# ---- design 1 ----
Figure 1. Routed metal per tile (design 1).
The bar under the picture is 20 um long. The die is cut into 10 by 10 equal tiles; dark blue is low, red is high, scaled to the fullest tile. Values are wire area over tile area, all layers added.
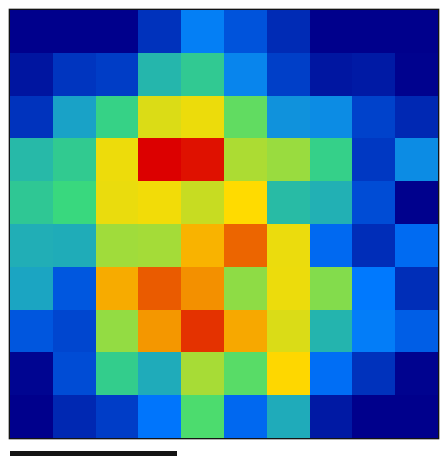
Figure 2. Track usage over the die (design 1).
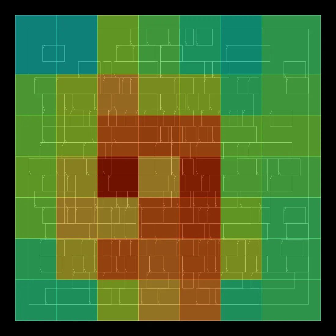
### src/rtl/call_return_ctrl_pkg.sv
// Shared encodings for the call/return PC sequencer.
// Optional depth tracking is enabled with CALLRET_DEPTH_CHECK_EN.
package cr_pkg;

    localparam logic IDLE     = 1'b0;
    localparam logic CMD      = 1'b1;

    localparam logic STK_PUSH = 1'b0;
    localparam logic STK_POP  = 1'b1;

    typedef enum logic {
        ST_IDLE = IDLE,
        ST_CMD  = CMD
    } state_t;

endpackage

### src/rtl/call_return_ctrl_if.sv
// Bus between the sequencer (master) and the return-address stack (slave).
// stk_nclr is the stack's active-low clear.
interface call_return_ctrl_if #(parameter int width = 8);

    logic [width-1:0] stk_peek;
    logic [width-1:0] stk_push;
    logic             stk_c;
    logic             stk_en;
    logic             stk_nclr;

    modport master (input stk_peek, output stk_push, output stk_c, output stk_en, output stk_nclr);
    modport slave  (output stk_peek, input stk_push, input stk_c, input stk_en, input stk_nclr);

endinterface

### src/rtl/call_return_ctrl_depth_cnt.sv
// Up/down occupancy counter mirroring the attached stack; flags full/empty.
// Only instantiated when CALLRET_DEPTH_CHECK_EN is defined.
module cr_depth_cnt #(
    parameter int depth = 1
) (
    input  logic clk,
    input  logic clr,
    input  logic inc,
    input  logic dec,
    output logic full,
    output logic empty
);

    localparam logic [depth:0] CAP = {1'b1, {depth{1'b0}}};

    logic [depth:0] count;

    // count saturates at 0 and at capacity; callers only pulse inc/dec when legal
    always_ff @(posedge clk) begin
        if (clr)
            count <= '0;
        else if (inc && !full)
            count <= count + 1'b1;
        else if (dec && !empty)
            count <= count - 1'b1;
    end

    assign full  = (count == CAP);
    assign empty = (count == '0);

endmodule

### src/rtl/call_return_ctrl.sv
// PC sequencer issuing push/pop commands to a return-address stack.
// CALLRET_DEPTH_CHECK_EN: track stack depth, refuse CALL at full / RET at
// empty and raise sticky overflow/underflow. Undefined: always accept.
module call_return_ctrl
    import cr_pkg::*;
#(
    parameter int width = 8,
    parameter int depth = 1
) (
    input  logic             clk,
    input  logic             clr,
    input  logic             step,
    input  logic             call,
    input  logic             ret,
    input  logic [width-1:0] target,
    output logic [width-1:0] pc,
    output logic             busy,
    output logic             overflow,
    output logic             underflow,
    call_return_ctrl_if.master bus
);

    state_t           state, state_nxt;
    logic [width-1:0] pc_nxt;
    logic [width-1:0] push_q, push_nxt;
    logic             cmd_q, cmd_nxt;
    logic             en_q;
    logic             issue;
    logic             full, empty;

`ifdef CALLRET_DEPTH_CHECK_EN
    logic ovf_q, unf_q;

    cr_depth_cnt #(.depth(depth)) u_depth_cnt (
        .clk   (clk),
        .clr   (clr),
        .inc   (issue && (cmd_nxt == STK_PUSH)),
        .dec   (issue && (cmd_nxt == STK_POP)),
        .full  (full),
        .empty (empty)
    );

    // refusals are only possible from IDLE; call wins over ret
    always_ff @(posedge clk) begin
        if (clr) begin
            ovf_q <= 1'b0;
            unf_q <= 1'b0;
        end else if (state == ST_IDLE) begin
            if (call && full)
                ovf_q <= 1'b1;
            if (!call && ret && empty)
                unf_q <= 1'b1;
        end
    end

    assign overflow  = ovf_q;
    assign underflow = unf_q;
`else
    assign full      = 1'b0;
    assign empty     = 1'b0;
    assign overflow  = 1'b0;
    assign underflow = 1'b0;
`endif

    // state and registered outputs; a command lasts exactly one CMD cycle
    always_ff @(posedge clk) begin
        if (clr) begin
            state  <= ST_IDLE;
            pc     <= '0;
            push_q <= '0;
            cmd_q  <= STK_PUSH;
            en_q   <= 1'b0;
        end else begin
            state  <= state_nxt;
            pc     <= pc_nxt;
            push_q <= push_nxt;
            cmd_q  <= cmd_nxt;
            en_q   <= issue;
        end
    end

    // request decode in IDLE with priority call > ret > step; CMD ignores all
    always_comb begin
        pc_nxt   = pc;
        push_nxt = push_q;
        cmd_nxt  = cmd_q;
        issue    = 1'b0;
        if (state == ST_IDLE) begin
            if (call) begin
                if (!full) begin
                    issue    = 1'b1;
                    cmd_nxt  = STK_PUSH;
                    pc_nxt   = target;
                    push_nxt = pc + width'(1);
                end
            end else if (ret) begin
                if (!empty) begin
                    issue   = 1'b1;
                    cmd_nxt = STK_POP;
                    pc_nxt  = bus.stk_peek;
                end
            end else if (step) begin
                pc_nxt = pc + width'(1);
            end
        end
        state_nxt = issue ? ST_CMD : ST_IDLE;
    end

    assign busy         = (state == ST_CMD);
    assign bus.stk_push = push_q;
    assign bus.stk_c    = cmd_q;
    assign bus.stk_en   = en_q;
    assign bus.stk_nclr = ~clr;

endmodule

### src/flat_wrapper.sv
// flat-port wrapper written by rule: the top's interface ports become plain ports
module call_return_ctrl_flat import cr_pkg::*;
#(
    parameter int width = 8,
    parameter int depth = 1
)
  (clk, clr, step, call, ret, target, pc, busy, overflow, underflow, bus_stk_peek, bus_stk_push, bus_stk_c, bus_stk_en, bus_stk_nclr);
  call_return_ctrl_if #(.width(width)) bus_i ();
  input  logic clk;
  input  logic clr;
  input  logic step;
  input  logic call;
  input  logic ret;
  input  logic [width-1:0] target;
  output logic [width-1:0] pc;
  output logic busy;
  output logic overflow;
  output logic underflow;
  input wire logic [$bits(bus_i.stk_peek)-1:0] bus_stk_peek;
  output wire logic [$bits(bus_i.stk_push)-1:0] bus_stk_push;
  output wire logic [$bits(bus_i.stk_c)-1:0] bus_stk_c;
  output wire logic [$bits(bus_i.stk_en)-1:0] bus_stk_en;
  output wire logic [$bits(bus_i.stk_nclr)-1:0] bus_stk_nclr;
  assign bus_i.stk_peek = bus_stk_peek;
  assign bus_stk_push = bus_i.stk_push;
  assign bus_stk_c = bus_i.stk_c;
  assign bus_stk_en = bus_i.stk_en;
  assign bus_stk_nclr = bus_i.stk_nclr;
  call_return_ctrl #(.width(width), .depth(depth)) u_core (.clk(clk), .clr(clr), .step(step), .call(call), .ret(ret), .target(target), .pc(pc), .busy(busy), .overflow(overflow), .underflow(underflow), .bus(bus_i));
endmodule
### config.mk
export PLATFORM = sky130hd
export DESIGN_NAME = call_return_ctrl_flat
export DESIGN_NICKNAME = d
export VERILOG_FILES = /design/src/rtl/call_return_ctrl_pkg.sv /design/src/rtl/call_return_ctrl_if.sv /design/src/rtl/call_return_ctrl_depth_cnt.sv /design/src/rtl/call_return_ctrl.sv /design/src/flat_wrapper.sv
export SDC_FILE = /design/constraint.sdc
export NUM_CORES = 1
export LEC_CHECK = 0
export CAP_MARGIN = 20
export CORE_MARGIN = 2
export CORE_UTILIZATION = 45
export DETAILED_ROUTE_END_ITERATION = 7
export GPL_TIMING_DRIVEN = 0
export PLACE_DENSITY = 0.84
export SYNTH_ARGS = -nofsm -noshare
export SYNTH_HDL_FRONTEND = slang
export SYNTH_SLANG_ARGS = --single-unit
### constraint.sdc
create_clock -name clk -period 2.7 [get_ports clk]
set_input_delay 0.27 -clock clk [delete_from_list [all_inputs] [get_ports clk]]
set_output_delay 0.27 -clock clk [all_outputs]
set_load 0.02 [all_outputs]
==> run notes <==
Physical implementation

The run finished with clean final reports. In the routed design, unresolved DRC markers number 0. Across all register-to-register paths, the minimum setup slack is 1.15 ns. The count of pins on the block boundary is 43. Per the synth log, the flip-flop and latch total comes to 18. The minimum clock period after layout is 1.824 ns. The setup TNS is 0 ns. Dividing the final minimum period by the clock period gives 0.6755. The post-synthesis cell count from yosys is 121. The wire length on met2 is 1459 um. Per the OpenROAD floorplan log, the area of the die is 0.002630 mm2. 0 antenna diodes ended up in the layout. The worst register-to-register path ends at u_core.pc[7]. The first-pass GRT wire length is 4905 um. The main area contributors are sky130_fd_sc_hd__dfxtp_1 36%, sky130_fd_sc_hd__a21oi_1 7.0%, sky130_fd_sc_hd__nand2_1 4.9%. The mean post-synth cell area is 8.314 um2. The highest metal layer with signal wires is met4. The final layout report lists a clock buffer count of 4.

The non-clock inverters instantiated in the layout total 5. Per the post-route antenna check, the number of violating nets is 0. The aggregate routed wire length is 2983 um. The share of total power dissipated in sequential elements is 0.444.

The congestion estimate from routability-driven global placement came to 0.8519. Looking at the hold checks, the worst path lands on u_core.pc[2]. The largest incremental delay on the critical path is 0.60 ns. The number of cells on the critical path is 2.
Notes on Figure 1 above:
- fullest tile: 0.50
- densest ninth of the die: center
- emptiest ninth of the die: upper right
- tiles over half the peak: 32%
- nearly empty tiles: 13%
- mean over tiles: 0.18

Notes on Figure 2 above:
GR Layer Usage met2: 0.4113
GRT Overall Usage: 0.2505
fraction of met1 tracks used by global routing: 0.3212
busiest layer in global routing: met2
Wirelength per Cell: 15.54 um

## flip-flops by register name, indices dropped and copies added (netlist names)
signal               cells
u_core.bus.stk_push      8
u_core.bus.stk_c         1
u_core.pc                8
u_core.busy              1
## per-stage QoR
step                      instance area (um2)  utilization
after CTS                                1461       0.6736
final                                    1461       0.6736
after global placement                   1425       0.6569
after detailed placement                 1425       0.6569
after floorplan                          1010            -
after global routing                     1461       0.6736
## worst reg2reg max path: cells and delay by family (launching register included)
kind	cells	cell delay, ns
and+or+nand+nor	3	0.83
DFF	1	0.49
AOI/OAI and AO/OA	1	0.14

# ---- design 2 ----
--- src/rtl/ex_muldiv_pkg.sv ---
// ex_muldiv_pkg
// Shared execute-stage definitions for the multiply/divide unit. Decode and
// execute both import this package, so the op_i encodings are defined once.
// It also holds the unit's state encoding and two small op-class helpers.
package ex_muldiv_pkg;

    // op_i encodings driven by ID/EX
    localparam logic [1:0] EXE_DIVU_OP  = 2'd0;
    localparam logic [1:0] EXE_DIV_OP   = 2'd1;
    localparam logic [1:0] EXE_MULTU_OP = 2'd2;
    localparam logic [1:0] EXE_MULT_OP  = 2'd3;

    // Unit state encoding (2 bits)
    typedef enum logic [1:0] {
        ST_IDLE    = 2'd0,
        ST_DIVZERO = 2'd1,
        ST_RUN     = 2'd2,
        ST_DONE    = 2'd3
    } muldiv_state_t;

    // True for both divide flavours
    function automatic logic op_is_div(input logic [1:0] op);
        return (op == EXE_DIVU_OP) || (op == EXE_DIV_OP);
    endfunction

    // True for the signed flavours of either operation
    function automatic logic op_is_signed(input logic [1:0] op);
        return (op == EXE_DIV_OP) || (op == EXE_MULT_OP);
    endfunction

endpackage

--- src/rtl/ex_muldiv_if.sv ---
// ex_muldiv_if
// Groups the request/response signals between the ID/EX pipeline register
// (master) and the multi-cycle multiply/divide unit (slave).
//   start_i    : request, held until ready_o is seen
//   op_i       : operation select (see ex_muldiv_pkg)
//   opdata1_i  : dividend / multiplicand
//   opdata2_i  : divisor / multiplier
//   annul_i    : abort the operation in flight
//   result_o   : {HI, LO} result, 2*DATA_W bits
//   ready_o    : result_o valid
//   busy_o     : unit not idle
//   stallreq_o : pipeline stall request
interface ex_muldiv_if #(
    parameter int DATA_W = 32
);
    logic                  start_i;
    logic [1:0]            op_i;
    logic [DATA_W-1:0]     opdata1_i;
    logic [DATA_W-1:0]     opdata2_i;
    logic                  annul_i;
    logic [2*DATA_W-1:0]   result_o;
    logic                  ready_o;
    logic                  busy_o;
    logic                  stallreq_o;

    modport master (
        output start_i, op_i, opdata1_i, opdata2_i, annul_i,
        input  result_o, ready_o, busy_o, stallreq_o
    );

    modport slave (
        input  start_i, op_i, opdata1_i, opdata2_i, annul_i,
        output result_o, ready_o, busy_o, stallreq_o
    );
endinterface

--- src/rtl/ex_muldiv.sv ---
// ex_muldiv
// Multi-cycle multiply/divide unit for the execute stage. Signed and
// unsigned shift-add multiply and restoring divide run at one bit per
// cycle. The result is returned as {HI, LO} through a start/ready handshake.
// Ports:
//   clk : rising-edge clock
//   rst : synchronous, active-high reset
//   bus : ex_muldiv_if.slave request/response bundle
module ex_muldiv
    import ex_muldiv_pkg::*;
#(
    parameter int DATA_W = 32
) (
    input  logic       clk,
    input  logic       rst,
    ex_muldiv_if.slave bus
);

    localparam int              CNT_W     = $clog2(DATA_W) + 1;
    localparam logic [CNT_W-1:0] LAST_STEP = CNT_W'(DATA_W - 1);
    localparam logic [CNT_W-1:0] DZ_LAST   = CNT_W'(1);

    function automatic logic [DATA_W-1:0] neg_if(input logic [DATA_W-1:0] x, input logic n);
        return n ? -x : x;
    endfunction

    function automatic logic [2*DATA_W-1:0] neg2_if(input logic [2*DATA_W-1:0] x, input logic n);
        return n ? -x : x;
    endfunction

    function automatic logic [DATA_W-1:0] abs_if(input logic [DATA_W-1:0] x, input logic is_signed);
        return neg_if(x, is_signed & x[DATA_W-1]);
    endfunction

    muldiv_state_t        state;
    logic [CNT_W-1:0]     cnt;
    logic                 is_div;
    logic                 neg_a;
    logic                 neg_b;
    logic [DATA_W-1:0]    quot;
    logic [DATA_W-1:0]    rem;
    logic [DATA_W-1:0]    opb;
    logic [2*DATA_W-1:0]  acc;
    logic [2*DATA_W-1:0]  mcand;
    logic [2*DATA_W-1:0]  result_q;
    logic                 ready_q;
    logic                 busy_q;

    logic                 req_div;
    logic                 req_signed;
    logic                 req_divzero;
    logic [DATA_W-1:0]    a_mag;
    logic [DATA_W-1:0]    b_mag;
    logic [DATA_W:0]      rem_shift;
    logic                 fits;
    logic [DATA_W-1:0]    rem_next;
    logic [DATA_W-1:0]    quot_next;
    logic [2*DATA_W-1:0]  acc_next;
    logic [2*DATA_W-1:0]  final_result;

    // Request decode and one iteration of both datapaths. Divide keeps the
    // dividend in quot and shifts its top bit into a DATA_W+1 partial
    // remainder. Each step also shifts one quotient bit into the bottom of
    // quot. The restored remainder is always below the divisor, so it fits
    // back into DATA_W bits. Multiply adds the shifted multiplicand whenever
    // the current low bit of the multiplier is set. On the last step the
    // sign fix-up is applied to the freshly computed values.
    always_comb begin
        req_div     = op_is_div(bus.op_i);
        req_signed  = op_is_signed(bus.op_i);
        req_divzero = req_div && (bus.opdata2_i == '0);
        a_mag       = abs_if(bus.opdata1_i, req_signed);
        b_mag       = abs_if(bus.opdata2_i, req_signed);

        rem_shift = {rem, quot[DATA_W-1]};
        fits      = rem_shift >= {1'b0, opb};
        rem_next  = fits ? (rem_shift[DATA_W-1:0] - opb) : rem_shift[DATA_W-1:0];
        quot_next = {quot[DATA_W-2:0], fits};
        acc_next  = opb[0] ? (acc + mcand) : acc;

        if (is_div) begin
            final_result = {neg_if(rem_next, neg_a), neg_if(quot_next, neg_a ^ neg_b)};
        end else begin
            final_result = neg2_if(acc_next, neg_a ^ neg_b);
        end
    end

    // Control FSM and datapath registers. Annul has priority over everything
    // except reset and drops back to IDLE without ever raising ready. The
    // operands are only looked at in IDLE. Later changes to them are ignored.
    // A zero divisor skips iteration altogether. Its result is known
    // immediately, but DIVZERO is held for two cycles so that ready rises two
    // edges after start is sampled. DONE holds the result until the requester
    // drops start, which keeps a held start from re-triggering the unit.
    always_ff @(posedge clk) begin
        if (rst) begin
            state    <= ST_IDLE;
            cnt      <= '0;
            is_div   <= 1'b0;
            neg_a    <= 1'b0;
            neg_b    <= 1'b0;
            quot     <= '0;
            rem      <= '0;
            opb      <= '0;
            acc      <= '0;
            mcand    <= '0;
            result_q <= '0;
            ready_q  <= 1'b0;
            busy_q   <= 1'b0;
        end else if (bus.annul_i) begin
            state   <= ST_IDLE;
            cnt     <= '0;
            ready_q <= 1'b0;
            busy_q  <= 1'b0;
        end else begin
            case (state)
                ST_IDLE: begin
                    if (bus.start_i) begin
                        is_div <= req_div;
                        neg_a  <= req_signed & bus.opdata1_i[DATA_W-1];
                        neg_b  <= req_signed & bus.opdata2_i[DATA_W-1];
                        cnt    <= '0;
                        rem    <= '0;
                        acc    <= '0;
                        opb    <= b_mag;
                        mcand  <= {{DATA_W{1'b0}}, a_mag};
                        busy_q <= 1'b1;
                        if (req_divzero) begin
                            state <= ST_DIVZERO;
                            quot  <= bus.opdata1_i;
                        end else begin
                            state <= ST_RUN;
                            quot  <= a_mag;
                        end
                    end
                end
                ST_RUN: begin
                    cnt <= cnt + CNT_W'(1);
                    if (is_div) begin
                        rem  <= rem_next;
                        quot <= quot_next;
                    end else begin
                        acc   <= acc_next;
                        mcand <= mcand << 1;
                        opb   <= opb >> 1;
                    end
                    if (cnt == LAST_STEP) begin
                        state    <= ST_DONE;
                        result_q <= final_result;
                        ready_q  <= 1'b1;
                    end
                end
                ST_DIVZERO: begin
                    cnt <= cnt + CNT_W'(1);
                    if (cnt == DZ_LAST) begin
                        state    <= ST_DONE;
                        result_q <= {quot, {DATA_W{1'b1}}};
                        ready_q  <= 1'b1;
                    end
                end
                ST_DONE: begin
                    if (!bus.start_i) begin
                        state   <= ST_IDLE;
                        ready_q <= 1'b0;
                        busy_q  <= 1'b0;
                    end
                end
                default: state <= ST_IDLE;
            endcase
        end
    end

    // The stall request must cover the request cycle itself, before the
    // FSM has left IDLE, so this term is combinational. It is forced low
    // while rst is high.
    assign bus.stallreq_o = !rst &&
                            (((state == ST_IDLE) && bus.start_i && !bus.annul_i) ||
                             (state == ST_RUN) || (state == ST_DIVZERO));
    assign bus.result_o   = result_q;
    assign bus.ready_o    = ready_q;
    assign bus.busy_o     = busy_q;

endmodule

--- src/flat_wrapper.sv ---
// flat-port wrapper written by rule: the top's interface ports become plain ports
module ex_muldiv_flat import ex_muldiv_pkg::*;
#(
    parameter int DATA_W = 32
)
  (clk, rst, bus_start_i, bus_op_i, bus_opdata1_i, bus_opdata2_i, bus_annul_i, bus_result_o, bus_ready_o, bus_busy_o, bus_stallreq_o);
  ex_muldiv_if #(.DATA_W(DATA_W)) bus_i ();
  input  logic clk;
  input  logic rst;
  input wire logic [$bits(bus_i.start_i)-1:0] bus_start_i;
  input wire logic [$bits(bus_i.op_i)-1:0] bus_op_i;
  input wire logic [$bits(bus_i.opdata1_i)-1:0] bus_opdata1_i;
  input wire logic [$bits(bus_i.opdata2_i)-1:0] bus_opdata2_i;
  input wire logic [$bits(bus_i.annul_i)-1:0] bus_annul_i;
  output wire logic [$bits(bus_i.result_o)-1:0] bus_result_o;
  output wire logic [$bits(bus_i.ready_o)-1:0] bus_ready_o;
  output wire logic [$bits(bus_i.busy_o)-1:0] bus_busy_o;
  output wire logic [$bits(bus_i.stallreq_o)-1:0] bus_stallreq_o;
  assign bus_i.start_i = bus_start_i;
  assign bus_i.op_i = bus_op_i;
  assign bus_i.opdata1_i = bus_opdata1_i;
  assign bus_i.opdata2_i = bus_opdata2_i;
  assign bus_i.annul_i = bus_annul_i;
  assign bus_result_o = bus_i.result_o;
  assign bus_ready_o = bus_i.ready_o;
  assign bus_busy_o = bus_i.busy_o;
  assign bus_stallreq_o = bus_i.stallreq_o;
  ex_muldiv #(.DATA_W(DATA_W)) u_core (.clk(clk), .rst(rst), .bus(bus_i));
endmodule
--- config.mk ---
export PLATFORM = sky130hd
export DESIGN_NAME = ex_muldiv_flat
export DESIGN_NICKNAME = d
export VERILOG_FILES = /design/src/rtl/ex_muldiv_pkg.sv /design/src/rtl/ex_muldiv_if.sv /design/src/rtl/ex_muldiv.sv /design/src/flat_wrapper.sv
export SDC_FILE = /design/constraint.sdc
export NUM_CORES = 1
export LEC_CHECK = 0
export ABC_CLOCK_PERIOD_IN_PS = 13400
export CAP_MARGIN = 5
export CORE_ASPECT_RATIO = 1.5
export CORE_UTILIZATION = 45
export DETAILED_ROUTE_END_ITERATION = 16
export GPL_TIMING_DRIVEN = 0
export PLACE_DENSITY_LB_ADDON = 0.12
export SYNTH_ARGS = -nofsm -noshare
export SYNTH_HDL_FRONTEND = slang
export SYNTH_SLANG_ARGS = --single-unit
export TNS_END_PERCENT = 5
--- constraint.sdc ---
create_clock -name clk -period 13.4 [get_ports clk]
set_input_delay 2.68 -clock clk [delete_from_list [all_inputs] [get_ports clk]]
set_output_delay 2.68 -clock clk [all_outputs]
set_load 0.01 [all_outputs]
Figure 3. Wiring by layer (design 2).
The bar under the picture is 50 um long.
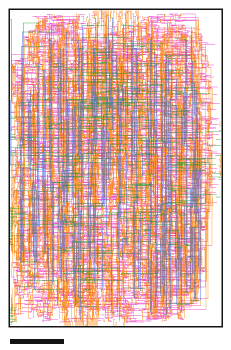
- magenta: M1 (wire length 41.0 mm)
- blue: M4 (wire length 14400 um)
- green: M3 (wire length 7010 um)
- orange: M2 (wire length 54.6 mm)
sum of routed wire length over all layers: 117000 um
Wirelength per Cell: 26.26 um

Figure 4. Sequential cells colored by netlist name (design 2).
The bar under the picture is 50 um long. Other sequential cells in the stronger gray, the rest of the logic in the fainter gray.
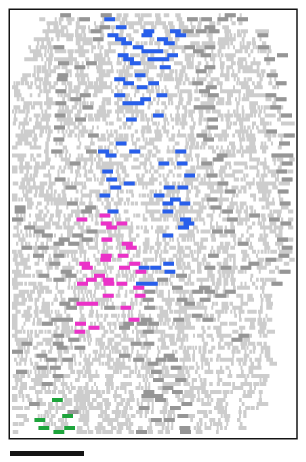
- magenta: u_core.quot (sequential cells 32)
- green: u_core.cnt (sequential cells 6; where lower left)
- blue: u_core.bus.result_o (sequential cells 64)
- not colored: 199

==> run notes <==
Physical implementation

Per the hold report, the tightest min-delay path originates at u_core.bus.result_o[54]. In this run the power spent charging and discharging nets is 1159 uW. Per the detail_route log, the uppermost layer with routed signals is met4. The average instance in the mapped netlist occupies 7.011 um2. The number of sequential cells reported for the layout is 301. The xor/xnor share of the synthesized area is 0.08770.

In this run, post-CTS hold repair placed 0 buffers. The Yosys warning count is 0. In this run, distinct cell masters in the synthesized netlist total 110.

The die covers 0.05645 mm2. In the final layout, the fill cell count is 5721. Summing every instance area after synthesis gives 0.02497 mm2. Setup repair after global routing left no endpoint under its margin. The post-placement cell area is 0.02719 mm2. The element type at the critical path end is an output pin.

Detailed-route iteration 0 reported a violation count of 2432. The clock sink count is 301. Buffers inserted during clock tree synthesis total 36. Total power normalized to cell area comes to 107.4 mW/mm2.

The synth_stat.txt file lists the number of cells as 3561. The core utilization of the finished layout is 0.5191. The via count of the first global-routing pass is 27350. The logs give a warning total of 30. The signed area change from the synthesized netlist to the final layout is 13.89%. The most common cell after layout, fill and taps aside is sky130_fd_sc_hd__nand2_1.

The fraction of final layout cells with drive strength greater than 1 is 0.04709. The final setup slack of the worst path is 4.928 ns. The synthesis run shows the most used standard cells to be 514 x sky130_fd_sc_hd__nand2_1, 475 x sky130_fd_sc_hd__nor2_1, 341 x sky130_fd_sc_hd__a21oi_1, 301 x sky130_fd_sc_hd__dfxtp_1, 239 x sky130_fd_sc_hd__o21ai_0. The setup clock skew after layout is 0.01354 ns. The run finished with clean final reports.
==> critical path, cell delays in order <==
cell	delay [ns]
sky130_fd_sc_hd__clkdlybuf4s50_1	0.61
sky130_fd_sc_hd__clkbuf_1	0.56
sky130_fd_sc_hd__clkbuf_1	0.58
sky130_fd_sc_hd__clkbuf_1	0.60
sky130_fd_sc_hd__nor2_1	0.21
sky130_fd_sc_hd__clkdlybuf4s50_1	0.53
==> power by group through the flow <==
stage	clock network [uW]	logic (uW)	registers (uW)
after floorplan	0	614	984
after global placement	0	950	1010
after detailed placement	0	950	1010
after CTS	1090	954	987
after global routing	1120	1050	991
final	1080	984	991

# ---- design 3 ----
Figure 5. Routed metal per tile (design 3).
The bar under the picture is 20 um long. The die is cut into 20 by 20 equal tiles; dark blue is low, red is high, scaled to the fullest tile. Values are wire area over tile area, all layers added.
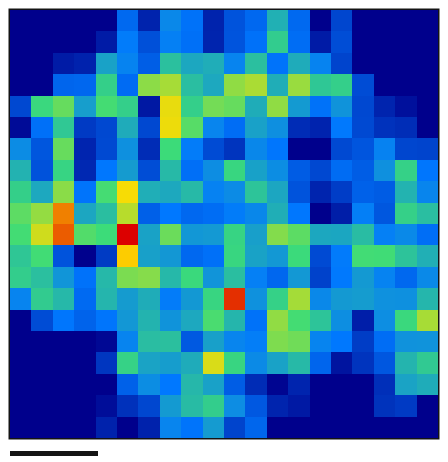
Figure 6. Wiring by layer (design 3).
The bar under the picture is 20 um long.
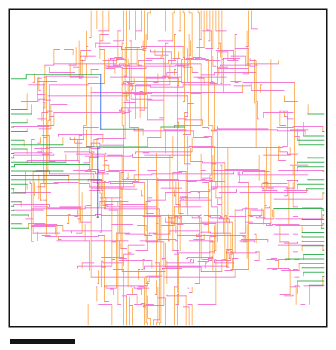
===== src/rtl/pc_seq_ctrl.sv =====
// pc_seq_ctrl
// Owns every non-sequential update of the program-counter register:
//   - fetches the reset vector at boot and loads it into the PC,
//   - forwards execute-stage branch redirects while running,
//   - accepts NMI/IRQ at instruction boundaries, fetches the matching
//     vector and redirects the PC, capturing the return address.
// Vector bytes are read little-endian (low byte at base, high at base+1)
// through a simple request/ack read port.
module pc_seq_ctrl #(
   parameter int unsigned       ADDR_W    = 16,
   parameter logic [ADDR_W-1:0] RESET_VEC = ADDR_W'(16'hFFFC),
   parameter logic [ADDR_W-1:0] NMI_VEC   = ADDR_W'(16'hFFFA),
   parameter logic [ADDR_W-1:0] IRQ_VEC   = ADDR_W'(16'hFFFE)
) (
   input  logic              clk,
   input  logic              rst,
   input  logic [ADDR_W-1:0] pc_i,
   input  logic              instr_boundary_i,
   input  logic              branch_req_i,
   input  logic [ADDR_W-1:0] branch_target_i,
   input  logic              nmi_i,
   input  logic              irq_i,
   input  logic              irq_mask_i,
   output logic              vec_req_o,
   output logic [ADDR_W-1:0] vec_addr_o,
   input  logic [7:0]        vec_data_i,
   input  logic              vec_ack_i,
   output logic              load_pc_o,
   output logic [ADDR_W-1:0] load_addr_o,
   output logic              fetch_en_o,
   output logic              int_ack_o,
   output logic              int_src_o,
   output logic [ADDR_W-1:0] ret_pc_o
);

   typedef enum logic [2:0] {
      ST_BOOT   = 3'd0,
      ST_VEC_LO = 3'd1,
      ST_VEC_HI = 3'd2,
      ST_LOAD   = 3'd3,
      ST_RUN    = 3'd4
   } state_t;

   typedef enum logic [1:0] {
      SEL_RESET = 2'd0,
      SEL_NMI   = 2'd1,
      SEL_IRQ   = 2'd2
   } vec_sel_t;

   state_t            r_state;
   vec_sel_t          r_vec_sel;
   logic              r_nmi_prev;
   logic              r_nmi_pending;
   logic [ADDR_W-1:0] r_ret_pc;
   logic [7:0]        r_vec_lo;
   logic [7:0]        r_vec_hi;

   logic              w_nmi_edge;
   logic              w_irq_req;
   logic              w_accept;
   logic              w_accept_nmi;
   logic [ADDR_W-1:0] w_base;
   logic [ADDR_W-1:0] w_vec_word;

   // An interrupt is only taken while running, on a retiring instruction;
   // a pending NMI always beats an unmasked IRQ.
   assign w_nmi_edge   = nmi_i & ~r_nmi_prev;
   assign w_irq_req    = irq_i & ~irq_mask_i;
   assign w_accept     = (r_state == ST_RUN) & instr_boundary_i & (r_nmi_pending | w_irq_req);
   assign w_accept_nmi = w_accept & r_nmi_pending;
   assign w_vec_word   = ADDR_W'({r_vec_hi, r_vec_lo});
   assign ret_pc_o     = r_ret_pc;

   // Select the low-byte address of the vector currently being fetched.
   always_comb begin
      w_base = RESET_VEC;
      case (r_vec_sel)
         SEL_NMI: w_base = NMI_VEC;
         SEL_IRQ: w_base = IRQ_VEC;
         default: w_base = RESET_VEC;
      endcase
   end

   // NMI edge detector; a new edge wins over the clear on acceptance so an
   // edge arriving in the acceptance cycle is not lost. Edges seen in BOOT
   // are ignored because the boot sequence always starts from reset.
   always_ff @(posedge clk or posedge rst) begin
      if (rst) begin
         r_nmi_prev    <= 1'b0;
         r_nmi_pending <= 1'b0;
      end else begin
         r_nmi_prev <= nmi_i;
         if (w_nmi_edge && (r_state != ST_BOOT)) begin
            r_nmi_pending <= 1'b1;
         end else if (w_accept_nmi) begin
            r_nmi_pending <= 1'b0;
         end
      end
   end

   // Sequencer: boot / vector fetch / PC load / run, plus capture of the
   // vector bytes, the vector source and the interrupt return address.
   always_ff @(posedge clk or posedge rst) begin
      if (rst) begin
         r_state   <= ST_BOOT;
         r_vec_sel <= SEL_RESET;
         r_ret_pc  <= '0;
         r_vec_lo  <= 8'h00;
         r_vec_hi  <= 8'h00;
      end else begin
         unique case (r_state)
            ST_BOOT: begin
               r_state <= ST_VEC_LO;
            end
            ST_VEC_LO: begin
               if (vec_ack_i) begin
                  r_vec_lo <= vec_data_i;
                  r_state  <= ST_VEC_HI;
               end
            end
            ST_VEC_HI: begin
               if (vec_ack_i) begin
                  r_vec_hi <= vec_data_i;
                  r_state  <= ST_LOAD;
               end
            end
            ST_LOAD: begin
               r_state <= ST_RUN;
            end
            ST_RUN: begin
               if (w_accept) begin
                  r_vec_sel <= w_accept_nmi ? SEL_NMI : SEL_IRQ;
                  // A branch retiring with the boundary is where the core
                  // would have gone next, so that is the return address.
                  r_ret_pc  <= branch_req_i ? branch_target_i : pc_i;
                  r_state   <= ST_VEC_LO;
               end
            end
            default: begin
               r_state <= ST_BOOT;
            end
         endcase
      end
   end

   // Output decode from state; branch redirects pass straight through in RUN.
   always_comb begin
      fetch_en_o  = 1'b0;
      vec_req_o   = 1'b0;
      vec_addr_o  = '0;
      load_pc_o   = 1'b0;
      load_addr_o = '0;
      int_ack_o   = 1'b0;
      int_src_o   = 1'b0;
      case (r_state)
         ST_VEC_LO: begin
            vec_req_o  = 1'b1;
            vec_addr_o = w_base;
         end
         ST_VEC_HI: begin
            vec_req_o  = 1'b1;
            vec_addr_o = w_base + ADDR_W'(1);
         end
         ST_LOAD: begin
            load_pc_o   = 1'b1;
            load_addr_o = w_vec_word;
            int_ack_o   = (r_vec_sel != SEL_RESET);
            int_src_o   = (r_vec_sel == SEL_NMI);
         end
         ST_RUN: begin
            fetch_en_o  = 1'b1;
            load_pc_o   = branch_req_i;
            load_addr_o = branch_target_i;
         end
         default: begin
         end
      endcase
   end

endmodule


===== config.mk =====
export PLATFORM = sky130hd
export DESIGN_NAME = pc_seq_ctrl
export DESIGN_NICKNAME = d
export VERILOG_FILES = /design/src/rtl/pc_seq_ctrl.sv
export SDC_FILE = /design/constraint.sdc
export NUM_CORES = 1
export LEC_CHECK = 0
export CORE_MARGIN = 3
export CORE_UTILIZATION = 25
export DETAILED_ROUTE_END_ITERATION = 7
export GPL_TIMING_DRIVEN = 0
export PLACE_DENSITY = 0.57
export RECOVER_POWER = 50
export SLEW_MARGIN = 20
export SYNTH_ARGS = -nofsm -noshare
export SYNTH_HDL_FRONTEND = slang
export SYNTH_SLANG_ARGS = --single-unit

===== constraint.sdc =====
create_clock -name clk -period 2 [get_ports clk]
set_input_delay 0.4 -clock clk [delete_from_list [all_inputs] [get_ports clk]]
set_output_delay 0.4 -clock clk [all_outputs]
set_load 0.02 [all_outputs]

==> run notes <==
Physical implementation

The flow ran to the end, but the final reports show violations. The final reports fail on setup timing. Across all stage logs, warnings added up to 30. The synthesized netlist has a Yosys-reported chip area of 0.002106 mm2. The clock power share is 0.102. The smallest clock period supported by the final layout is computed as 2.071 ns.

Counting every instance in the synthesized netlist gives 160. The final routed DRC violation total is 0. The cell class with the largest area share is non-clock buffers.

Per the OpenROAD floorplan log, the area of the core is 0.007968 mm2. Of the synthesized area, sequential elements account for 0.4635. According to the timing report, the critical path is captured at load_addr_o[8]. The per-cell via count in the routed design is 4.344. For this block, wires on met1 add up to 2734 um. The script computed the net switching share of total power as 0.3805. The sequential cell count is 39.

The register with the most flip-flops in the layout has 16 of them. The final setup slack of the worst path is -0.07053 ns. The first global-routing pass estimated 9604 um of wire. As reported, the later end of the worst-skew pair has a clock insertion delay of 0.29 ns. The final timing report counts setup violations totalling 8. The multi-input combinational cell count is 94. In the final timing run, aggregate negative setup slack is -0.1933 ns.

Row generation in the floorplan step produced 32 rows. The root buffer cell chosen for the clock tree is sky130_fd_sc_hd__clkbuf_8. Measured on the finished design, the core utilization comes to 0.4444. The critical path launch point is r_state[0]. The sum of buffers and inverters on the critical path is 5.
About Figure 5:
- mean over tiles: 0.10
- densest ninth of the die: middle left
- fullest tile: 0.38

About Figure 6:
- magenta: M1 (wire length 2730 um)
- green: M3 (wire length 415 um)
- blue: M4 (wire length 38.8 um)
- orange: M2 (wire length 2940 um)
Wirelength per Cell: 15.96 um
GRT Overall Usage: 0.1279
sum of routed wire length over all layers: 6130 um
Vias: 1668

==> cell usage in the layout (no fill, tap or decap), drive strengths merged, types with 2 or more instances in the layout <==
| master | count |
|---|---|
| ha | 3 |
| dlygate4sd3 | 2 |
| nor2b | 2 |
| nand2b | 2 |
| nor2 | 2 |
| nor3b | 2 |
| mux2 | 49 |
| nor3 | 2 |
| clkdlybuf4s50 | 60 |
| clkbuf | 14 |
| a22o | 16 |
| dfrtp | 39 |
| inv | 3 |
| buf | 68 |
| a21o | 2 |
| and2 | 3 |

# ---- design 4 ----
Figure 7. Wiring by layer (design 4).
The bar under the picture is 50 um long.
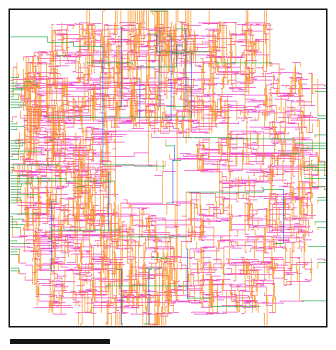
<file path="src/rtl/operand_skew_feeder.sv">
// Operand skew feeder: staggers each accepted operand row across N lanes so that
// lane i is delayed by i+1 array-advance cycles, feeding one edge of a systolic array.
module operand_skew_feeder #(
  parameter int unsigned N  = 8,
  parameter int unsigned DW = 8
) (
  input  logic            clk,
  input  logic            rst_n,
  input  logic            adv,
  input  logic            in_valid,
  output logic            in_ready,
  input  logic [N*DW-1:0] in_row,
  input  logic            in_last,
  output logic [N*DW-1:0] out_data,
  output logic [N-1:0]    out_lane_valid,
  output logic            busy,
  output logic            tile_done
);

  localparam int unsigned CW = (N > 1) ? $clog2(N) : 1;

  typedef enum logic {
    FEED  = 1'b0,
    DRAIN = 1'b1
  } state_e;

  state_e          state_q, state_d;
  logic [CW-1:0]   cnt_q, cnt_d;
  logic            done_q, done_d;
  logic            accept_c;
  logic [N-1:0]    lane_busy;

  // Next-state, drain counter and ready/accept decode.
  always_comb begin
    state_d  = state_q;
    cnt_d    = cnt_q;
    done_d   = 1'b0;
    in_ready = (state_q == FEED) && adv;
    accept_c = in_valid && in_ready;
    if (adv) begin
      case (state_q)
        FEED: begin
          if (accept_c && in_last) begin
            state_d = DRAIN;
            cnt_d   = CW'(N - 1);
          end
        end
        DRAIN: begin
          cnt_d = cnt_q - CW'(1);
          if (cnt_q == CW'(1)) begin
            state_d = FEED;
            done_d  = 1'b1;
          end
        end
        default: state_d = FEED;
      endcase
    end
  end

  // State, counter and the single-cycle tile_done pulse.
  always_ff @(posedge clk or negedge rst_n) begin
    if (!rst_n) begin
      state_q <= FEED;
      cnt_q   <= '0;
      done_q  <= 1'b0;
    end else begin
      state_q <= state_d;
      cnt_q   <= cnt_d;
      done_q  <= done_d;
    end
  end

  // Lane i is a chain of i+1 data/valid stages; the last stage drives the array edge.
  for (genvar i = 0; i < N; i++) begin : g_lane
    logic [DW-1:0] dat_q [i+1];
    logic [i:0]    vld_q;

    // Shift the lane on every advance; stage 0 takes the accepted element or a bubble.
    always_ff @(posedge clk or negedge rst_n) begin
      if (!rst_n) begin
        for (int s = 0; s <= i; s++) dat_q[s] <= '0;
        vld_q <= '0;
      end else if (adv) begin
        dat_q[0] <= accept_c ? in_row[i*DW +: DW] : '0;
        vld_q[0] <= accept_c;
        for (int s = 1; s <= i; s++) begin
          dat_q[s] <= dat_q[s-1];
          vld_q[s] <= vld_q[s-1];
        end
      end
    end

    assign out_data[i*DW +: DW] = dat_q[i];
    assign out_lane_valid[i]    = vld_q[i];
    assign lane_busy[i]         = |vld_q;
  end

  assign busy      = (state_q == DRAIN) || (|lane_busy);
  assign tile_done = done_q;

endmodule

</file>
<file path="config.mk">
export PLATFORM = sky130hd
export DESIGN_NAME = operand_skew_feeder
export DESIGN_NICKNAME = d
export VERILOG_FILES = /design/src/rtl/operand_skew_feeder.sv
export SDC_FILE = /design/constraint.sdc
export NUM_CORES = 1
export LEC_CHECK = 0
export ABC_CLOCK_PERIOD_IN_PS = 1200
export CAP_MARGIN = 10
export CORE_MARGIN = 3
export CORE_UTILIZATION = 50
export CTS_CLUSTER_DIAMETER = 100
export DETAILED_ROUTE_END_ITERATION = 10
export PLACE_DENSITY = 0.76
export SETUP_SLACK_MARGIN = 0.5
export SYNTH_ARGS = -nofsm -noshare
export SYNTH_HDL_FRONTEND = slang
export SYNTH_SLANG_ARGS = --single-unit
</file>
<file path="constraint.sdc">
create_clock -name clk -period 1.2 [get_ports clk]
set_input_delay 0.24 -clock clk [delete_from_list [all_inputs] [get_ports clk]]
set_output_delay 0.24 -clock clk [all_outputs]
set_load 0.03 [all_outputs]
</file>
==> run notes <==
Physical implementation

The worst setup slack after placement is -0.4268 ns. The clock buffer count from CTS is 31. The per-cell via count in the routed design is 5.285. In this run the core area contains 54 standard-cell rows.

The cell-mix breakdown from Yosys lists the compound-gate area share as 0.05202. The final reports fail on hold timing, setup timing. The final timing report gives a worst setup slack of -0.5670 ns. The iteration-0 DRC count of the detailed router is 250. The sequential cell area is 0.007550 mm2. The most critical hold endpoint after final layout shows a slack of -0.4467 ns. The register with the most flip-flops in the layout has 232 of them. The family of cells with the greatest summed delay on the critical path is flip-flops.

For reference, the most critical setup path is categorized as register to output pin. For reference, the final report shows the hold violation count at 301. The normalized max-slew margin is 0.7654. The sequential cell count is 301. The number of levels the H-tree was split into is 1. The count of antenna-violating nets left after detailed routing is 0. Setup repair after global routing could not meet its margin everywhere. The fraction of post-synthesis cell area in the top cell type by area is 0.6524.

The sum of buffers and inverters on the critical path is 1. The number of endpoints failing setup at the final stage is 144. The layout report lists the multi-input gate area as 0.004243 mm2. The area of the die is 0.02495 mm2. The number of synthesized flops with an enable pin is 0. The flow ran to the end, but the final reports show violations.
## Picture notes: Figure 7
- green: M3 (wire length 1120 um)
- blue: M4 (wire length 488 um)
- magenta: M1 (wire length 11000 um)
- orange: M2 (wire length 12500 um)
Wirelength per Cell: 20.17 um
Vias: 6564
GRT Overall Usage: 0.1994
sum of routed wire length over all layers: 25050 um

==> power by group through the flow <==
stage	Sequential, uW	Clock, uW	Combinational, uW
floorplan	13000	0	4500
global placement	13000	0	5670
detailed placement	13100	0	5850
CTS	13000	10300	7050
global route	13300	10800	8000
finish	13100	10100	7580
==> path summary, 6_finish.rpt <==
path	start	to
setup / recovery	g_lane[7].vld_q[5]	busy
hold / removal	rst_n	out_data[60]
setup reg to reg	state_q	g_lane[1].dat_q[8]
hold reg to reg	cnt_q[1]	cnt_q[1]
max in group asynchronous	rst_n	g_lane[0].dat_q[4]
min in group clk	adv	g_lane[7].vld_q[6]

# ---- design 5 ----
Figure 8. Cell classes on the final placement (design 5).
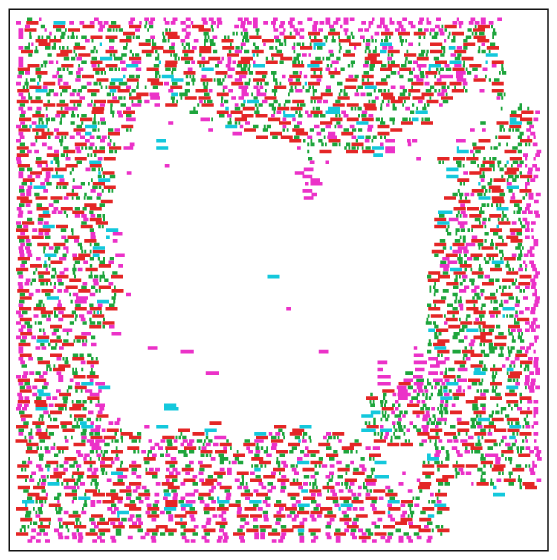
**src/rtl/aes_seq_ctrl_if.sv**
```systemverilog
// Register-file and AES-core signals seen by the block sequencer.
// master = sequencer side, slave = register file / core side.
interface aes_seq_ctrl_if;
   logic [127:0] reg_conf;
   logic [127:0] key;
   logic [127:0] r0;
   logic [127:0] r1;
   logic [127:0] busR;
   logic [1:0]   reg_dest;
   logic         wr_control;
   logic         enable_amba;
   logic [127:0] core_key;
   logic [127:0] core_block;
   logic         core_mode;
   logic         core_start;
   logic         core_abort;
   logic         core_done;
   logic [127:0] core_result;
   logic         busy;

   modport master (
      input  reg_conf, key, r0, r1, core_done, core_result,
      output busR, reg_dest, wr_control, enable_amba,
             core_key, core_block, core_mode, core_start, core_abort, busy
   );

   modport slave (
      output reg_conf, key, r0, r1, core_done, core_result,
      input  busR, reg_dest, wr_control, enable_amba,
             core_key, core_block, core_mode, core_start, core_abort, busy
   );
endinterface

```
**src/rtl/aes_seq_ctrl.sv**
```systemverilog
// Sequences one AES-128 block operation: snapshot, core handshake, optional
// CBC chaining, and write-back of result, IV and status to the register file.
module aes_seq_ctrl #(
   parameter int unsigned TIMEOUT_CYCLES = 64,
   parameter int unsigned CNT_W          = 8
) (
   input  logic          ACLK,
   input  logic          ARSTn,
   aes_seq_ctrl_if.master bus
);

   localparam logic [7:0] LP_TMO = 8'(TIMEOUT_CYCLES);

   typedef enum logic [2:0] {
      S_IDLE, S_LOAD, S_START, S_WAIT, S_WB_RES, S_WB_IV, S_WB_ST
   } state_t;

   state_t        r_state, w_next;
   logic          r_start_d, r_start_edge;
   logic [127:0]  r_key, r_block, r_r0, r_iv, r_result;
   logic          r_mode, r_cbc;
   logic [7:0]    r_timer;
   logic [CNT_W-1:0] r_cnt;
   logic          r_ok, r_tmo, r_abt, r_ovr;
   logic          w_tmo_hit, w_sw_abort;
   logic [7:0]    w_cnt_field;
   logic          w_unused_conf;

   assign w_tmo_hit     = (r_timer + 8'd1) == LP_TMO;
   assign w_sw_abort    = bus.reg_conf[3];
   assign w_unused_conf = ^bus.reg_conf[127:4];

   if (CNT_W >= 8) begin : g_cnt_wide
      assign w_cnt_field = r_cnt[7:0];
   end else begin : g_cnt_narrow
      assign w_cnt_field = {{(8-CNT_W){1'b0}}, r_cnt};
   end

   always_ff @(posedge ACLK or negedge ARSTn) begin
      if (!ARSTn) r_state <= S_IDLE;
      else        r_state <= w_next;
   end

   always_comb begin
      w_next = r_state;
      case (r_state)
         S_IDLE:   if (r_start_edge) w_next = S_LOAD;
         S_LOAD:   w_next = S_START;
         S_START:  w_next = S_WAIT;
         S_WAIT: begin
            if (bus.core_done)                w_next = S_WB_RES;
            else if (w_tmo_hit || w_sw_abort) w_next = S_WB_ST;
         end
         S_WB_RES: w_next = r_cbc ? S_WB_IV : S_WB_ST;
         S_WB_IV:  w_next = S_WB_ST;
         S_WB_ST:  w_next = S_IDLE;
         default:  w_next = S_IDLE;
      endcase
   end

   always_comb begin
      bus.busR        = '0;
      bus.reg_dest    = 2'b00;
      bus.wr_control  = 1'b0;
      bus.enable_amba = 1'b1;
      bus.core_start  = 1'b0;
      bus.core_abort  = 1'b0;
      bus.busy        = (r_state != S_IDLE);
      case (r_state)
         S_START: bus.core_start = 1'b1;
         S_WAIT:  bus.core_abort = !bus.core_done && (w_tmo_hit || w_sw_abort);
         S_WB_RES: begin
            bus.wr_control  = 1'b1;
            bus.enable_amba = 1'b0;
            bus.reg_dest    = 2'b00;
            bus.busR        = r_result;
         end
         S_WB_IV: begin
            bus.wr_control  = 1'b1;
            bus.enable_amba = 1'b0;
            bus.reg_dest    = 2'b01;
            bus.busR        = r_mode ? r_r0 : r_result;
         end
         S_WB_ST: begin
            bus.wr_control  = 1'b1;
            bus.enable_amba = 1'b0;
            bus.reg_dest    = 2'b11;
            bus.busR        = {96'd0, 16'd0, w_cnt_field, 4'd0, r_ovr, r_abt, r_tmo, r_ok};
         end
         default: ;
      endcase
   end

   assign bus.core_key   = r_key;
   assign bus.core_block = r_block;
   assign bus.core_mode  = r_mode;

   always_ff @(posedge ACLK or negedge ARSTn) begin
      if (!ARSTn) begin
         r_start_d    <= 1'b0;
         r_start_edge <= 1'b0;
         r_key        <= '0;
         r_block      <= '0;
         r_r0         <= '0;
         r_iv         <= '0;
         r_result     <= '0;
         r_mode       <= 1'b0;
         r_cbc        <= 1'b0;
         r_timer      <= '0;
         r_cnt        <= '0;
         r_ok         <= 1'b0;
         r_tmo        <= 1'b0;
         r_abt        <= 1'b0;
         r_ovr        <= 1'b0;
      end else begin
         r_start_d    <= bus.reg_conf[0];
         r_start_edge <= bus.reg_conf[0] & ~r_start_d;
         // A start edge arriving mid-operation is dropped but remembered.
         if (r_start_edge && r_state != S_IDLE) r_ovr <= 1'b1;
         case (r_state)
            S_LOAD: begin
               r_key   <= bus.key;
               r_r0    <= bus.r0;
               r_iv    <= bus.r1;
               r_mode  <= bus.reg_conf[1];
               r_cbc   <= bus.reg_conf[2];
               r_block <= (bus.reg_conf[2] && !bus.reg_conf[1]) ? (bus.r0 ^ bus.r1) : bus.r0;
            end
            S_START: r_timer <= '0;
            S_WAIT: begin
               r_timer <= r_timer + 8'd1;
               if (bus.core_done) begin
                  r_result <= (r_mode && r_cbc) ? (bus.core_result ^ r_iv) : bus.core_result;
                  r_ok     <= 1'b1;
                  r_cnt    <= r_cnt + 1'b1;
               end else if (w_tmo_hit || w_sw_abort) begin
                  r_tmo <= w_tmo_hit;
                  r_abt <= w_sw_abort;
               end
            end
            S_WB_ST: begin
               r_ok  <= 1'b0;
               r_tmo <= 1'b0;
               r_abt <= 1'b0;
               r_ovr <= 1'b0;
            end
            default: ;
         endcase
      end
   end

endmodule

```
**src/flat_wrapper.sv**
```systemverilog
// flat-port wrapper written by rule: the top's interface ports become plain ports
module aes_seq_ctrl_flat 
#(
   parameter int unsigned TIMEOUT_CYCLES = 64,
   parameter int unsigned CNT_W          = 8
)
  (ACLK, ARSTn, bus_reg_conf, bus_key, bus_r0, bus_r1, bus_core_done, bus_core_result, bus_busR, bus_reg_dest, bus_wr_control, bus_enable_amba, bus_core_key, bus_core_block, bus_core_mode, bus_core_start, bus_core_abort, bus_busy);
  aes_seq_ctrl_if bus_i ();
  input  logic ACLK;
  input  logic ARSTn;
  input wire logic [$bits(bus_i.reg_conf)-1:0] bus_reg_conf;
  input wire logic [$bits(bus_i.key)-1:0] bus_key;
  input wire logic [$bits(bus_i.r0)-1:0] bus_r0;
  input wire logic [$bits(bus_i.r1)-1:0] bus_r1;
  input wire logic [$bits(bus_i.core_done)-1:0] bus_core_done;
  input wire logic [$bits(bus_i.core_result)-1:0] bus_core_result;
  output wire logic [$bits(bus_i.busR)-1:0] bus_busR;
  output wire logic [$bits(bus_i.reg_dest)-1:0] bus_reg_dest;
  output wire logic [$bits(bus_i.wr_control)-1:0] bus_wr_control;
  output wire logic [$bits(bus_i.enable_amba)-1:0] bus_enable_amba;
  output wire logic [$bits(bus_i.core_key)-1:0] bus_core_key;
  output wire logic [$bits(bus_i.core_block)-1:0] bus_core_block;
  output wire logic [$bits(bus_i.core_mode)-1:0] bus_core_mode;
  output wire logic [$bits(bus_i.core_start)-1:0] bus_core_start;
  output wire logic [$bits(bus_i.core_abort)-1:0] bus_core_abort;
  output wire logic [$bits(bus_i.busy)-1:0] bus_busy;
  assign bus_i.reg_conf = bus_reg_conf;
  assign bus_i.key = bus_key;
  assign bus_i.r0 = bus_r0;
  assign bus_i.r1 = bus_r1;
  assign bus_i.core_done = bus_core_done;
  assign bus_i.core_result = bus_core_result;
  assign bus_busR = bus_i.busR;
  assign bus_reg_dest = bus_i.reg_dest;
  assign bus_wr_control = bus_i.wr_control;
  assign bus_enable_amba = bus_i.enable_amba;
  assign bus_core_key = bus_i.core_key;
  assign bus_core_block = bus_i.core_block;
  assign bus_core_mode = bus_i.core_mode;
  assign bus_core_start = bus_i.core_start;
  assign bus_core_abort = bus_i.core_abort;
  assign bus_busy = bus_i.busy;
  aes_seq_ctrl #(.TIMEOUT_CYCLES(TIMEOUT_CYCLES), .CNT_W(CNT_W)) u_core (.ACLK(ACLK), .ARSTn(ARSTn), .bus(bus_i));
endmodule
```
**config.mk**
```make
export PLATFORM = sky130hd
export DESIGN_NAME = aes_seq_ctrl_flat
export DESIGN_NICKNAME = d
export VERILOG_FILES = /design/src/rtl/aes_seq_ctrl_if.sv /design/src/rtl/aes_seq_ctrl.sv /design/src/flat_wrapper.sv
export SDC_FILE = /design/constraint.sdc
export NUM_CORES = 2
export LEC_CHECK = 0
export ABC_CLOCK_PERIOD_IN_PS = 2600
export CAP_MARGIN = 15
export CELL_PAD_IN_SITES_DETAIL_PLACEMENT = 1
export CELL_PAD_IN_SITES_GLOBAL_PLACEMENT = 1
export CORE_AREA = 4 4 405 407
export CTS_CLUSTER_SIZE = 24
export DETAILED_ROUTE_END_ITERATION = 7
export DIE_AREA = 0 0 409 411
export PLACE_DENSITY = 0.51
export RECOVER_POWER = 25
export SETUP_SLACK_MARGIN = 0.02
export SLEW_MARGIN = 25
export SYNTH_ARGS = -nofsm -noshare
export SYNTH_HDL_FRONTEND = slang
export SYNTH_SLANG_ARGS = --single-unit
```
**constraint.sdc**
```tcl
create_clock -name ACLK -period 2.6 [get_ports ACLK]
set_clock_uncertainty 0.1 [all_clocks]
set_input_delay 0.52 -clock ACLK [delete_from_list [all_inputs] [get_ports ACLK]]
set_output_delay 0.52 -clock ACLK [all_outputs]
set_load 0.005 [all_outputs]
```
==> run notes <==
Physical implementation

For this run the aggregate overflow at the end of global routing stands at 0. For reference, the critical path is launched at u_core.r_state[0]. The register bit count reported by yosys is 667. The type of the tightest min-delay check is register to register.

After the first detailed-routing iteration, the DRC count stood at 856. The power of the combinational group is 20700 uW. The cell area after placement is 0.04210 mm2.

The power report attributes to the clock group a share of 0.237. TritonCTS built the clock tree. In the post-synthesis netlist, the biggest area contributors are sky130_fd_sc_hd__dfrtp_1 57%, sky130_fd_sc_hd__mux2_2 15%, sky130_fd_sc_hd__xor2_1 7.8%.

The number of cells on the critical path is 9. The final setup slack of the worst path is -0.3737 ns. The share of total power dissipated in combinational logic is 0.404.

Per the final timing report, the hold violations number 0. The post-cts sizing count is 729. The cell total after placement is 5583.

The run finished, with violations left. The startpoint of the worst register-to-register path is u_core.r_state[0]. The number of endpoints failing setup at the final stage is 218.

Per the run summary, max-cap violations total 1. The final reports fail on capacitance limit, slew limit, setup timing. The worst setup slack after placement is -0.09436 ns.

The final-report max-slew violation count is 49. For this run, the top clock speed supported by timing is 0.3363 GHz.
## Picture notes: Figure 8
- magenta: remaining buffers and delay cells (cells 1157)
- green: remaining logic cells (cells 1675)
- red: registers (cells 667)
- cyan: clock drivers and dummy loads (cells 153)
Final Util: 0.2891
placeable core area: 0.1602 mm2
number of cell rows: 147
cell area after layout: 0.04632 mm2

## cell type report
class | instances | area [um2]
flip-flops and latches | 667 | 16690
fillers | 17730 | 113900
clock inverters | 27 | 319.1
clock buffers | 126 | 2512
multi-input cells | 1669 | 11920
repair buffers | 1157 | 12090
well taps | 2160 | 2703
diodes | 23 | 57.56
inverters | 6 | 22.52

# ---- design 6 ----
Figure 9. Track usage over the die (design 6).
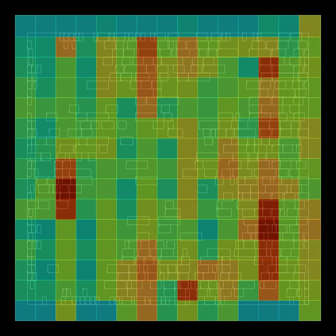
Figure 10. Wiring by layer (design 6).
The bar under the picture is 20 um long.
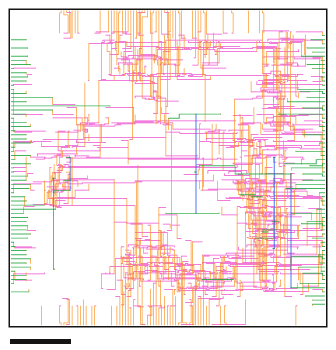
==> src/rtl/wb_arb_pkg.sv <==
// Shared definitions for the write-back port arbiter: FSM state encoding,
// source identifiers and default widths.
package wb_arb_pkg;

   localparam int DATA_W_DEF = 32;
   localparam int ADDR_W_DEF = 5;

   typedef enum logic {
      IDLE  = 1'b0,
      WRITE = 1'b1
   } wb_state_t;

   localparam logic SRC_EXU = 1'b0;
   localparam logic SRC_LSU = 1'b1;

endpackage

==> src/rtl/wb_rr_pick.sv <==
// Two-way round-robin pick between EXU and LSU. i_favour names the source
// that wins when both request; a lone requester always wins.
// o_grant is one-hot: bit 0 = EXU, bit 1 = LSU, all-zero when idle.
module wb_rr_pick
   import wb_arb_pkg::*;
(
   input  logic       i_req_exu,
   input  logic       i_req_lsu,
   input  logic       i_favour,
   output logic [1:0] o_grant
);

   // Resolve the grant from the two requests and the favoured source
   always_comb begin
      o_grant = '0;
      if (i_req_exu && i_req_lsu) begin
         o_grant = (i_favour == SRC_LSU) ? 2'b10 : 2'b01;
      end else if (i_req_exu) begin
         o_grant = 2'b01;
      end else if (i_req_lsu) begin
         o_grant = 2'b10;
      end
   end

endmodule

==> src/rtl/wb_port_arbiter.sv <==
// Write-back port arbiter: EXU and LSU results share one register-file write
// port. A result is accepted in IDLE and written in the following WRITE cycle.
// Optional performance counters are built only when WB_ARB_PERF_EN is defined;
// otherwise the o_perf_* outputs are tied to zero.
module wb_port_arbiter
   import wb_arb_pkg::*;
#(
   parameter int DATA_W = DATA_W_DEF,
   parameter int ADDR_W = ADDR_W_DEF
) (
   input  logic              i_clk,
   input  logic              i_rst_n,
   input  logic              i_exu_valid,
   output logic              o_exu_ready,
   input  logic              i_exu_wena,
   input  logic [ADDR_W-1:0] i_exu_rd,
   input  logic [DATA_W-1:0] i_exu_data,
   input  logic              i_lsu_valid,
   output logic              o_lsu_ready,
   input  logic              i_lsu_wena,
   input  logic [ADDR_W-1:0] i_lsu_rd,
   input  logic [DATA_W-1:0] i_lsu_data,
   output logic              o_rf_wen,
   output logic [ADDR_W-1:0] o_rf_waddr,
   output logic [DATA_W-1:0] o_rf_wdata,
   output logic              o_done,
   output logic              o_done_src,
   output logic [31:0]       o_perf_exu_cnt,
   output logic [31:0]       o_perf_lsu_cnt,
   output logic [31:0]       o_perf_conflict_cnt
);

   wb_state_t         state_q, state_d;
   logic              favour_q;
   logic              held_src_q;
   logic              held_wena_q;
   logic [ADDR_W-1:0] held_rd_q;
   logic [DATA_W-1:0] held_data_q;
   logic [1:0]        grant;
   logic              exu_rdy, lsu_rdy;
   logic              accept;
   logic              accept_src;

   wb_rr_pick u_pick (
      .i_req_exu (i_exu_valid),
      .i_req_lsu (i_lsu_valid),
      .i_favour  (favour_q),
      .o_grant   (grant)
   );

   // Outputs: readies in IDLE, write port and retirement in WRITE.
   // Gating with i_rst_n keeps readies low in reset and drops a held write
   // that coincides with reset.
   always_comb begin
      exu_rdy    = 1'b0;
      lsu_rdy    = 1'b0;
      o_rf_wen   = 1'b0;
      o_done     = 1'b0;
      o_done_src = SRC_EXU;
      o_rf_waddr = held_rd_q;
      o_rf_wdata = held_data_q;
      if (i_rst_n) begin
         if (state_q == IDLE) begin
            exu_rdy = grant[0];
            lsu_rdy = grant[1];
         end else begin
            o_rf_wen   = held_wena_q & (held_rd_q != '0);
            o_done     = 1'b1;
            o_done_src = held_src_q;
         end
      end
   end

   assign o_exu_ready = exu_rdy;
   assign o_lsu_ready = lsu_rdy;
   assign accept      = exu_rdy | lsu_rdy;
   assign accept_src  = lsu_rdy ? SRC_LSU : SRC_EXU;

   // Next state: accept moves to WRITE, WRITE always returns to IDLE
   always_comb begin
      state_d = state_q;
      unique case (state_q)
         IDLE:    if (accept) state_d = WRITE;
         WRITE:   state_d = IDLE;
         default: state_d = IDLE;
      endcase
   end

   // State register
   always_ff @(posedge i_clk) begin
      if (!i_rst_n) state_q <= IDLE;
      else          state_q <= state_d;
   end

   // Capture the accepted result and hand the next conflict to the other side
   always_ff @(posedge i_clk) begin
      if (!i_rst_n) begin
         favour_q    <= SRC_LSU;
         held_src_q  <= SRC_EXU;
         held_wena_q <= 1'b0;
         held_rd_q   <= '0;
         held_data_q <= '0;
      end else if (accept) begin
         favour_q    <= ~accept_src;
         held_src_q  <= accept_src;
         held_wena_q <= lsu_rdy ? i_lsu_wena : i_exu_wena;
         held_rd_q   <= lsu_rdy ? i_lsu_rd   : i_exu_rd;
         held_data_q <= lsu_rdy ? i_lsu_data : i_exu_data;
      end
   end

`ifdef WB_ARB_PERF_EN
   logic [31:0] exu_cnt_q, lsu_cnt_q, conflict_cnt_q;

   // Transfer and conflict counters, free-running with natural wrap
   always_ff @(posedge i_clk) begin
      if (!i_rst_n) begin
         exu_cnt_q      <= '0;
         lsu_cnt_q      <= '0;
         conflict_cnt_q <= '0;
      end else begin
         if (exu_rdy) exu_cnt_q <= exu_cnt_q + 32'd1;
         if (lsu_rdy) lsu_cnt_q <= lsu_cnt_q + 32'd1;
         if ((state_q == IDLE) && i_exu_valid && i_lsu_valid)
            conflict_cnt_q <= conflict_cnt_q + 32'd1;
      end
   end

   assign o_perf_exu_cnt      = exu_cnt_q;
   assign o_perf_lsu_cnt      = lsu_cnt_q;
   assign o_perf_conflict_cnt = conflict_cnt_q;
`else
   assign o_perf_exu_cnt      = '0;
   assign o_perf_lsu_cnt      = '0;
   assign o_perf_conflict_cnt = '0;
`endif

endmodule

==> config.mk <==
export PLATFORM = sky130hd
export DESIGN_NAME = wb_port_arbiter
export DESIGN_NICKNAME = d
export VERILOG_FILES = /design/src/rtl/wb_arb_pkg.sv /design/src/rtl/wb_rr_pick.sv /design/src/rtl/wb_port_arbiter.sv
export SDC_FILE = /design/constraint.sdc
export NUM_CORES = 1
export LEC_CHECK = 0
export CAP_MARGIN = 10
export CORE_MARGIN = 4
export CORE_UTILIZATION = 30
export CTS_CLUSTER_DIAMETER = 30
export DETAILED_ROUTE_END_ITERATION = 10
export PLACE_DENSITY = 0.88
export SYNTH_ARGS = -nofsm -noshare
export SYNTH_HDL_FRONTEND = slang
export SYNTH_SLANG_ARGS = --single-unit
export TNS_END_PERCENT = 1
==> constraint.sdc <==
create_clock -name i_clk -period 1.29 [get_ports i_clk]
set_input_delay 0.129 -clock i_clk [delete_from_list [all_inputs] [get_ports i_clk]]
set_output_delay 0.129 -clock i_clk [all_outputs]
set_load 0.01 [all_outputs]
==> run notes <==
Physical implementation

The run finished, with violations left. The final reports fail on setup timing. The detailed router put a total of 3660 um of wire on met1.

The total of max-cap violations is 0. The number of setup buffers added after CTS is 1. The final-report max-slew violation count is 0. The count of final hold-check violations is 0. The share of flip-flops with an asynchronous set or reset after synthesis is 0. The sequential element share of the synthesized area is 0.2971. The die is 104.0 um wide. The cell sequence reported for the critical path is or3_4, o311a_1, buf_6. Along the worst path, the maximum fanout reaches 2. The number of endpoints failing setup at the final stage is 23. The final setup slack of the worst path is -0.2867 ns.

The clock arrives with 0.008893 ns of skew. The core utilization before placement is 0.3122.
## Picture notes: Figure 9
Final Util: 0.4474
fraction of met1 tracks used by global routing: 0.1812
Wirelength per Cell: 15.53 um
GRT Overall Usage: 0.1421
GR Layer Usage met2: 0.2326

## Picture notes: Figure 10
- orange: M2 (wire length 3810 um)
- green: M3 (wire length 712 um)
- magenta: M1 (wire length 3660 um)
- blue: M4 (wire length 141 um)
Vias: 2460
sum of routed wire length over all layers: 8326 um

[cells by family (layout without fill, tap and decap cells)]
logic type | count (synthesis) | after routing | share of synthesized area
buffers and inverters | 124 | 158 | 0.3216
AND-OR/OR-AND | 84 | 84 | 0.2772
AND/OR/NAND/NOR | 49 | 49 | 0.1028
flip-flops | 41 | 41 | 0.2971
other | 1 | 96 | 0.001357
[critical path: cells and delay by family (launching register included)]
kind / cells / cell delay [ns]
simple gates: 1 / 0.38
buf+inv: 1 / 0.13
flops: 1 / 0.32
compound gates: 1 / 0.32

# ---- design 7 ----
--- src/rtl/btn_pkg.sv ---
// Shared types and defaults for the button conditioner: channel state encoding,
// default timing constants and the counter-width helper.
package btn_pkg;

    typedef enum logic [1:0] {
        IDLE      = 2'd0,
        WAIT_HIGH = 2'd1,
        HELD      = 2'd2,
        WAIT_LOW  = 2'd3
    } btn_state_e;

    localparam int unsigned DEF_N_BTN           = 2;
    localparam int unsigned DEF_DEBOUNCE_CYCLES = 1_000_000;
    localparam int unsigned DEF_LONG_CYCLES     = 100_000_000;

    // Width able to hold max(a, b) without wrapping; never narrower than 1 bit.
    function automatic int unsigned cnt_width(input int unsigned a, input int unsigned b);
        int unsigned m;
        m = (a > b) ? a : b;
        return (m < 2) ? 1 : $clog2(m + 1);
    endfunction

endpackage

--- src/rtl/btn_chan.sv ---
// One button channel: 2-flop synchronizer, debounce FSM and shared saturating counter.
// Long-press detection is built only when BTN_LONG_PRESS_EN is defined.
//
// state     | meaning
// ----------|---------------------------------------------------------------
// IDLE      | released and stable, waiting for a high sample
// WAIT_HIGH | qualifying a press; counter counts stable high samples
// HELD      | press accepted; counter times the long press (when enabled)
// WAIT_LOW  | qualifying a release; counter counts stable low samples
`default_nettype none
module btn_chan
    import btn_pkg::*;
#(
    parameter int unsigned DEBOUNCE_CYCLES = DEF_DEBOUNCE_CYCLES,
    parameter int unsigned LONG_CYCLES     = DEF_LONG_CYCLES
) (
    input  logic clk_i,
    input  logic clear_i,
    input  logic raw_i,
    output logic level_o,
    output logic press_o,
    output logic rel_o,
    output logic long_o
);

    localparam int unsigned CW = cnt_width(DEBOUNCE_CYCLES, LONG_CYCLES);
    localparam logic [CW-1:0] DEB_LAST = CW'(DEBOUNCE_CYCLES - 1);
    localparam logic [CW-1:0] CNT_MAX  = {CW{1'b1}};

    logic          sync1_q;
    logic          sync2_q;
    btn_state_e    state_q, state_d;
    logic [CW-1:0] cnt_q, cnt_d;
    logic [CW-1:0] cnt_inc;
    logic          press_q, press_d;
    logic          rel_q, rel_d;

`ifdef BTN_LONG_PRESS_EN
    localparam logic [CW-1:0] LONG_LAST = CW'(LONG_CYCLES - 1);
    logic long_q, long_d;
    logic long_done_q, long_done_d;
`endif

    assign cnt_inc = (cnt_q == CNT_MAX) ? cnt_q : cnt_q + CW'(1);

    always_comb begin
        state_d = state_q;
        cnt_d   = cnt_q;
        press_d = 1'b0;
        rel_d   = 1'b0;
`ifdef BTN_LONG_PRESS_EN
        long_d      = 1'b0;
        long_done_d = long_done_q;
`endif
        case (state_q)
            IDLE: begin
                if (sync2_q) begin
                    state_d = WAIT_HIGH;
                    cnt_d   = '0;
                end
            end
            WAIT_HIGH: begin
                if (!sync2_q) begin
                    state_d = IDLE;
                end else if (cnt_q == DEB_LAST) begin
                    state_d = HELD;
                    press_d = 1'b1;
                    cnt_d   = '0;
                end else begin
                    cnt_d = cnt_inc;
                end
            end
            HELD: begin
                if (!sync2_q) begin
                    state_d = WAIT_LOW;
                    cnt_d   = '0;
                end else begin
`ifdef BTN_LONG_PRESS_EN
                    // One pulse per accepted press; the flag clears only on release.
                    if (cnt_q == LONG_LAST && !long_done_q) begin
                        long_d      = 1'b1;
                        long_done_d = 1'b1;
                    end
                    cnt_d = cnt_inc;
`endif
                end
            end
            WAIT_LOW: begin
                if (sync2_q) begin
                    state_d = HELD;
                    cnt_d   = '0;
                end else if (cnt_q == DEB_LAST) begin
                    state_d = IDLE;
                    rel_d   = 1'b1;
                    cnt_d   = '0;
`ifdef BTN_LONG_PRESS_EN
                    long_done_d = 1'b0;
`endif
                end else begin
                    cnt_d = cnt_inc;
                end
            end
            default: state_d = IDLE;
        endcase
    end

    always_ff @(posedge clk_i) begin
        if (clear_i) begin
            sync1_q <= 1'b0;
            sync2_q <= 1'b0;
            state_q <= IDLE;
            cnt_q   <= '0;
            press_q <= 1'b0;
            rel_q   <= 1'b0;
        end else begin
            sync1_q <= raw_i;
            sync2_q <= sync1_q;
            state_q <= state_d;
            cnt_q   <= cnt_d;
            press_q <= press_d;
            rel_q   <= rel_d;
        end
    end

`ifdef BTN_LONG_PRESS_EN
    always_ff @(posedge clk_i) begin
        if (clear_i) begin
            long_q      <= 1'b0;
            long_done_q <= 1'b0;
        end else begin
            long_q      <= long_d;
            long_done_q <= long_done_d;
        end
    end
    assign long_o = long_q;
`else
    assign long_o = 1'b0;
`endif

    // Level stays high while a release is still being qualified.
    assign level_o = (state_q == HELD) || (state_q == WAIT_LOW);
    assign press_o = press_q;
    assign rel_o   = rel_q;

endmodule
`default_nettype wire

--- src/rtl/btn_cond.sv ---
// Multi-channel push-button conditioner: N_BTN independent btn_chan instances.
// Define BTN_LONG_PRESS_EN to build the long-press pulse; otherwise btn_long is 0.
`default_nettype none
module btn_cond
    import btn_pkg::*;
#(
    parameter int unsigned N_BTN           = DEF_N_BTN,
    parameter int unsigned DEBOUNCE_CYCLES = DEF_DEBOUNCE_CYCLES,
    parameter int unsigned LONG_CYCLES     = DEF_LONG_CYCLES
) (
    input  logic             clk,
    input  logic             clear,
    input  logic [N_BTN-1:0] btn_raw,
    output logic [N_BTN-1:0] btn_level,
    output logic [N_BTN-1:0] btn_press,
    output logic [N_BTN-1:0] btn_release,
    output logic [N_BTN-1:0] btn_long
);

    for (genvar g = 0; g < int'(N_BTN); g++) begin : g_chan
        btn_chan #(
            .DEBOUNCE_CYCLES (DEBOUNCE_CYCLES),
            .LONG_CYCLES     (LONG_CYCLES)
        ) u_chan (
            .clk_i   (clk),
            .clear_i (clear),
            .raw_i   (btn_raw[g]),
            .level_o (btn_level[g]),
            .press_o (btn_press[g]),
            .rel_o   (btn_release[g]),
            .long_o  (btn_long[g])
        );
    end

endmodule
`default_nettype wire

--- config.mk ---
export PLATFORM = sky130hd
export DESIGN_NAME = btn_cond
export DESIGN_NICKNAME = d
export VERILOG_FILES = /design/src/rtl/btn_pkg.sv /design/src/rtl/btn_chan.sv /design/src/rtl/btn_cond.sv
export SDC_FILE = /design/constraint.sdc
export NUM_CORES = 1
export LEC_CHECK = 0
export ABC_AREA = 1
export CAP_MARGIN = 20
export CORE_MARGIN = 8
export CORE_UTILIZATION = 55
export DETAILED_ROUTE_END_ITERATION = 6
export PLACE_DENSITY = 0.72
export SLEW_MARGIN = 20
export SYNTH_ARGS = -nofsm -noshare
export SYNTH_HDL_FRONTEND = slang
export SYNTH_SLANG_ARGS = --single-unit
--- constraint.sdc ---
create_clock -name clk -period 3.2 [get_ports clk]
set_input_delay 0.96 -clock clk [delete_from_list [all_inputs] [get_ports clk]]
set_output_delay 0.96 -clock clk [all_outputs]
set_load 0.05 [all_outputs]
Figure 11. Cell classes on the final placement (design 7).
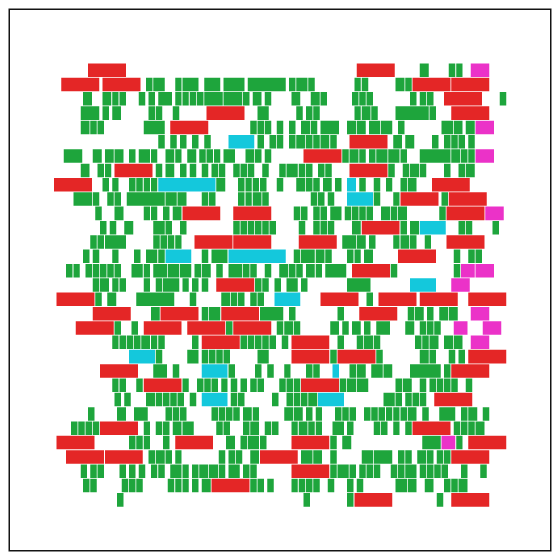
- magenta: remaining buffers and delay cells (cells 12)
- cyan: clock drivers and dummy loads (cells 14)
- green: remaining logic cells (cells 596)
- red: registers (cells 66)

==> run notes <==
Physical implementation

The run finished with clean final reports. Per the synthesis report, the simple-gate share of the synthesized area is 0.5006. The number of setup buffers added after CTS is 0. The number of levels the H-tree was split into is 3.

The first detailed-routing pass took 5 iterations. Counting instances in the post-synthesis netlist gives the leading cell types as 203 x sky130_fd_sc_hd__nand2_1, 142 x sky130_fd_sc_hd__nor2_1, 76 x sky130_fd_sc_hd__inv_1, 66 x sky130_fd_sc_hd__dfxtp_1, 43 x sky130_fd_sc_hd__nand3_1. The placed wire-length estimate after detailed placement is 8008 um.

In this run, the synthesized area fraction spent on AND-OR/OR-AND gates is recorded as 0.06592. The net switching power is 360.1 uW. The number of endpoints failing setup at the final stage is 0. The switching power share of the total is 0.2177.

The most utilized layer in the global route result is met2. The area of the die is 0.01051 mm2. The aggregate global routing overflow is 0. The overall die height is 102.5 um.

The capture point of the worst reg-to-reg path is g_chan[1].u_chan.cnt_q[7]. Each instance of the synthesized netlist takes up on average 6.066 um2. STA classifies the critical path startpoint as a register. The core region is 0.007253 mm2. The cell class with the largest area share is combinational gates. Fill cells in the final layout number 734.

The final routed DRC violation total is 0. The worst hold slack across all endpoints is 0.4096 ns.
## per-stage QoR
step	power, uW	setup WS (ns)	area (um2)
2_1_floorplan	899.0	1.372	4123
3_3_place_gp	916.5	0.8963	4243
6_report	1654	0.6613	4449
3_5_place_dp	917.3	0.8941	4243
5_1_grt	1712	0.5994	4449
4_1_cts	1673	0.6325	4449
## power by group through the flow
stage,Sequential [uW],Clock [uW],Combinational [uW]
2_1_floorplan,847,0,52.0
3_3_place_gp,848,0,68.9
3_5_place_dp,848,0,69.5
4_1_cts,829,774,70.0
5_1_grt,829,806,77.0
6_report,829,754,70.5

# ---- design 8 ----
===== src/rtl/multicycle_control.sv =====
// Multi-cycle MIPS control FSM: sequences FETCH/DECODE/execute states for the
// shared-memory single-ALU datapath, with a ready/valid memory handshake, a
// parametrised mult/div stall and illegal-opcode flagging.
module multicycle_control #(
    parameter int          MULDIV_CYCLES = 4,
    parameter logic [5:0]  SHIFT_OPCODE  = 6'b110000
) (
    input  logic       clk,
    input  logic       reset,
    input  logic [5:0] opcode,
    input  logic [5:0] funct,
    input  logic       mem_ready,
    output logic       pc_write,
    output logic       pc_write_cond,
    output logic       ir_write,
    output logic       i_or_d,
    output logic       mem_read,
    output logic       mem_write,
    output logic       mem_to_reg,
    output logic       reg_dst,
    output logic       reg_write,
    output logic       alu_src_a,
    output logic [1:0] alu_src_b,
    output logic [1:0] alu_op,
    output logic [1:0] pc_source,
    output logic       hilo_write,
    output logic       busy,
    output logic       illegal,
    output logic [3:0] state
);

    localparam int CW = $clog2(MULDIV_CYCLES + 1);

    localparam logic [5:0] OP_RTYPE = 6'b000000;
    localparam logic [5:0] OP_ADDI  = 6'b001000;
    localparam logic [5:0] OP_ANDI  = 6'b001100;
    localparam logic [5:0] OP_LW    = 6'b100011;
    localparam logic [5:0] OP_SW    = 6'b101011;
    localparam logic [5:0] OP_BEQ   = 6'b000100;
    localparam logic [5:0] OP_J     = 6'b000010;
    localparam logic [5:0] FN_MULT  = 6'b011000;
    localparam logic [5:0] FN_DIV   = 6'b011010;

    typedef enum logic [3:0] {
        FETCH     = 4'd0,
        DECODE    = 4'd1,
        MEM_ADDR  = 4'd2,
        MEM_READ  = 4'd3,
        MEM_WB    = 4'd4,
        MEM_WRITE = 4'd5,
        EXEC_R    = 4'd6,
        EXEC_I    = 4'd7,
        ALU_WB    = 4'd8,
        BRANCH    = 4'd9,
        JUMP      = 4'd10,
        MULDIV    = 4'd11
    } state_t;

    state_t        cur_state, next_state;
    logic [CW-1:0] cnt;
    logic          is_muldiv;

    assign is_muldiv = (funct == FN_MULT) || (funct == FN_DIV);

    // State register and mult/div stall counter (loaded on DECODE->MULDIV).
    always_ff @(posedge clk) begin
        if (reset) begin
            cur_state <= FETCH;
            cnt       <= '0;
        end else begin
            cur_state <= next_state;
            if (cur_state == DECODE && next_state == MULDIV)
                cnt <= CW'(MULDIV_CYCLES - 1);
            else if (cur_state == MULDIV && cnt != '0)
                cnt <= cnt - CW'(1);
        end
    end

    // Next-state and Moore outputs; reset overrides everything to defaults.
    always_comb begin
        next_state    = cur_state;
        pc_write      = 1'b0;
        pc_write_cond = 1'b0;
        ir_write      = 1'b0;
        i_or_d        = 1'b0;
        mem_read      = 1'b0;
        mem_write     = 1'b0;
        mem_to_reg    = 1'b0;
        reg_dst       = 1'b0;
        reg_write     = 1'b0;
        alu_src_a     = 1'b0;
        alu_src_b     = 2'b00;
        alu_op        = 2'b10;
        pc_source     = 2'b00;
        hilo_write    = 1'b0;
        busy          = 1'b0;
        illegal       = 1'b0;
        state         = cur_state;

        case (cur_state)
            FETCH: begin
                mem_read  = 1'b1;
                alu_src_b = 2'b01;
                alu_op    = 2'b00;
                ir_write  = mem_ready;
                pc_write  = mem_ready;
                if (mem_ready) next_state = DECODE;
            end
            DECODE: begin
                alu_src_b = 2'b11;
                alu_op    = 2'b00;
                if (opcode == OP_RTYPE)
                    next_state = is_muldiv ? MULDIV : EXEC_R;
                else if (opcode == SHIFT_OPCODE)
                    next_state = EXEC_R;
                else if (opcode == OP_ADDI || opcode == OP_ANDI)
                    next_state = EXEC_I;
                else if (opcode == OP_LW || opcode == OP_SW)
                    next_state = MEM_ADDR;
                else if (opcode == OP_BEQ)
                    next_state = BRANCH;
                else if (opcode == OP_J)
                    next_state = JUMP;
                else begin
                    next_state = FETCH;
                    illegal    = 1'b1;
                end
            end
            MEM_ADDR: begin
                alu_src_a  = 1'b1;
                alu_src_b  = 2'b10;
                alu_op     = 2'b00;
                next_state = (opcode == OP_LW) ? MEM_READ : MEM_WRITE;
            end
            MEM_READ: begin
                mem_read = 1'b1;
                i_or_d   = 1'b1;
                if (mem_ready) next_state = MEM_WB;
            end
            MEM_WB: begin
                reg_write  = 1'b1;
                mem_to_reg = 1'b1;
                next_state = FETCH;
            end
            MEM_WRITE: begin
                mem_write = 1'b1;
                i_or_d    = 1'b1;
                if (mem_ready) next_state = FETCH;
            end
            EXEC_R: begin
                alu_src_a  = 1'b1;
                alu_src_b  = (opcode == SHIFT_OPCODE) ? 2'b10 : 2'b00;
                next_state = ALU_WB;
            end
            EXEC_I: begin
                alu_src_a  = 1'b1;
                alu_src_b  = 2'b10;
                alu_op     = (opcode == OP_ANDI) ? 2'b11 : 2'b00;
                next_state = ALU_WB;
            end
            ALU_WB: begin
                reg_write  = 1'b1;
                reg_dst    = (opcode == OP_RTYPE) || (opcode == SHIFT_OPCODE);
                next_state = FETCH;
            end
            BRANCH: begin
                alu_src_a     = 1'b1;
                alu_op        = 2'b01;
                pc_write_cond = 1'b1;
                pc_source     = 2'b01;
                next_state    = FETCH;
            end
            JUMP: begin
                pc_write   = 1'b1;
                pc_source  = 2'b10;
                next_state = FETCH;
            end
            MULDIV: begin
                alu_src_a = 1'b1;
                busy      = 1'b1;
                if (cnt == '0) begin
                    hilo_write = 1'b1;
                    next_state = FETCH;
                end
            end
            default: next_state = FETCH;
        endcase

        if (reset) begin
            next_state    = FETCH;
            pc_write      = 1'b0;
            pc_write_cond = 1'b0;
            ir_write      = 1'b0;
            i_or_d        = 1'b0;
            mem_read      = 1'b0;
            mem_write     = 1'b0;
            mem_to_reg    = 1'b0;
            reg_dst       = 1'b0;
            reg_write     = 1'b0;
            alu_src_a     = 1'b0;
            alu_src_b     = 2'b00;
            alu_op        = 2'b10;
            pc_source     = 2'b00;
            hilo_write    = 1'b0;
            busy          = 1'b0;
            illegal       = 1'b0;
            state         = 4'd0;
        end
    end

endmodule


===== config.mk =====
export PLATFORM = sky130hd
export DESIGN_NAME = multicycle_control
export DESIGN_NICKNAME = d
export VERILOG_FILES = /design/src/rtl/multicycle_control.sv
export SDC_FILE = /design/constraint.sdc
export NUM_CORES = 1
export LEC_CHECK = 0
export CAP_MARGIN = 40
export CORE_AREA = 4 4 50 52
export DETAILED_ROUTE_END_ITERATION = 7
export DIE_AREA = 0 0 54 56
export PLACE_DENSITY = 0.83
export RECOVER_POWER = 50
export REMOVE_ABC_BUFFERS = 1
export SYNTH_ARGS = -nofsm -noshare
export SYNTH_HDL_FRONTEND = slang
export SYNTH_SLANG_ARGS = --single-unit

===== constraint.sdc =====
create_clock -name clk -period 2.8 [get_ports clk]
set_input_delay 0.28 -clock clk [delete_from_list [all_inputs] [get_ports clk]]
set_output_delay 0.28 -clock clk [all_outputs]
set_load 0.01 [all_outputs]

Figure 12. Wiring by layer (design 8).
The bar under the picture is 20 um long.
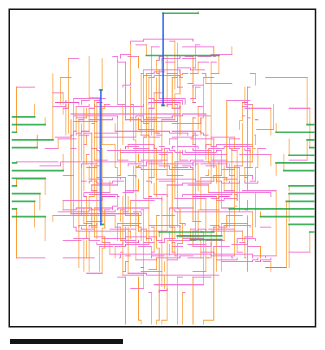
- orange: M2 (wire length 1400 um)
- magenta: M1 (wire length 1130 um)
- green: M3 (wire length 165 um)
- blue: M4 (wire length 40.1 um)

Figure 13. Track usage over the die (design 8).
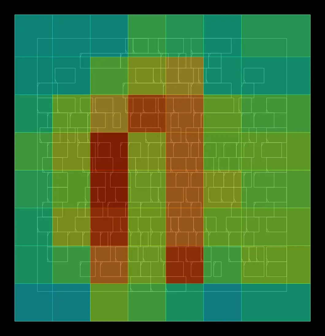
busiest layer in global routing: met2
Final Util: 0.6310
GRT Overall Usage: 0.1911
Wirelength per Cell: 14.02 um

Figure 14. Sequential cells colored by netlist name (design 8).
The bar under the picture is 20 um long. Other cells in gray.
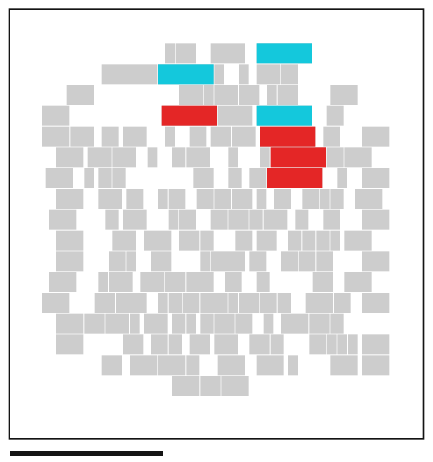
- cyan: cnt (sequential cells 3)
- red: cur_state (sequential cells 4)
Reg area: 140.1 um2
sequential logic power: 107 uW
share of cell area taken by flip-flops and latches: 0.1055

==> run notes <==
Physical implementation

The initial antenna violation count was 0. In the final layout, the registers with the most flip-flops are cur_state (4), cnt (3). The area of the die is 0.003024 mm2. The number of endpoints failing setup at the final stage is 0. Per STA, the worst path is made up of dlygate4sd3_1, nor2_1, nand2_1, o21ai_0, a21oi_1, a211oi_1, clkdlybuf4s50_1. Across all stage logs, warnings added up to 27.

Input and output buffers added on the ports amount to 36. The number of setup buffers added after CTS is 0. The fraction of area in multi-input gates is 0.5320. The mux cell area share after synthesis is 0.

The post-synthesis cell type count is 48. The largest register by flop count is cur_state. The post-synthesis cell count from yosys is 131. The synthesized design contains 0 enable-type register cells.

The biggest area contributor in the post-synthesis netlist is sky130_fd_sc_hd__dfxtp_1. The power report lists the clock group at 88.7 uW. Together, buffers and inverters on the worst path number 2. For this design the total switching power over the nets is 85.34 uW. The aggregate routed wire length is 2734 um. On the critical path the largest part of the delay comes from buffers and inverters.

The number of nets in the final layout is 185. The share of flip-flops with an asynchronous set or reset after synthesis is 0. The run finished with clean final reports. Measured on the final layout, the clock distribution area share stands at 0.01977.
[stage by stage]
step	total power, uW	worst slack (ns)	utilization	hold WS, ns	area [um2]
after floorplan	147.5	1.027	-	0.3491	873.3
after global placement	204.7	0.1872	0.6239	0.5474	1314
after detailed placement	206.2	0.1467	0.6239	0.5550	1314
after CTS	295.5	0.1494	0.6364	0.5695	1340
after global routing	312.7	0.03285	0.6310	0.6134	1329
final	291.4	0.1371	0.6310	0.5613	1329
[metal layers]
metal	vias to the layer above	wire, um
met1	507	1127
met5	-	0
met3	4	164
met2	42	1402
li1	562	-
met4	0	40

# ---- design 9 ----
==> src/rtl/axis_mem2m.sv <==
// Drains one FFT frame from mem0 port A onto an AXI4-Stream master; tvalid rises two cycles after start.
// Backpressure gates the RAM enable so the registered RAM output holds the beat; no skid buffer.
module axis_mem2m #(
    parameter int FFT_SIZE   = 4096,
    parameter int DATA_WIDTH = 64,
    parameter int BIT_REV    = 0,
    parameter int ADDR_WIDTH = $clog2(FFT_SIZE)
) (
    input  logic                  clk,
    input  logic                  rst,
    input  logic                  start,
    output logic                  axis_tx,
    output logic                  done,
    output logic                  axis_mem2m_clken,
    output logic [ADDR_WIDTH-1:0] axis_mem2m_raddr,
    input  logic [DATA_WIDTH-1:0] axis_mem2m_rdata,
    output logic [DATA_WIDTH-1:0] m_axis_tdata,
    output logic                  m_axis_tvalid,
    input  logic                  m_axis_tready,
    output logic                  m_axis_tlast
);

    typedef enum logic [1:0] {IDLE, RUN, DRAIN} state_t;

    localparam logic [ADDR_WIDTH-1:0] CNT_LAST = ADDR_WIDTH'(FFT_SIZE - 1);

    state_t                  state_q, state_d;
    logic [ADDR_WIDTH-1:0]   cnt_q, cnt_d;
    logic                    tvalid_q, tvalid_d;
    logic                    tlast_q, tlast_d;
    logic                    done_q, done_d;
    logic [ADDR_WIDTH-1:0]   cnt_rev;
    logic                    adv;
    logic                    issue;

    assign adv   = !tvalid_q || m_axis_tready;
    assign issue = (state_q == RUN) && adv;

    always_comb begin
        state_d  = state_q;
        cnt_d    = cnt_q;
        tvalid_d = tvalid_q;
        tlast_d  = tlast_q;
        done_d   = 1'b0;
        case (state_q)
            // A start landing on the done pulse belongs to the frame just finished.
            IDLE: begin
                if (start && !done_q) begin
                    state_d = RUN;
                    cnt_d   = '0;
                end
            end
            RUN: begin
                if (issue) begin
                    cnt_d = cnt_q + 1'b1;
                    if (cnt_q == CNT_LAST) begin
                        state_d = DRAIN;
                    end
                end
            end
            DRAIN: begin
                if (adv) begin
                    state_d = IDLE;
                    done_d  = 1'b1;
                end
            end
            default: state_d = IDLE;
        endcase
        if (adv) begin
            tvalid_d = issue;
            tlast_d  = issue && (cnt_q == CNT_LAST);
        end
    end

    always_ff @(posedge clk or posedge rst) begin
        if (rst) begin
            state_q  <= IDLE;
            cnt_q    <= '0;
            tvalid_q <= 1'b0;
            tlast_q  <= 1'b0;
            done_q   <= 1'b0;
        end else begin
            state_q  <= state_d;
            cnt_q    <= cnt_d;
            tvalid_q <= tvalid_d;
            tlast_q  <= tlast_d;
            done_q   <= done_d;
        end
    end

    always_comb begin
        cnt_rev = '0;
        for (int i = 0; i < ADDR_WIDTH; i++) begin
            cnt_rev[i] = cnt_q[ADDR_WIDTH-1-i];
        end
    end

    assign axis_mem2m_raddr = (BIT_REV != 0) ? cnt_rev : cnt_q;
    assign axis_mem2m_clken = issue;
    assign axis_tx          = (state_q != IDLE);
    assign done             = done_q;
    assign m_axis_tvalid    = tvalid_q;
    assign m_axis_tlast     = tlast_q;
    assign m_axis_tdata     = axis_mem2m_rdata;

endmodule

==> config.mk <==
export PLATFORM = sky130hd
export DESIGN_NAME = axis_mem2m
export DESIGN_NICKNAME = d
export VERILOG_FILES = /design/src/rtl/axis_mem2m.sv
export SDC_FILE = /design/constraint.sdc
export NUM_CORES = 1
export LEC_CHECK = 0
export ABC_AREA = 1
export CORE_MARGIN = 2
export CORE_UTILIZATION = 32
export CTS_CLUSTER_SIZE = 16
export DETAILED_ROUTE_END_ITERATION = 7
export GPL_TIMING_DRIVEN = 0
export HOLD_SLACK_MARGIN = 0.15
export PLACE_DENSITY = 0.95
export SLEW_MARGIN = 20
export SYNTH_ARGS = -nofsm -noshare
export SYNTH_HDL_FRONTEND = slang
export SYNTH_SLANG_ARGS = --single-unit
==> constraint.sdc <==
create_clock -name clk -period 2.7 [get_ports clk]
set_input_delay 0.54 -clock clk [delete_from_list [all_inputs] [get_ports clk]]
set_output_delay 0.54 -clock clk [all_outputs]
set_load 0.02 [all_outputs]
Figure 15. Track usage over the die (design 9).
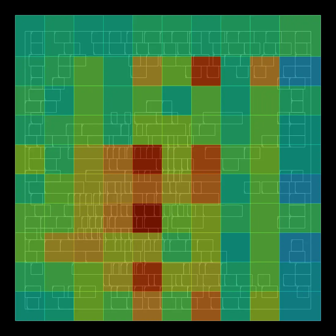
Final Util: 0.5531
GR Layer Usage met2: 0.2428
fraction of met1 tracks used by global routing: 0.1541

Figure 16. Wiring by layer (design 9).
The bar under the picture is 20 um long.
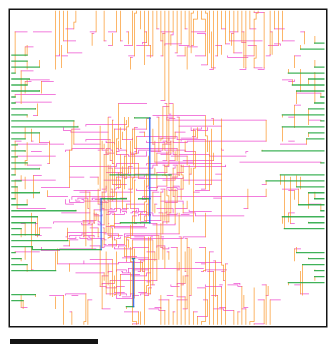
- blue: M4 (wire length 46.2 um)
- green: M3 (wire length 402 um)
- magenta: M1 (wire length 1310 um)
- orange: M2 (wire length 1910 um)
Wirelength per Cell: 11.03 um
Vias: 1446
sum of routed wire length over all layers: 3663 um
GRT Overall Usage: 0.1342

==> run notes <==
Physical implementation

The run finished with clean final reports. The most used flip-flop cell after synthesis is sky130_fd_sc_hd__dfrtp_1. The initial antenna violation count is 0.

The final layout report lists a clock buffer count of 3. By area the synthesized netlist is led by sky130_fd_sc_hd__buf_4 33%, sky130_fd_sc_hd__dfrtp_1 29%, sky130_fd_sc_hd__nand2_1 7.7%. In this run, CTS created clock tree buffers numbering 3. Per STA, the startpoint of the critical path is m_axis_tready. The final weighted congestion in routability-driven placement is 0.8243. The layout report lists the clock-cell share of area as 0.01909. After layout, the worst setup slack is 0.4813 ns. Between the synthesized netlist and the finished layout, the area growth was recorded as 64.94%.

The share of the final layout cell area in sequential cells is 0.1754. By area, non-clock buffers come first. The end point of the critical path is axis_mem2m_clken. Of the cells placed in the final design, the portion with a size suffix greater than 1 is 0.3071. The total sequential power is 353 uW.

The mean post-synth cell area is 7.657 um2. The area of the die is 0.005152 mm2. The highest metal layer with signal wires is met4.
[cell families (layout without fill, tap and decap cells)]
group | after synthesis | after routing | synth area share
buf+inv | 87 | 175 | 0.3966
simple gates | 74 | 74 | 0.2570
flops | 17 | 17 | 0.2894
compound gates | 12 | 12 | 0.04255
fa+ha+maj | 1 | 1 | 0.008509
xor+xnor | 1 | 1 | 0.005959
[sequential cells by signal (all words and copies together), names as in the netlist]
register,flops
state_q,2
m_axis_tvalid,1
m_axis_tlast,1
axis_mem2m_raddr,12
done,1
[critical path, delay by kind of cell]
kind,cells,cell delay [ns]
buf+inv,4,0.87
simple gates,2,0.27

# ---- design 10 ----
$ cat config.mk
export PLATFORM = sky130hd
export DESIGN_NAME = operand_entry
export DESIGN_NICKNAME = d
export VERILOG_FILES = /design/src/rtl/operand_entry.sv
export SDC_FILE = /design/constraint.sdc
export NUM_CORES = 1
export LEC_CHECK = 0
export CAP_MARGIN = 20
export CORE_MARGIN = 8
export CORE_UTILIZATION = 40
export CTS_BUF_LIST = sky130_fd_sc_hd__clkbuf_4 sky130_fd_sc_hd__clkbuf_8
export CTS_CLUSTER_DIAMETER = 100
export DETAILED_ROUTE_END_ITERATION = 8
export PLACE_DENSITY = 0.6
export SYNTH_ARGS = -nofsm -noshare
export SYNTH_HDL_FRONTEND = slang
export SYNTH_SLANG_ARGS = --single-unit
$ cat constraint.sdc
create_clock -name iCLK -period 2.5 [get_ports iCLK]
set_input_delay 0.5 -clock iCLK [delete_from_list [all_inputs] [get_ports iCLK]]
set_output_delay 0.5 -clock iCLK [all_outputs]
set_load 0.01 [all_outputs]
$ cat src/rtl/operand_entry.sv
// Push-button operand entry for the switch calculator: two debounced keys drive an
// A -> B -> opcode -> show FSM. Optional macro DIV_ZERO_GUARD_EN rejects div/mod by zero.
module operand_entry #(
    parameter int unsigned DEBOUNCE_CYCLES = 500000,
    parameter int unsigned CNT_W           = 19
) (
    input  logic       iCLK,
    input  logic       iRST,
    input  logic [6:0] iSW,
    input  logic [1:0] iOPSW,
    input  logic [1:0] iKEY_N,
    output logic [6:0] oA,
    output logic [6:0] oB,
    output logic [1:0] oOP,
    output logic       oVALID,
    output logic [1:0] oSTATE,
    output logic       oERR
);

    localparam int unsigned OPND_W = 7;
    localparam int unsigned KEYS   = 2;
    localparam logic [OPND_W-1:0] OPND_MAX = OPND_W'(99);

    typedef enum logic [1:0] {
        S_A    = 2'b00,
        S_B    = 2'b01,
        S_OP   = 2'b10,
        S_SHOW = 2'b11
    } state_t;

    function automatic logic [OPND_W-1:0] clip(input logic [OPND_W-1:0] x);
        return (x > OPND_MAX) ? OPND_MAX : x;
    endfunction

    logic [KEYS-1:0]  sync1;
    logic [KEYS-1:0]  sync2;
    logic [KEYS-1:0]  stable;
    logic [CNT_W-1:0] cnt [KEYS];
    logic [KEYS-1:0]  take_c;
    logic [KEYS-1:0]  press_c;

    // A key level is accepted once the sampled level has differed from the stable one long enough
    always_comb begin
        take_c  = '0;
        press_c = '0;
        for (int k = 0; k < KEYS; k++) begin
            take_c[k]  = (sync2[k] != stable[k]) && (cnt[k] == CNT_W'(DEBOUNCE_CYCLES - 1));
            press_c[k] = take_c[k] && !sync2[k];
        end
    end

    always_ff @(posedge iCLK) begin
        if (iRST) begin
            sync1  <= '1;
            sync2  <= '1;
            stable <= '1;
            for (int k = 0; k < KEYS; k++) cnt[k] <= '0;
        end else begin
            sync1 <= iKEY_N;
            sync2 <= sync1;
            for (int k = 0; k < KEYS; k++) begin
                if ((sync2[k] == stable[k]) || take_c[k]) cnt[k] <= '0;
                else                                      cnt[k] <= cnt[k] + CNT_W'(1);
                if (take_c[k]) stable[k] <= sync2[k];
            end
        end
    end

    logic enter_ev;
    logic clear_ev;
    assign enter_ev = press_c[0];
    assign clear_ev = press_c[1];

    state_t            state_q;
    state_t            state_d;
    logic [OPND_W-1:0] a_d;
    logic [OPND_W-1:0] b_d;
    logic [1:0]        op_d;
    logic              err_d;

    // Clear has priority over enter when both events land together
    always_comb begin
        state_d = state_q;
        a_d     = oA;
        b_d     = oB;
        op_d    = oOP;
        err_d   = 1'b0;
        if (clear_ev) begin
            state_d = S_A;
            a_d     = '0;
            b_d     = '0;
            op_d    = '0;
        end else if (enter_ev) begin
            case (state_q)
                S_A: begin
                    a_d     = clip(iSW);
                    state_d = S_B;
                end
                S_B: begin
                    b_d     = clip(iSW);
                    state_d = S_OP;
                end
                S_OP: begin
`ifdef DIV_ZERO_GUARD_EN
                    if ((iOPSW == 2'b11) && (oB == '0)) begin
                        err_d = 1'b1;
                    end else begin
                        op_d    = iOPSW;
                        state_d = S_SHOW;
                    end
`else
                    op_d    = iOPSW;
                    state_d = S_SHOW;
`endif
                end
                default: state_d = S_A;
            endcase
        end
    end

    always_ff @(posedge iCLK) begin
        if (iRST) begin
            state_q <= S_A;
            oA      <= '0;
            oB      <= '0;
            oOP     <= '0;
            oVALID  <= 1'b0;
            oERR    <= 1'b0;
        end else begin
            state_q <= state_d;
            oA      <= a_d;
            oB      <= b_d;
            oOP     <= op_d;
            oVALID  <= (state_d == S_SHOW);
            oERR    <= err_d;
        end
    end

    assign oSTATE = state_q;

endmodule
==> run notes <==
Physical implementation

The flow ran to the end, and the final reports show no timing, DRC or antenna violations. The number of antenna diodes in the final layout is 0. The OpenROAD report gives the critical path a data arrival time of 2.53 ns. The multi-input combinational cell count is 254. The synthesized netlist has a Yosys-reported chip area of 0.003094 mm2. The layout report lists the combined flip-flop and latch area as 0.001642 mm2. The xor/xnor share of the synthesized area is 0.1019. The final-report max-slew violation count is 0. The global route stage reports its total congestion overflow as 0. After detailed placement, the design holds a cell count of 466.

The Yosys warning count is 0. The share of synthesized area in the top cell type comes to 0.3688. After floorplanning, the core was divided into 32 placement rows. After filler insertion, the fill cell instance count of the layout stands at 734.

According to the CTS report, the clock sink count is 63. Of all cell types, the one taking the most synthesized area is sky130_fd_sc_hd__edfxtp_1. Detailed placement reports a standard cell area of 0.003650 mm2. The root buffer cell chosen for the clock tree is sky130_fd_sc_hd__clkbuf_8.

The final timing report derives a shortest allowable period of 2.338 ns. By startpoint and endpoint, the worst setup path is classified as register to register. Per the synthesis report, the number of distinct cell types is 34. Ranked by instance count, the synthesized netlist is headed by 58 x sky130_fd_sc_hd__nor2_1, 38 x sky130_fd_sc_hd__edfxtp_1, 25 x sky130_fd_sc_hd__dfxtp_1, 22 x sky130_fd_sc_hd__nand2_1, 19 x sky130_fd_sc_hd__xnor2_1.
[where the power goes]
group | internal, uW | switching [uW] | leakage (uW)
registers | 1130 | 30.6 | 0.000595
logic | 45.4 | 47.5 | 0.000799
clock network | 405 | 385 | 0.0000973
[logic make-up (layout without fill, tap and decap cells)]
family	Yosys count	count (layout)
other	2	39
buffers and inverters	19	63
adder cells (fa/ha/maj)	5	5
XOR/XNOR	36	36
AND/OR/NAND/NOR	152	152
AND-OR/OR-AND	9	9
multiplexers	13	13
flip-flops	63	63
Figure 17. Wiring by layer (design 10).
The bar under the picture is 20 um long.
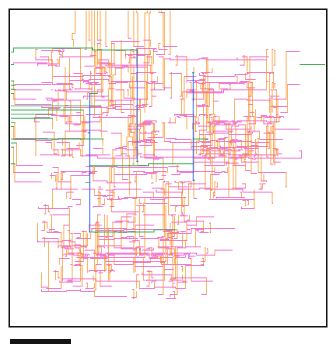
- blue: M4 (wire length 118 um)
- orange: M2 (wire length 2650 um)
- green: M3 (wire length 245 um)
- magenta: M1 (wire length 2720 um)
sum of routed wire length over all layers: 5732 um
Wirelength per Cell: 11.89 um
Vias: 2211
GRT Overall Usage: 0.1108

Figure 18. Cell classes on the final placement (design 10).
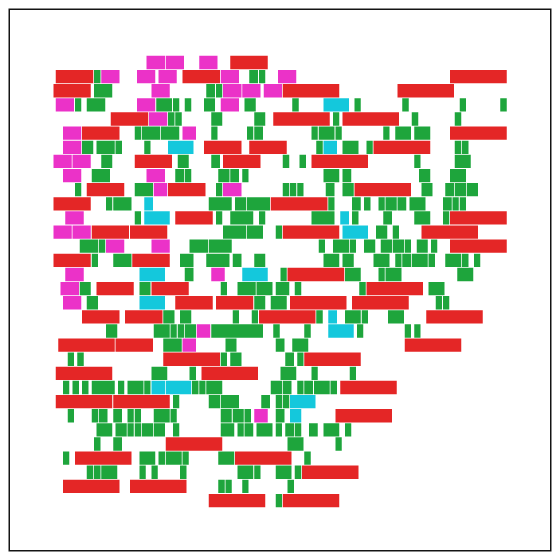
- green: remaining logic cells (cells 264)
- cyan: clock drivers and dummy loads (cells 16)
- magenta: remaining buffers and delay cells (cells 37)
- red: registers (cells 63)

Figure 19. Routed metal per tile (design 10).
The bar under the picture is 20 um long. The die is cut into 21 by 21 equal tiles; dark blue is low, red is high, scaled to the fullest tile. Values are wire area over tile area, all layers added.
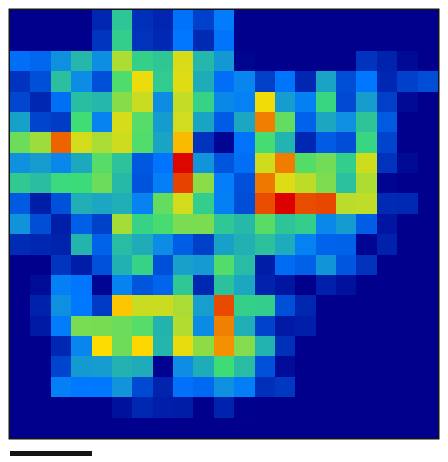
- nearly empty tiles: 32%
- densest ninth of the die: center
- fullest tile: 0.35
- mean over tiles: 0.084
- emptiest ninth of the die: lower right


# ---- design 11 ----
Figure 20. Wiring by layer (design 11).
The bar under the picture is 50 um long.
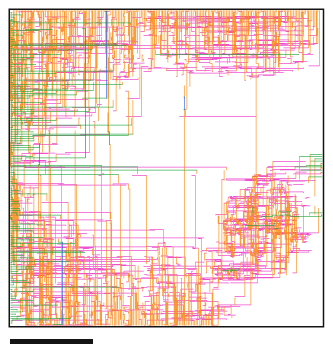
Figure 21. Routed metal per tile (design 11).
The bar under the picture is 50 um long. The die is cut into 38 by 38 equal tiles; dark blue is low, red is high, scaled to the fullest tile. Values are wire area over tile area, all layers added.
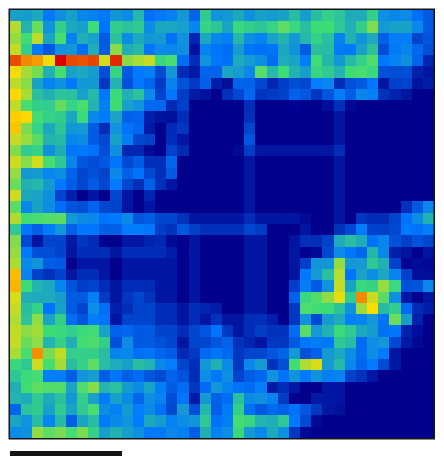
`src/rtl/udp_arb_pkg.sv`:
```
// rtl/udp_arb_pkg.sv - shared types for the UDP TX header/payload arbiter
package udp_arb_pkg;

  typedef struct packed {
    logic [5:0]  ip_dscp;
    logic [1:0]  ip_ecn;
    logic [7:0]  ip_ttl;
    logic [31:0] ip_source_ip;
    logic [31:0] ip_dest_ip;
    logic [15:0] source_port;
    logic [15:0] dest_port;
    logic [15:0] length;
    logic [15:0] checksum;
  } udp_tx_hdr_t;

  localparam int HDR_W = $bits(udp_tx_hdr_t);

  typedef enum logic [2:0] {IDLE, HDR, PAYLOAD, ABORT, DROP} arb_state_t;

  function automatic int unsigned wrap_inc(input int unsigned idx, input int unsigned n);
    return (idx + 1 >= n) ? 0 : idx + 1;
  endfunction

endpackage

```
`src/rtl/rr_priority_select.sv`:
```
// rtl/rr_priority_select.sv - round-robin first-set-bit search from a base pointer
module rr_priority_select #(
  parameter int N = 2
) (
  input  logic [N-1:0]         req_i,
  input  logic [$clog2(N)-1:0] base_i,
  output logic                 found_o,
  output logic [$clog2(N)-1:0] idx_o
);

  localparam int IW = $clog2(N);
  localparam logic [IW:0] N_W = (IW+1)'(N);

  logic [2*N-1:0] req2;
  logic [N-1:0]   rot;
  logic [IW-1:0]  off;
  logic [IW:0]    sum_w;

  // rotate so base_i lands at bit 0, search upward, then undo the rotation
  assign req2 = {req_i, req_i};
  assign rot  = req2[base_i +: N];

  always_comb begin
    found_o = 1'b0;
    off     = '0;
    for (int i = N - 1; i >= 0; i--) begin
      if (rot[i]) begin
        found_o = 1'b1;
        off     = IW'(i);
      end
    end
  end

  assign sum_w = {1'b0, base_i} + {1'b0, off};
  assign idx_o = (sum_w >= N_W) ? IW'(sum_w - N_W) : sum_w[IW-1:0];

endmodule

```
`src/rtl/udp_tx_arbiter.sv`:
```
// rtl/udp_tx_arbiter.sv - frame-granular round-robin arbiter onto one UDP TX sink
module udp_tx_arbiter
  import udp_arb_pkg::*;
#(
  parameter int NUM_PORTS      = 2,
  parameter int TIMEOUT_CYCLES = 1024,
  parameter int CNT_WIDTH      = $clog2(TIMEOUT_CYCLES + 1)
) (
  input  logic                         clk,
  input  logic                         reset,
  input  logic [NUM_PORTS-1:0]         s_hdr_valid,
  output logic [NUM_PORTS-1:0]         s_hdr_ready,
  input  logic [NUM_PORTS*HDR_W-1:0]   s_hdr,
  input  logic [NUM_PORTS*8-1:0]       s_tdata,
  input  logic [NUM_PORTS-1:0]         s_tvalid,
  output logic [NUM_PORTS-1:0]         s_tready,
  input  logic [NUM_PORTS-1:0]         s_tlast,
  input  logic [NUM_PORTS-1:0]         s_tuser,
  output logic                         m_hdr_valid,
  input  logic                         m_hdr_ready,
  output logic [HDR_W-1:0]             m_hdr,
  output logic [7:0]                   m_tdata,
  output logic                         m_tvalid,
  input  logic                         m_tready,
  output logic                         m_tlast,
  output logic                         m_tuser,
  output logic                         grant_valid,
  output logic [$clog2(NUM_PORTS)-1:0] grant_index,
  output logic                         timeout_pulse
);

  localparam int IW = $clog2(NUM_PORTS);
  localparam int CW = (CNT_WIDTH < 1) ? 1 : CNT_WIDTH;
  localparam logic [CW-1:0] TMO = CW'(TIMEOUT_CYCLES);
  localparam bit WD_EN = (TIMEOUT_CYCLES != 0);

  arb_state_t    state_q;
  logic [IW-1:0] grant_q;
  logic [IW-1:0] rr_q;
  logic [CW-1:0] cnt_q;
  logic [CW-1:0] cnt_d;
  logic          tmo_q;

  logic [HDR_W-1:0] hdr_arr  [NUM_PORTS];
  logic [7:0]       data_arr [NUM_PORTS];

  for (genvar p = 0; p < NUM_PORTS; p++) begin : g_unpack
    assign hdr_arr[p]  = s_hdr[p*HDR_W +: HDR_W];
    assign data_arr[p] = s_tdata[p*8 +: 8];
  end

  logic          sel_found;
  logic [IW-1:0] sel_idx;
  logic [IW-1:0] next_ptr;
  logic          g_hdr_valid;
  logic          g_tvalid;
  logic          g_tlast;
  logic          stall_hit;

  rr_priority_select #(.N(NUM_PORTS)) u_sel (
    .req_i   (s_hdr_valid),
    .base_i  (rr_q),
    .found_o (sel_found),
    .idx_o   (sel_idx)
  );

  assign g_hdr_valid = s_hdr_valid[grant_q];
  assign g_tvalid    = s_tvalid[grant_q];
  assign g_tlast     = s_tlast[grant_q];
  assign next_ptr    = IW'(wrap_inc(int'(grant_q), NUM_PORTS));

  // only missing source data counts as a stall; sink backpressure keeps the count at zero
  assign cnt_d     = g_tvalid ? '0 : cnt_q + CW'(1);
  assign stall_hit = WD_EN && !g_tvalid && (cnt_d == TMO);

  always_ff @(posedge clk or negedge reset) begin
    if (!reset) begin
      state_q <= IDLE;
      grant_q <= '0;
      rr_q    <= '0;
      cnt_q   <= '0;
      tmo_q   <= 1'b0;
    end else begin
      tmo_q <= 1'b0;
      case (state_q)
        IDLE: begin
          if (sel_found) begin
            grant_q <= sel_idx;
            state_q <= HDR;
          end
        end
        HDR: begin
          if (g_hdr_valid && m_hdr_ready) begin
            cnt_q   <= '0;
            state_q <= PAYLOAD;
          end
        end
        PAYLOAD: begin
          if (g_tvalid && m_tready && g_tlast) begin
            rr_q    <= next_ptr;
            state_q <= IDLE;
          end else if (stall_hit) begin
            tmo_q   <= 1'b1;
            state_q <= ABORT;
          end else begin
            cnt_q <= cnt_d;
          end
        end
        ABORT: begin
          if (m_tready) state_q <= DROP;
        end
        DROP: begin
          if (g_tvalid && g_tlast) begin
            rr_q    <= next_ptr;
            state_q <= IDLE;
          end
        end
        default: state_q <= IDLE;
      endcase
    end
  end

  always_comb begin
    s_hdr_ready = '0;
    s_tready    = '0;
    m_hdr_valid = 1'b0;
    m_hdr       = hdr_arr[grant_q];
    m_tdata     = '0;
    m_tvalid    = 1'b0;
    m_tlast     = 1'b0;
    m_tuser     = 1'b0;
    case (state_q)
      HDR: begin
        m_hdr_valid          = g_hdr_valid;
        s_hdr_ready[grant_q] = m_hdr_ready;
      end
      PAYLOAD: begin
        m_tdata           = data_arr[grant_q];
        m_tvalid          = g_tvalid;
        m_tlast           = g_tlast;
        m_tuser           = s_tuser[grant_q];
        s_tready[grant_q] = m_tready;
      end
      ABORT: begin
        m_tvalid = 1'b1;
        m_tlast  = 1'b1;
        m_tuser  = 1'b1;
      end
      DROP: begin
        s_tready[grant_q] = 1'b1;
      end
      default: ;
    endcase
  end

  assign grant_valid   = (state_q != IDLE);
  assign grant_index   = grant_q;
  assign timeout_pulse = tmo_q;

endmodule

```
`config.mk`:
```
export PLATFORM = sky130hd
export DESIGN_NAME = udp_tx_arbiter
export DESIGN_NICKNAME = d
export VERILOG_FILES = /design/src/rtl/udp_arb_pkg.sv /design/src/rtl/rr_priority_select.sv /design/src/rtl/udp_tx_arbiter.sv
export SDC_FILE = /design/constraint.sdc
export NUM_CORES = 1
export LEC_CHECK = 0
export CAP_MARGIN = 5
export CELL_PAD_IN_SITES_DETAIL_PLACEMENT = 1
export CELL_PAD_IN_SITES_GLOBAL_PLACEMENT = 1
export CORE_AREA = 2 2 187 189
export CTS_CLUSTER_SIZE = 20
export DETAILED_ROUTE_END_ITERATION = 10
export DIE_AREA = 0 0 189 191
export PLACE_DENSITY = 0.57
export SYNTH_ARGS = -nofsm -noshare
export SYNTH_HDL_FRONTEND = slang
export SYNTH_SLANG_ARGS = --single-unit
```
`constraint.sdc`:
```
create_clock -name clk -period 4 [get_ports clk]
set_input_delay 0.8 -clock clk [delete_from_list [all_inputs] [get_ports clk]]
set_output_delay 0.8 -clock clk [all_outputs]
set_load 0.02 [all_outputs]
```
==> run notes <==
Physical implementation

The run finished with clean final reports. According to the floorplan report, the placeable core area is 0.03412 mm2. Once placement completed, the tool counted placed cells totaling 1254.

The per-cell via count in the routed design is 3.721. The highest fanout seen on the critical path is 2. The path with the worst hold slack has its endpoint at cnt_q[10]. The first global-routing pass estimated 39070 um of wire.

The final routed DRC violation total is 0. The number of buffers added to fix hold violations after cts is 0. The portion of total power attributed to combinational logic is 0.857.

The actual transition at the worst max-transition pin is 0.8669 ns. The horizontal die size is 189 um. Among the non-sequential cells, multiplexers take the most area. The worst setup path is captured at an output pin. In this run the register-to-register setup slack is 1.31 ns. No sink is reached through more buffers than the 2 on the longest clock path. Leaving out buffers and inverters, the combinational logic in the layout accounts for 0.002569 mm2. The highest achievable clock rate is 0.2918 GHz. STA puts the critical path data arrival time at 2.63 ns. The worst setup slack after placement is 0.5116 ns. The worst ir drop on vdd is 0.2673 mV. For the clock group, total power comes out at 209 uW. The flip-flop count of the largest register, all copies and words added is 11.
About Figure 20:
- green: M3 (wire length 2660 um)
- magenta: M1 (wire length 10400 um)
- blue: M4 (wire length 208 um)
- orange: M2 (wire length 15800 um)
sum of routed wire length over all layers: 29050 um
Wirelength per Cell: 23.06 um
Vias: 4689
GRT Overall Usage: 0.1520

About Figure 21:
- nearly empty tiles: 23%
- fullest tile: 0.60
- emptiest ninth of the die: center
- densest ninth of the die: upper left

-- routing by layer --
metal  GRT usage  vias to the layer above  wire [um]
met4    0.009615                        0        208
met2      0.2875                      183      15780
met1      0.1650                     2272      10390
li1            -                     2222          -
met3     0.06095                       12       2663
met5           0                        -          0
-- worst max-delay path, stage by stage --
cell                              delay (ns)
sky130_fd_sc_hd__clkdlybuf4s50_1        0.49
sky130_fd_sc_hd__nor4bb_1               0.40
sky130_fd_sc_hd__buf_4                  0.21
sky130_fd_sc_hd__and2_1                 0.12
sky130_fd_sc_hd__clkdlybuf4s50_1        0.60

# ---- design 12 ----
Figure 22. Routed metal per tile (design 12).
The bar under the picture is 20 um long. The die is cut into 14 by 14 equal tiles; dark blue is low, red is high, scaled to the fullest tile. Values are wire area over tile area, all layers added.
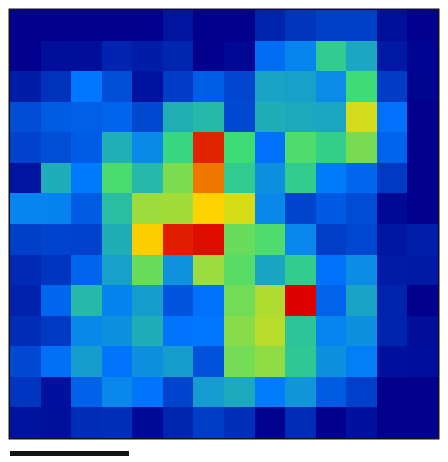
Figure 23. Sequential cells colored by netlist name (design 12).
The bar under the picture is 20 um long. Other sequential cells in the stronger gray, the rest of the logic in the fainter gray.
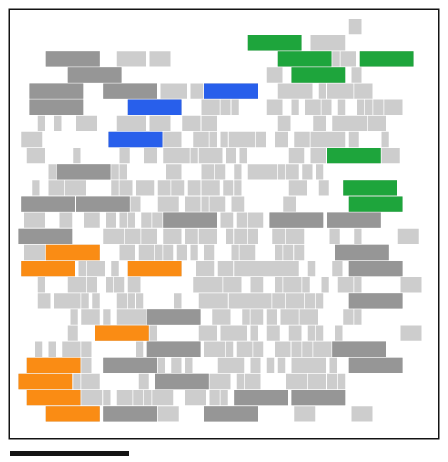
===== src/rtl/dpll_pkg.sv =====
// Shared DPLL definitions: controller state encoding and the loop-gain codes
// that the loop filter also decodes.
package dpll_pkg;

  typedef enum logic [2:0] {
    ST_IDLE,
    ST_FLUSH,
    ST_ACQUIRE,
    ST_TRACK,
    ST_LOCKED,
    ST_FAIL
  } dpll_state_e;

  localparam logic [1:0] GAIN_WIDE   = 2'b10;
  localparam logic [1:0] GAIN_MID    = 2'b01;
  localparam logic [1:0] GAIN_NARROW = 2'b00;

  // Idle reports narrow gain so every output reads zero while parked.
  function automatic logic [1:0] gainOf(input dpll_state_e s);
    case (s)
      ST_FLUSH, ST_ACQUIRE, ST_FAIL: gainOf = GAIN_WIDE;
      ST_TRACK:                      gainOf = GAIN_MID;
      default:                       gainOf = GAIN_NARROW;
    endcase
  endfunction

endpackage


===== src/rtl/dpll_err_window.sv =====
// Observation-window counter plus saturating phase-error accumulator.
// winErr_o already includes the current cycle's event, so it is the window total on winDone_o.
module dpll_err_window #(
  parameter int WIN_LEN = 256,
  parameter int ERR_W   = 8
) (
  input  logic             clk_i,
  input  logic             reset_i,
  input  logic             clear_i,
  input  logic             run_i,
  input  logic             pdUp_i,
  input  logic             pdDn_i,
  output logic             winDone_o,
  output logic [ERR_W-1:0] winErr_o
);

  localparam int CW = (WIN_LEN > 1) ? $clog2(WIN_LEN) : 1;
  localparam logic [CW-1:0]    WIN_LAST = CW'(WIN_LEN - 1);
  localparam logic [ERR_W-1:0] ERR_MAX  = '1;

  logic [CW-1:0]    winCnt_q, winCnt_d;
  logic [ERR_W-1:0] acc_q, acc_d;
  logic [ERR_W-1:0] errSum;
  logic             errEvt;
  logic             lastCycle;

  // Overlapping up/down pulses are dead-zone, not phase error.
  always_comb begin
    errEvt    = pdUp_i ^ pdDn_i;
    errSum    = (errEvt && (acc_q != ERR_MAX)) ? acc_q + ERR_W'(1) : acc_q;
    lastCycle = (winCnt_q == WIN_LAST);
    winCnt_d  = winCnt_q;
    acc_d     = acc_q;
    if (clear_i) begin
      winCnt_d = '0;
      acc_d    = '0;
    end else if (run_i) begin
      if (lastCycle) begin
        winCnt_d = '0;
        acc_d    = '0;
      end else begin
        winCnt_d = winCnt_q + CW'(1);
        acc_d    = errSum;
      end
    end
  end

  always_ff @(posedge clk_i or posedge reset_i) begin
    if (reset_i) begin
      winCnt_q <= '0;
      acc_q    <= '0;
    end else begin
      winCnt_q <= winCnt_d;
      acc_q    <= acc_d;
    end
  end

  assign winDone_o = run_i && !clear_i && lastCycle;
  assign winErr_o  = errSum;

endmodule


===== src/rtl/dpll_lock_ctrl.sv =====
// DPLL acquisition/lock controller: sequences flush, acquisition, tracking and lock
// from per-window phase-error counts, and drives loop-filter gain, flush and status.
module dpll_lock_ctrl
  import dpll_pkg::*;
#(
  parameter int WIN_LEN     = 256,
  parameter int ERR_W       = 8,
  parameter int LOCK_THR    = 4,
  parameter int UNLOCK_THR  = 32,
  parameter int LOCK_WINS   = 4,
  parameter int ACQ_TIMEOUT = 64
) (
  input  logic             clk_i,
  input  logic             reset_i,
  input  logic             enable_i,
  input  logic             pdUp_i,
  input  logic             pdDn_i,
  output logic [1:0]       gainSel_o,
  output logic             loopRst_o,
  output logic             locked_o,
  output logic             acqFail_o,
  output logic [ERR_W-1:0] errCount_o
);

  localparam int GW = $clog2(LOCK_WINS + 1);
  localparam int AW = $clog2(ACQ_TIMEOUT + 1);
  localparam logic [GW-1:0] LOCK_WINS_C   = GW'(LOCK_WINS);
  localparam logic [AW-1:0] ACQ_TIMEOUT_C = AW'(ACQ_TIMEOUT);

  dpll_state_e      state_q, state_d;
  logic [GW-1:0]    goodCnt_q, goodCnt_d, goodNext;
  logic [AW-1:0]    acqCnt_q, acqCnt_d, acqNext;
  logic [ERR_W-1:0] errCount_q, errCount_d;
  logic             flushCnt_q, flushCnt_d;
  logic [1:0]       gainSel_q;
  logic             loopRst_q, locked_q, acqFail_q;

  logic             counting;
  logic             winDone;
  logic [ERR_W-1:0] winErr;
  logic             winGood, winBad;

  assign counting = (state_q == ST_ACQUIRE) || (state_q == ST_TRACK) || (state_q == ST_LOCKED);

  dpll_err_window #(
    .WIN_LEN (WIN_LEN),
    .ERR_W   (ERR_W)
  ) u_errWindow (
    .clk_i     (clk_i),
    .reset_i   (reset_i),
    .clear_i   (!enable_i || !counting),
    .run_i     (counting),
    .pdUp_i    (pdUp_i),
    .pdDn_i    (pdDn_i),
    .winDone_o (winDone),
    .winErr_o  (winErr)
  );

  always_comb begin
    winGood    = int'(winErr) <= LOCK_THR;
    winBad     = int'(winErr) > UNLOCK_THR;
    goodNext   = goodCnt_q + GW'(1);
    acqNext    = acqCnt_q + AW'(1);
    state_d    = state_q;
    goodCnt_d  = goodCnt_q;
    acqCnt_d   = acqCnt_q;
    errCount_d = errCount_q;
    flushCnt_d = flushCnt_q;

    // Dropping enable beats any window-end decision taken in the same cycle.
    if (!enable_i) begin
      state_d    = ST_IDLE;
      goodCnt_d  = '0;
      acqCnt_d   = '0;
      errCount_d = '0;
      flushCnt_d = 1'b0;
    end else begin
      case (state_q)
        ST_IDLE: begin
          state_d    = ST_FLUSH;
          flushCnt_d = 1'b0;
        end
        ST_FLUSH: begin
          if (flushCnt_q) begin
            state_d    = ST_ACQUIRE;
            flushCnt_d = 1'b0;
          end else begin
            flushCnt_d = 1'b1;
          end
        end
        ST_ACQUIRE: begin
          if (winDone) begin
            errCount_d = winErr;
            if (winGood) begin
              goodCnt_d = GW'(1);
              state_d   = (LOCK_WINS_C == GW'(1)) ? ST_LOCKED : ST_TRACK;
            end else begin
              acqCnt_d = acqNext;
              if (acqNext == ACQ_TIMEOUT_C) state_d = ST_FAIL;
            end
          end
        end
        ST_TRACK: begin
          if (winDone) begin
            errCount_d = winErr;
            if (winGood) begin
              goodCnt_d = goodNext;
              if (goodNext == LOCK_WINS_C) state_d = ST_LOCKED;
            end else if (winBad) begin
              state_d   = ST_ACQUIRE;
              goodCnt_d = '0;
              acqCnt_d  = '0;
            end else begin
              goodCnt_d = '0;
            end
          end
        end
        ST_LOCKED: begin
          if (winDone) begin
            errCount_d = winErr;
            if (winBad) begin
              state_d   = ST_ACQUIRE;
              goodCnt_d = '0;
              acqCnt_d  = '0;
            end
          end
        end
        ST_FAIL: begin
          state_d = ST_FAIL;
        end
        default: begin
          state_d = ST_IDLE;
        end
      endcase
    end
  end

  // Outputs are decoded from the next state so they line up with the state register.
  always_ff @(posedge clk_i or posedge reset_i) begin
    if (reset_i) begin
      state_q    <= ST_IDLE;
      goodCnt_q  <= '0;
      acqCnt_q   <= '0;
      errCount_q <= '0;
      flushCnt_q <= 1'b0;
      gainSel_q  <= GAIN_NARROW;
      loopRst_q  <= 1'b0;
      locked_q   <= 1'b0;
      acqFail_q  <= 1'b0;
    end else begin
      state_q    <= state_d;
      goodCnt_q  <= goodCnt_d;
      acqCnt_q   <= acqCnt_d;
      errCount_q <= errCount_d;
      flushCnt_q <= flushCnt_d;
      gainSel_q  <= gainOf(state_d);
      loopRst_q  <= (state_d == ST_FLUSH);
      locked_q   <= (state_d == ST_LOCKED);
      acqFail_q  <= (state_d == ST_FAIL);
    end
  end

  assign gainSel_o  = gainSel_q;
  assign loopRst_o  = loopRst_q;
  assign locked_o   = locked_q;
  assign acqFail_o  = acqFail_q;
  assign errCount_o = errCount_q;

endmodule

===== config.mk =====
export PLATFORM = sky130hd
export DESIGN_NAME = dpll_lock_ctrl
export DESIGN_NICKNAME = d
export VERILOG_FILES = /design/src/rtl/dpll_pkg.sv /design/src/rtl/dpll_err_window.sv /design/src/rtl/dpll_lock_ctrl.sv
export SDC_FILE = /design/constraint.sdc
export NUM_CORES = 1
export LEC_CHECK = 0
export CAP_MARGIN = 20
export CORE_UTILIZATION = 50
export DETAILED_ROUTE_END_ITERATION = 12
export MAX_ROUTING_LAYER = met4
export PLACE_DENSITY = 0.8
export SKIP_LAST_GASP = 1
export SLEW_MARGIN = 20
export SYNTH_ARGS = -nofsm -noshare
export SYNTH_HDL_FRONTEND = slang
export SYNTH_SLANG_ARGS = --single-unit

===== constraint.sdc =====
create_clock -name clk_i -period 4 [get_ports clk_i]
set_input_delay 0.6 -clock clk_i [delete_from_list [all_inputs] [get_ports clk_i]]
set_output_delay 0.6 -clock clk_i [all_outputs]
set_load 0.005 [all_outputs]

==> run notes <==
Physical implementation

Once placement completed, the tool counted placed cells totaling 340. For this design the static power due to leakage is 0.001228 uW. The flow ran to the end, and the final reports show no timing, DRC or antenna violations. The tree is rooted in a sky130_fd_sc_hd__clkbuf_8. The synthesized area is 0.002461 mm2. The worst setup slack for register-to-register paths is 1.00 ns.

The final layout contains 290 nets. The initial antenna violation count is 0. Timing analysis after detailed placement gives a worst setup slack of 0.5654 ns. The share of total power dissipated in the clock network is 0.304. The signed area change from the synthesized netlist to the final layout is 12.96%. Measured against the total synthesized area, the mux share comes to 0.01271. The share of flip-flops with an asynchronous set or reset after synthesis is 1.000. The layout report gives the register share of total cell area as 0.3870. The critical path in this run is classified as primary input to register.

The cell area after placement is 0.002663 mm2. The largest incremental delay on the critical path is 0.50 ns. After synthesis, the most frequently instantiated cells are 43 x sky130_fd_sc_hd__dfrtp_1, 34 x sky130_fd_sc_hd__nor2_1, 32 x sky130_fd_sc_hd__nand2_1, 16 x sky130_fd_sc_hd__o21ai_0, 14 x sky130_fd_sc_hd__nand3_1. After global routing the overflow that remains totals 0.

During placement, the flow inserted port buffers numbering 17. For this run, the register share of the synthesized area comes to 0.4372. The critical path launch point is pdDn_i. The OpenROAD report gives the critical path a required time of 4.23 ns.
Notes on Figure 22 above:
- emptiest ninth of the die: upper left
- nearly empty tiles: 13%
- densest ninth of the die: center
- fullest tile: 0.62
- tiles over half the peak: 14%

Notes on Figure 23 above:
- orange: u_errWindow.winCnt_q (sequential cells 8; where lower left)
- blue: goodCnt_q (sequential cells 3)
- green: acqCnt_q (sequential cells 7; where upper right)
- not colored: 25

-- state kept, by name, summed over array words and instances (netlist names) --
name and cells:
acqCnt_q 7, acqFail_o 1, errCount_o 8, flushCnt_q 1
gainSel_o 2, goodCnt_q 3, locked_o 1, loopRst_o 1
state_q 3, u_errWindow.acc_q 8, u_errWindow.winCnt_q 8
-- routing by layer --
metal | GRT usage | vias to the layer above | routed length (um)
met2 | 0.3624 | 55 | 2401
met5 | - | - | 0
li1 | - | 989 | -
met1 | 0.3094 | 970 | 2427
met4 | 0.08279 | 0 | 67
met3 | 0.04722 | 4 | 219


==> layout pictures side by side <==
Routed metal per tile.
(a)
The bar under the picture is 20 um long. The die is cut into 21 by 21 equal tiles; dark blue is low, red is high, scaled to the fullest tile. Values are wire area over tile area, all layers added.
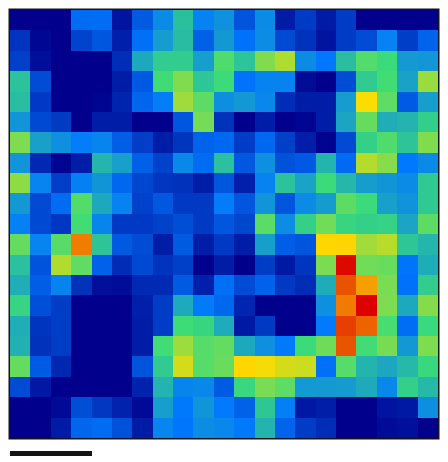
(b)
The bar under the picture is 20 um long. The die is cut into 14 by 14 equal tiles; dark blue is low, red is high, scaled to the fullest tile. Values are wire area over tile area, all layers added.
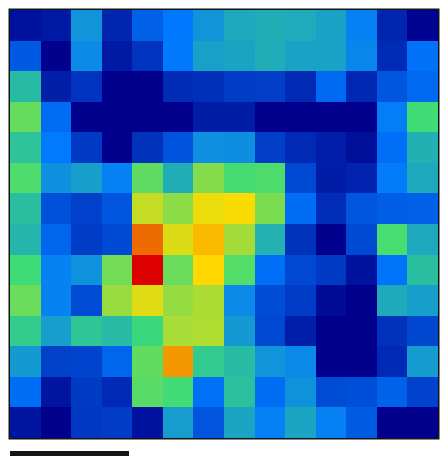
(c)
The bar under the picture is 20 um long. The die is cut into 21 by 21 equal tiles; dark blue is low, red is high, scaled to the fullest tile. Values are wire area over tile area, all layers added.
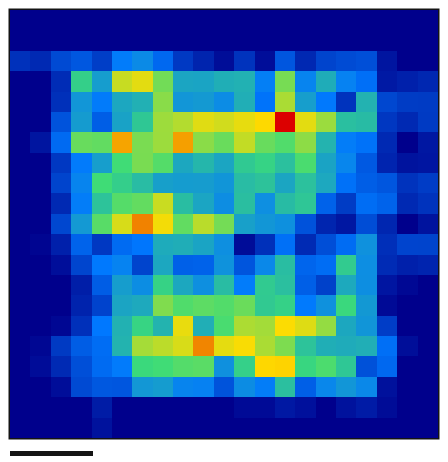
(d)
The bar under the picture is 50 um long. The die is cut into 19 by 29 equal tiles; dark blue is low, red is high, scaled to the fullest tile. Values are wire area over tile area, all layers added.
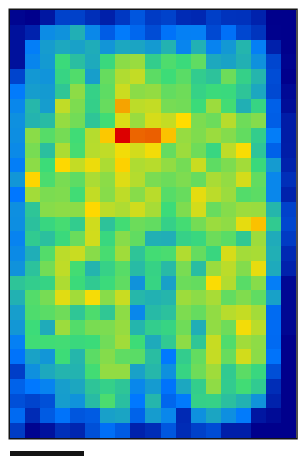
(e)
The bar under the picture is 50 um long. The die is cut into 32 by 32 equal tiles; dark blue is low, red is high, scaled to the fullest tile. Values are wire area over tile area, all layers added.
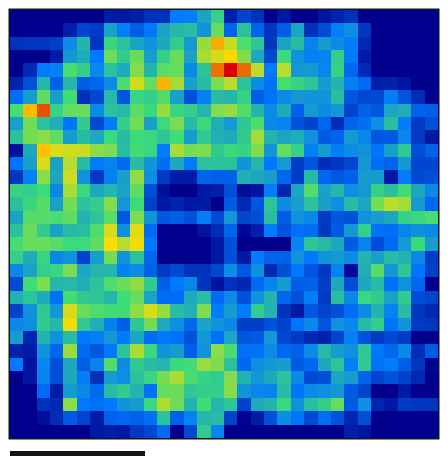
(f)
The bar under the picture is 100 um long. The die is cut into 20 by 21 equal tiles; dark blue is low, red is high, scaled to the fullest tile. Values are wire area over tile area, all layers added.
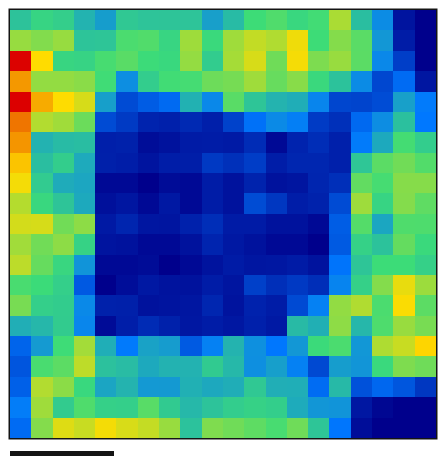
(e) is design 4.
(c) is design 7.
(f) is design 5.
(a) is design 6.
(b) is design 9.
(d) is design 2.
- largest die: (f)

Key to (c):
- emptiest ninth of the die: lower left
- nearly empty tiles: 28%
- fullest tile: 0.72
- tiles over half the peak: 15%
- mean over tiles: 0.17


==> notes/layouts.md <==
Pictures saved along the way, in no particular order.

Track usage over the die.
shot_01.png
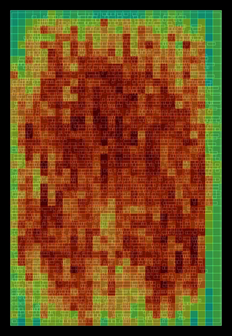
shot_02.png
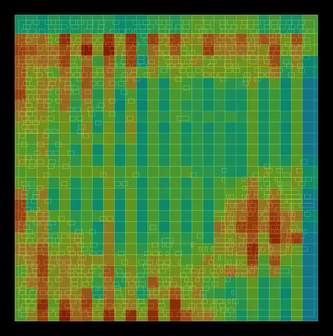
shot_03.png
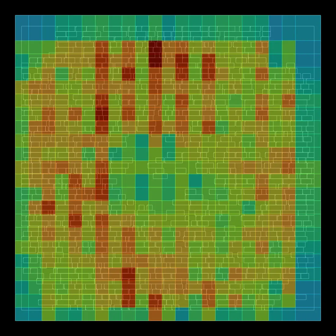
shot_04.png
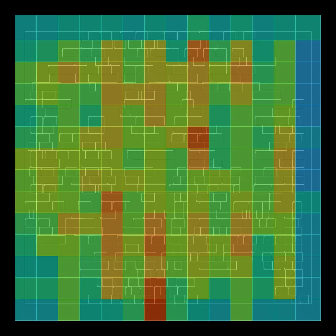
shot_05.png
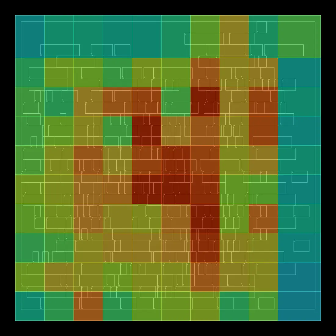
shot_06.png
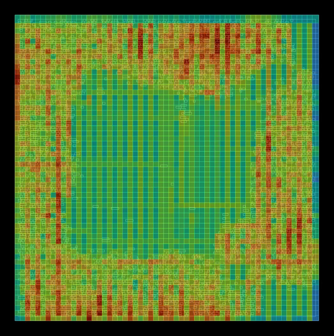
Of these, highest utilization: shot_03.png
Of these, lowest utilization: shot_02.png
| picture | from |
|---|---|
| shot_03.png | design 4 |
| shot_01.png | design 2 |
| shot_04.png | design 3 |
| shot_02.png | design 11 |
| shot_06.png | design 5 |
| shot_05.png | design 12 |

Power and IR drop assume default switching activity.
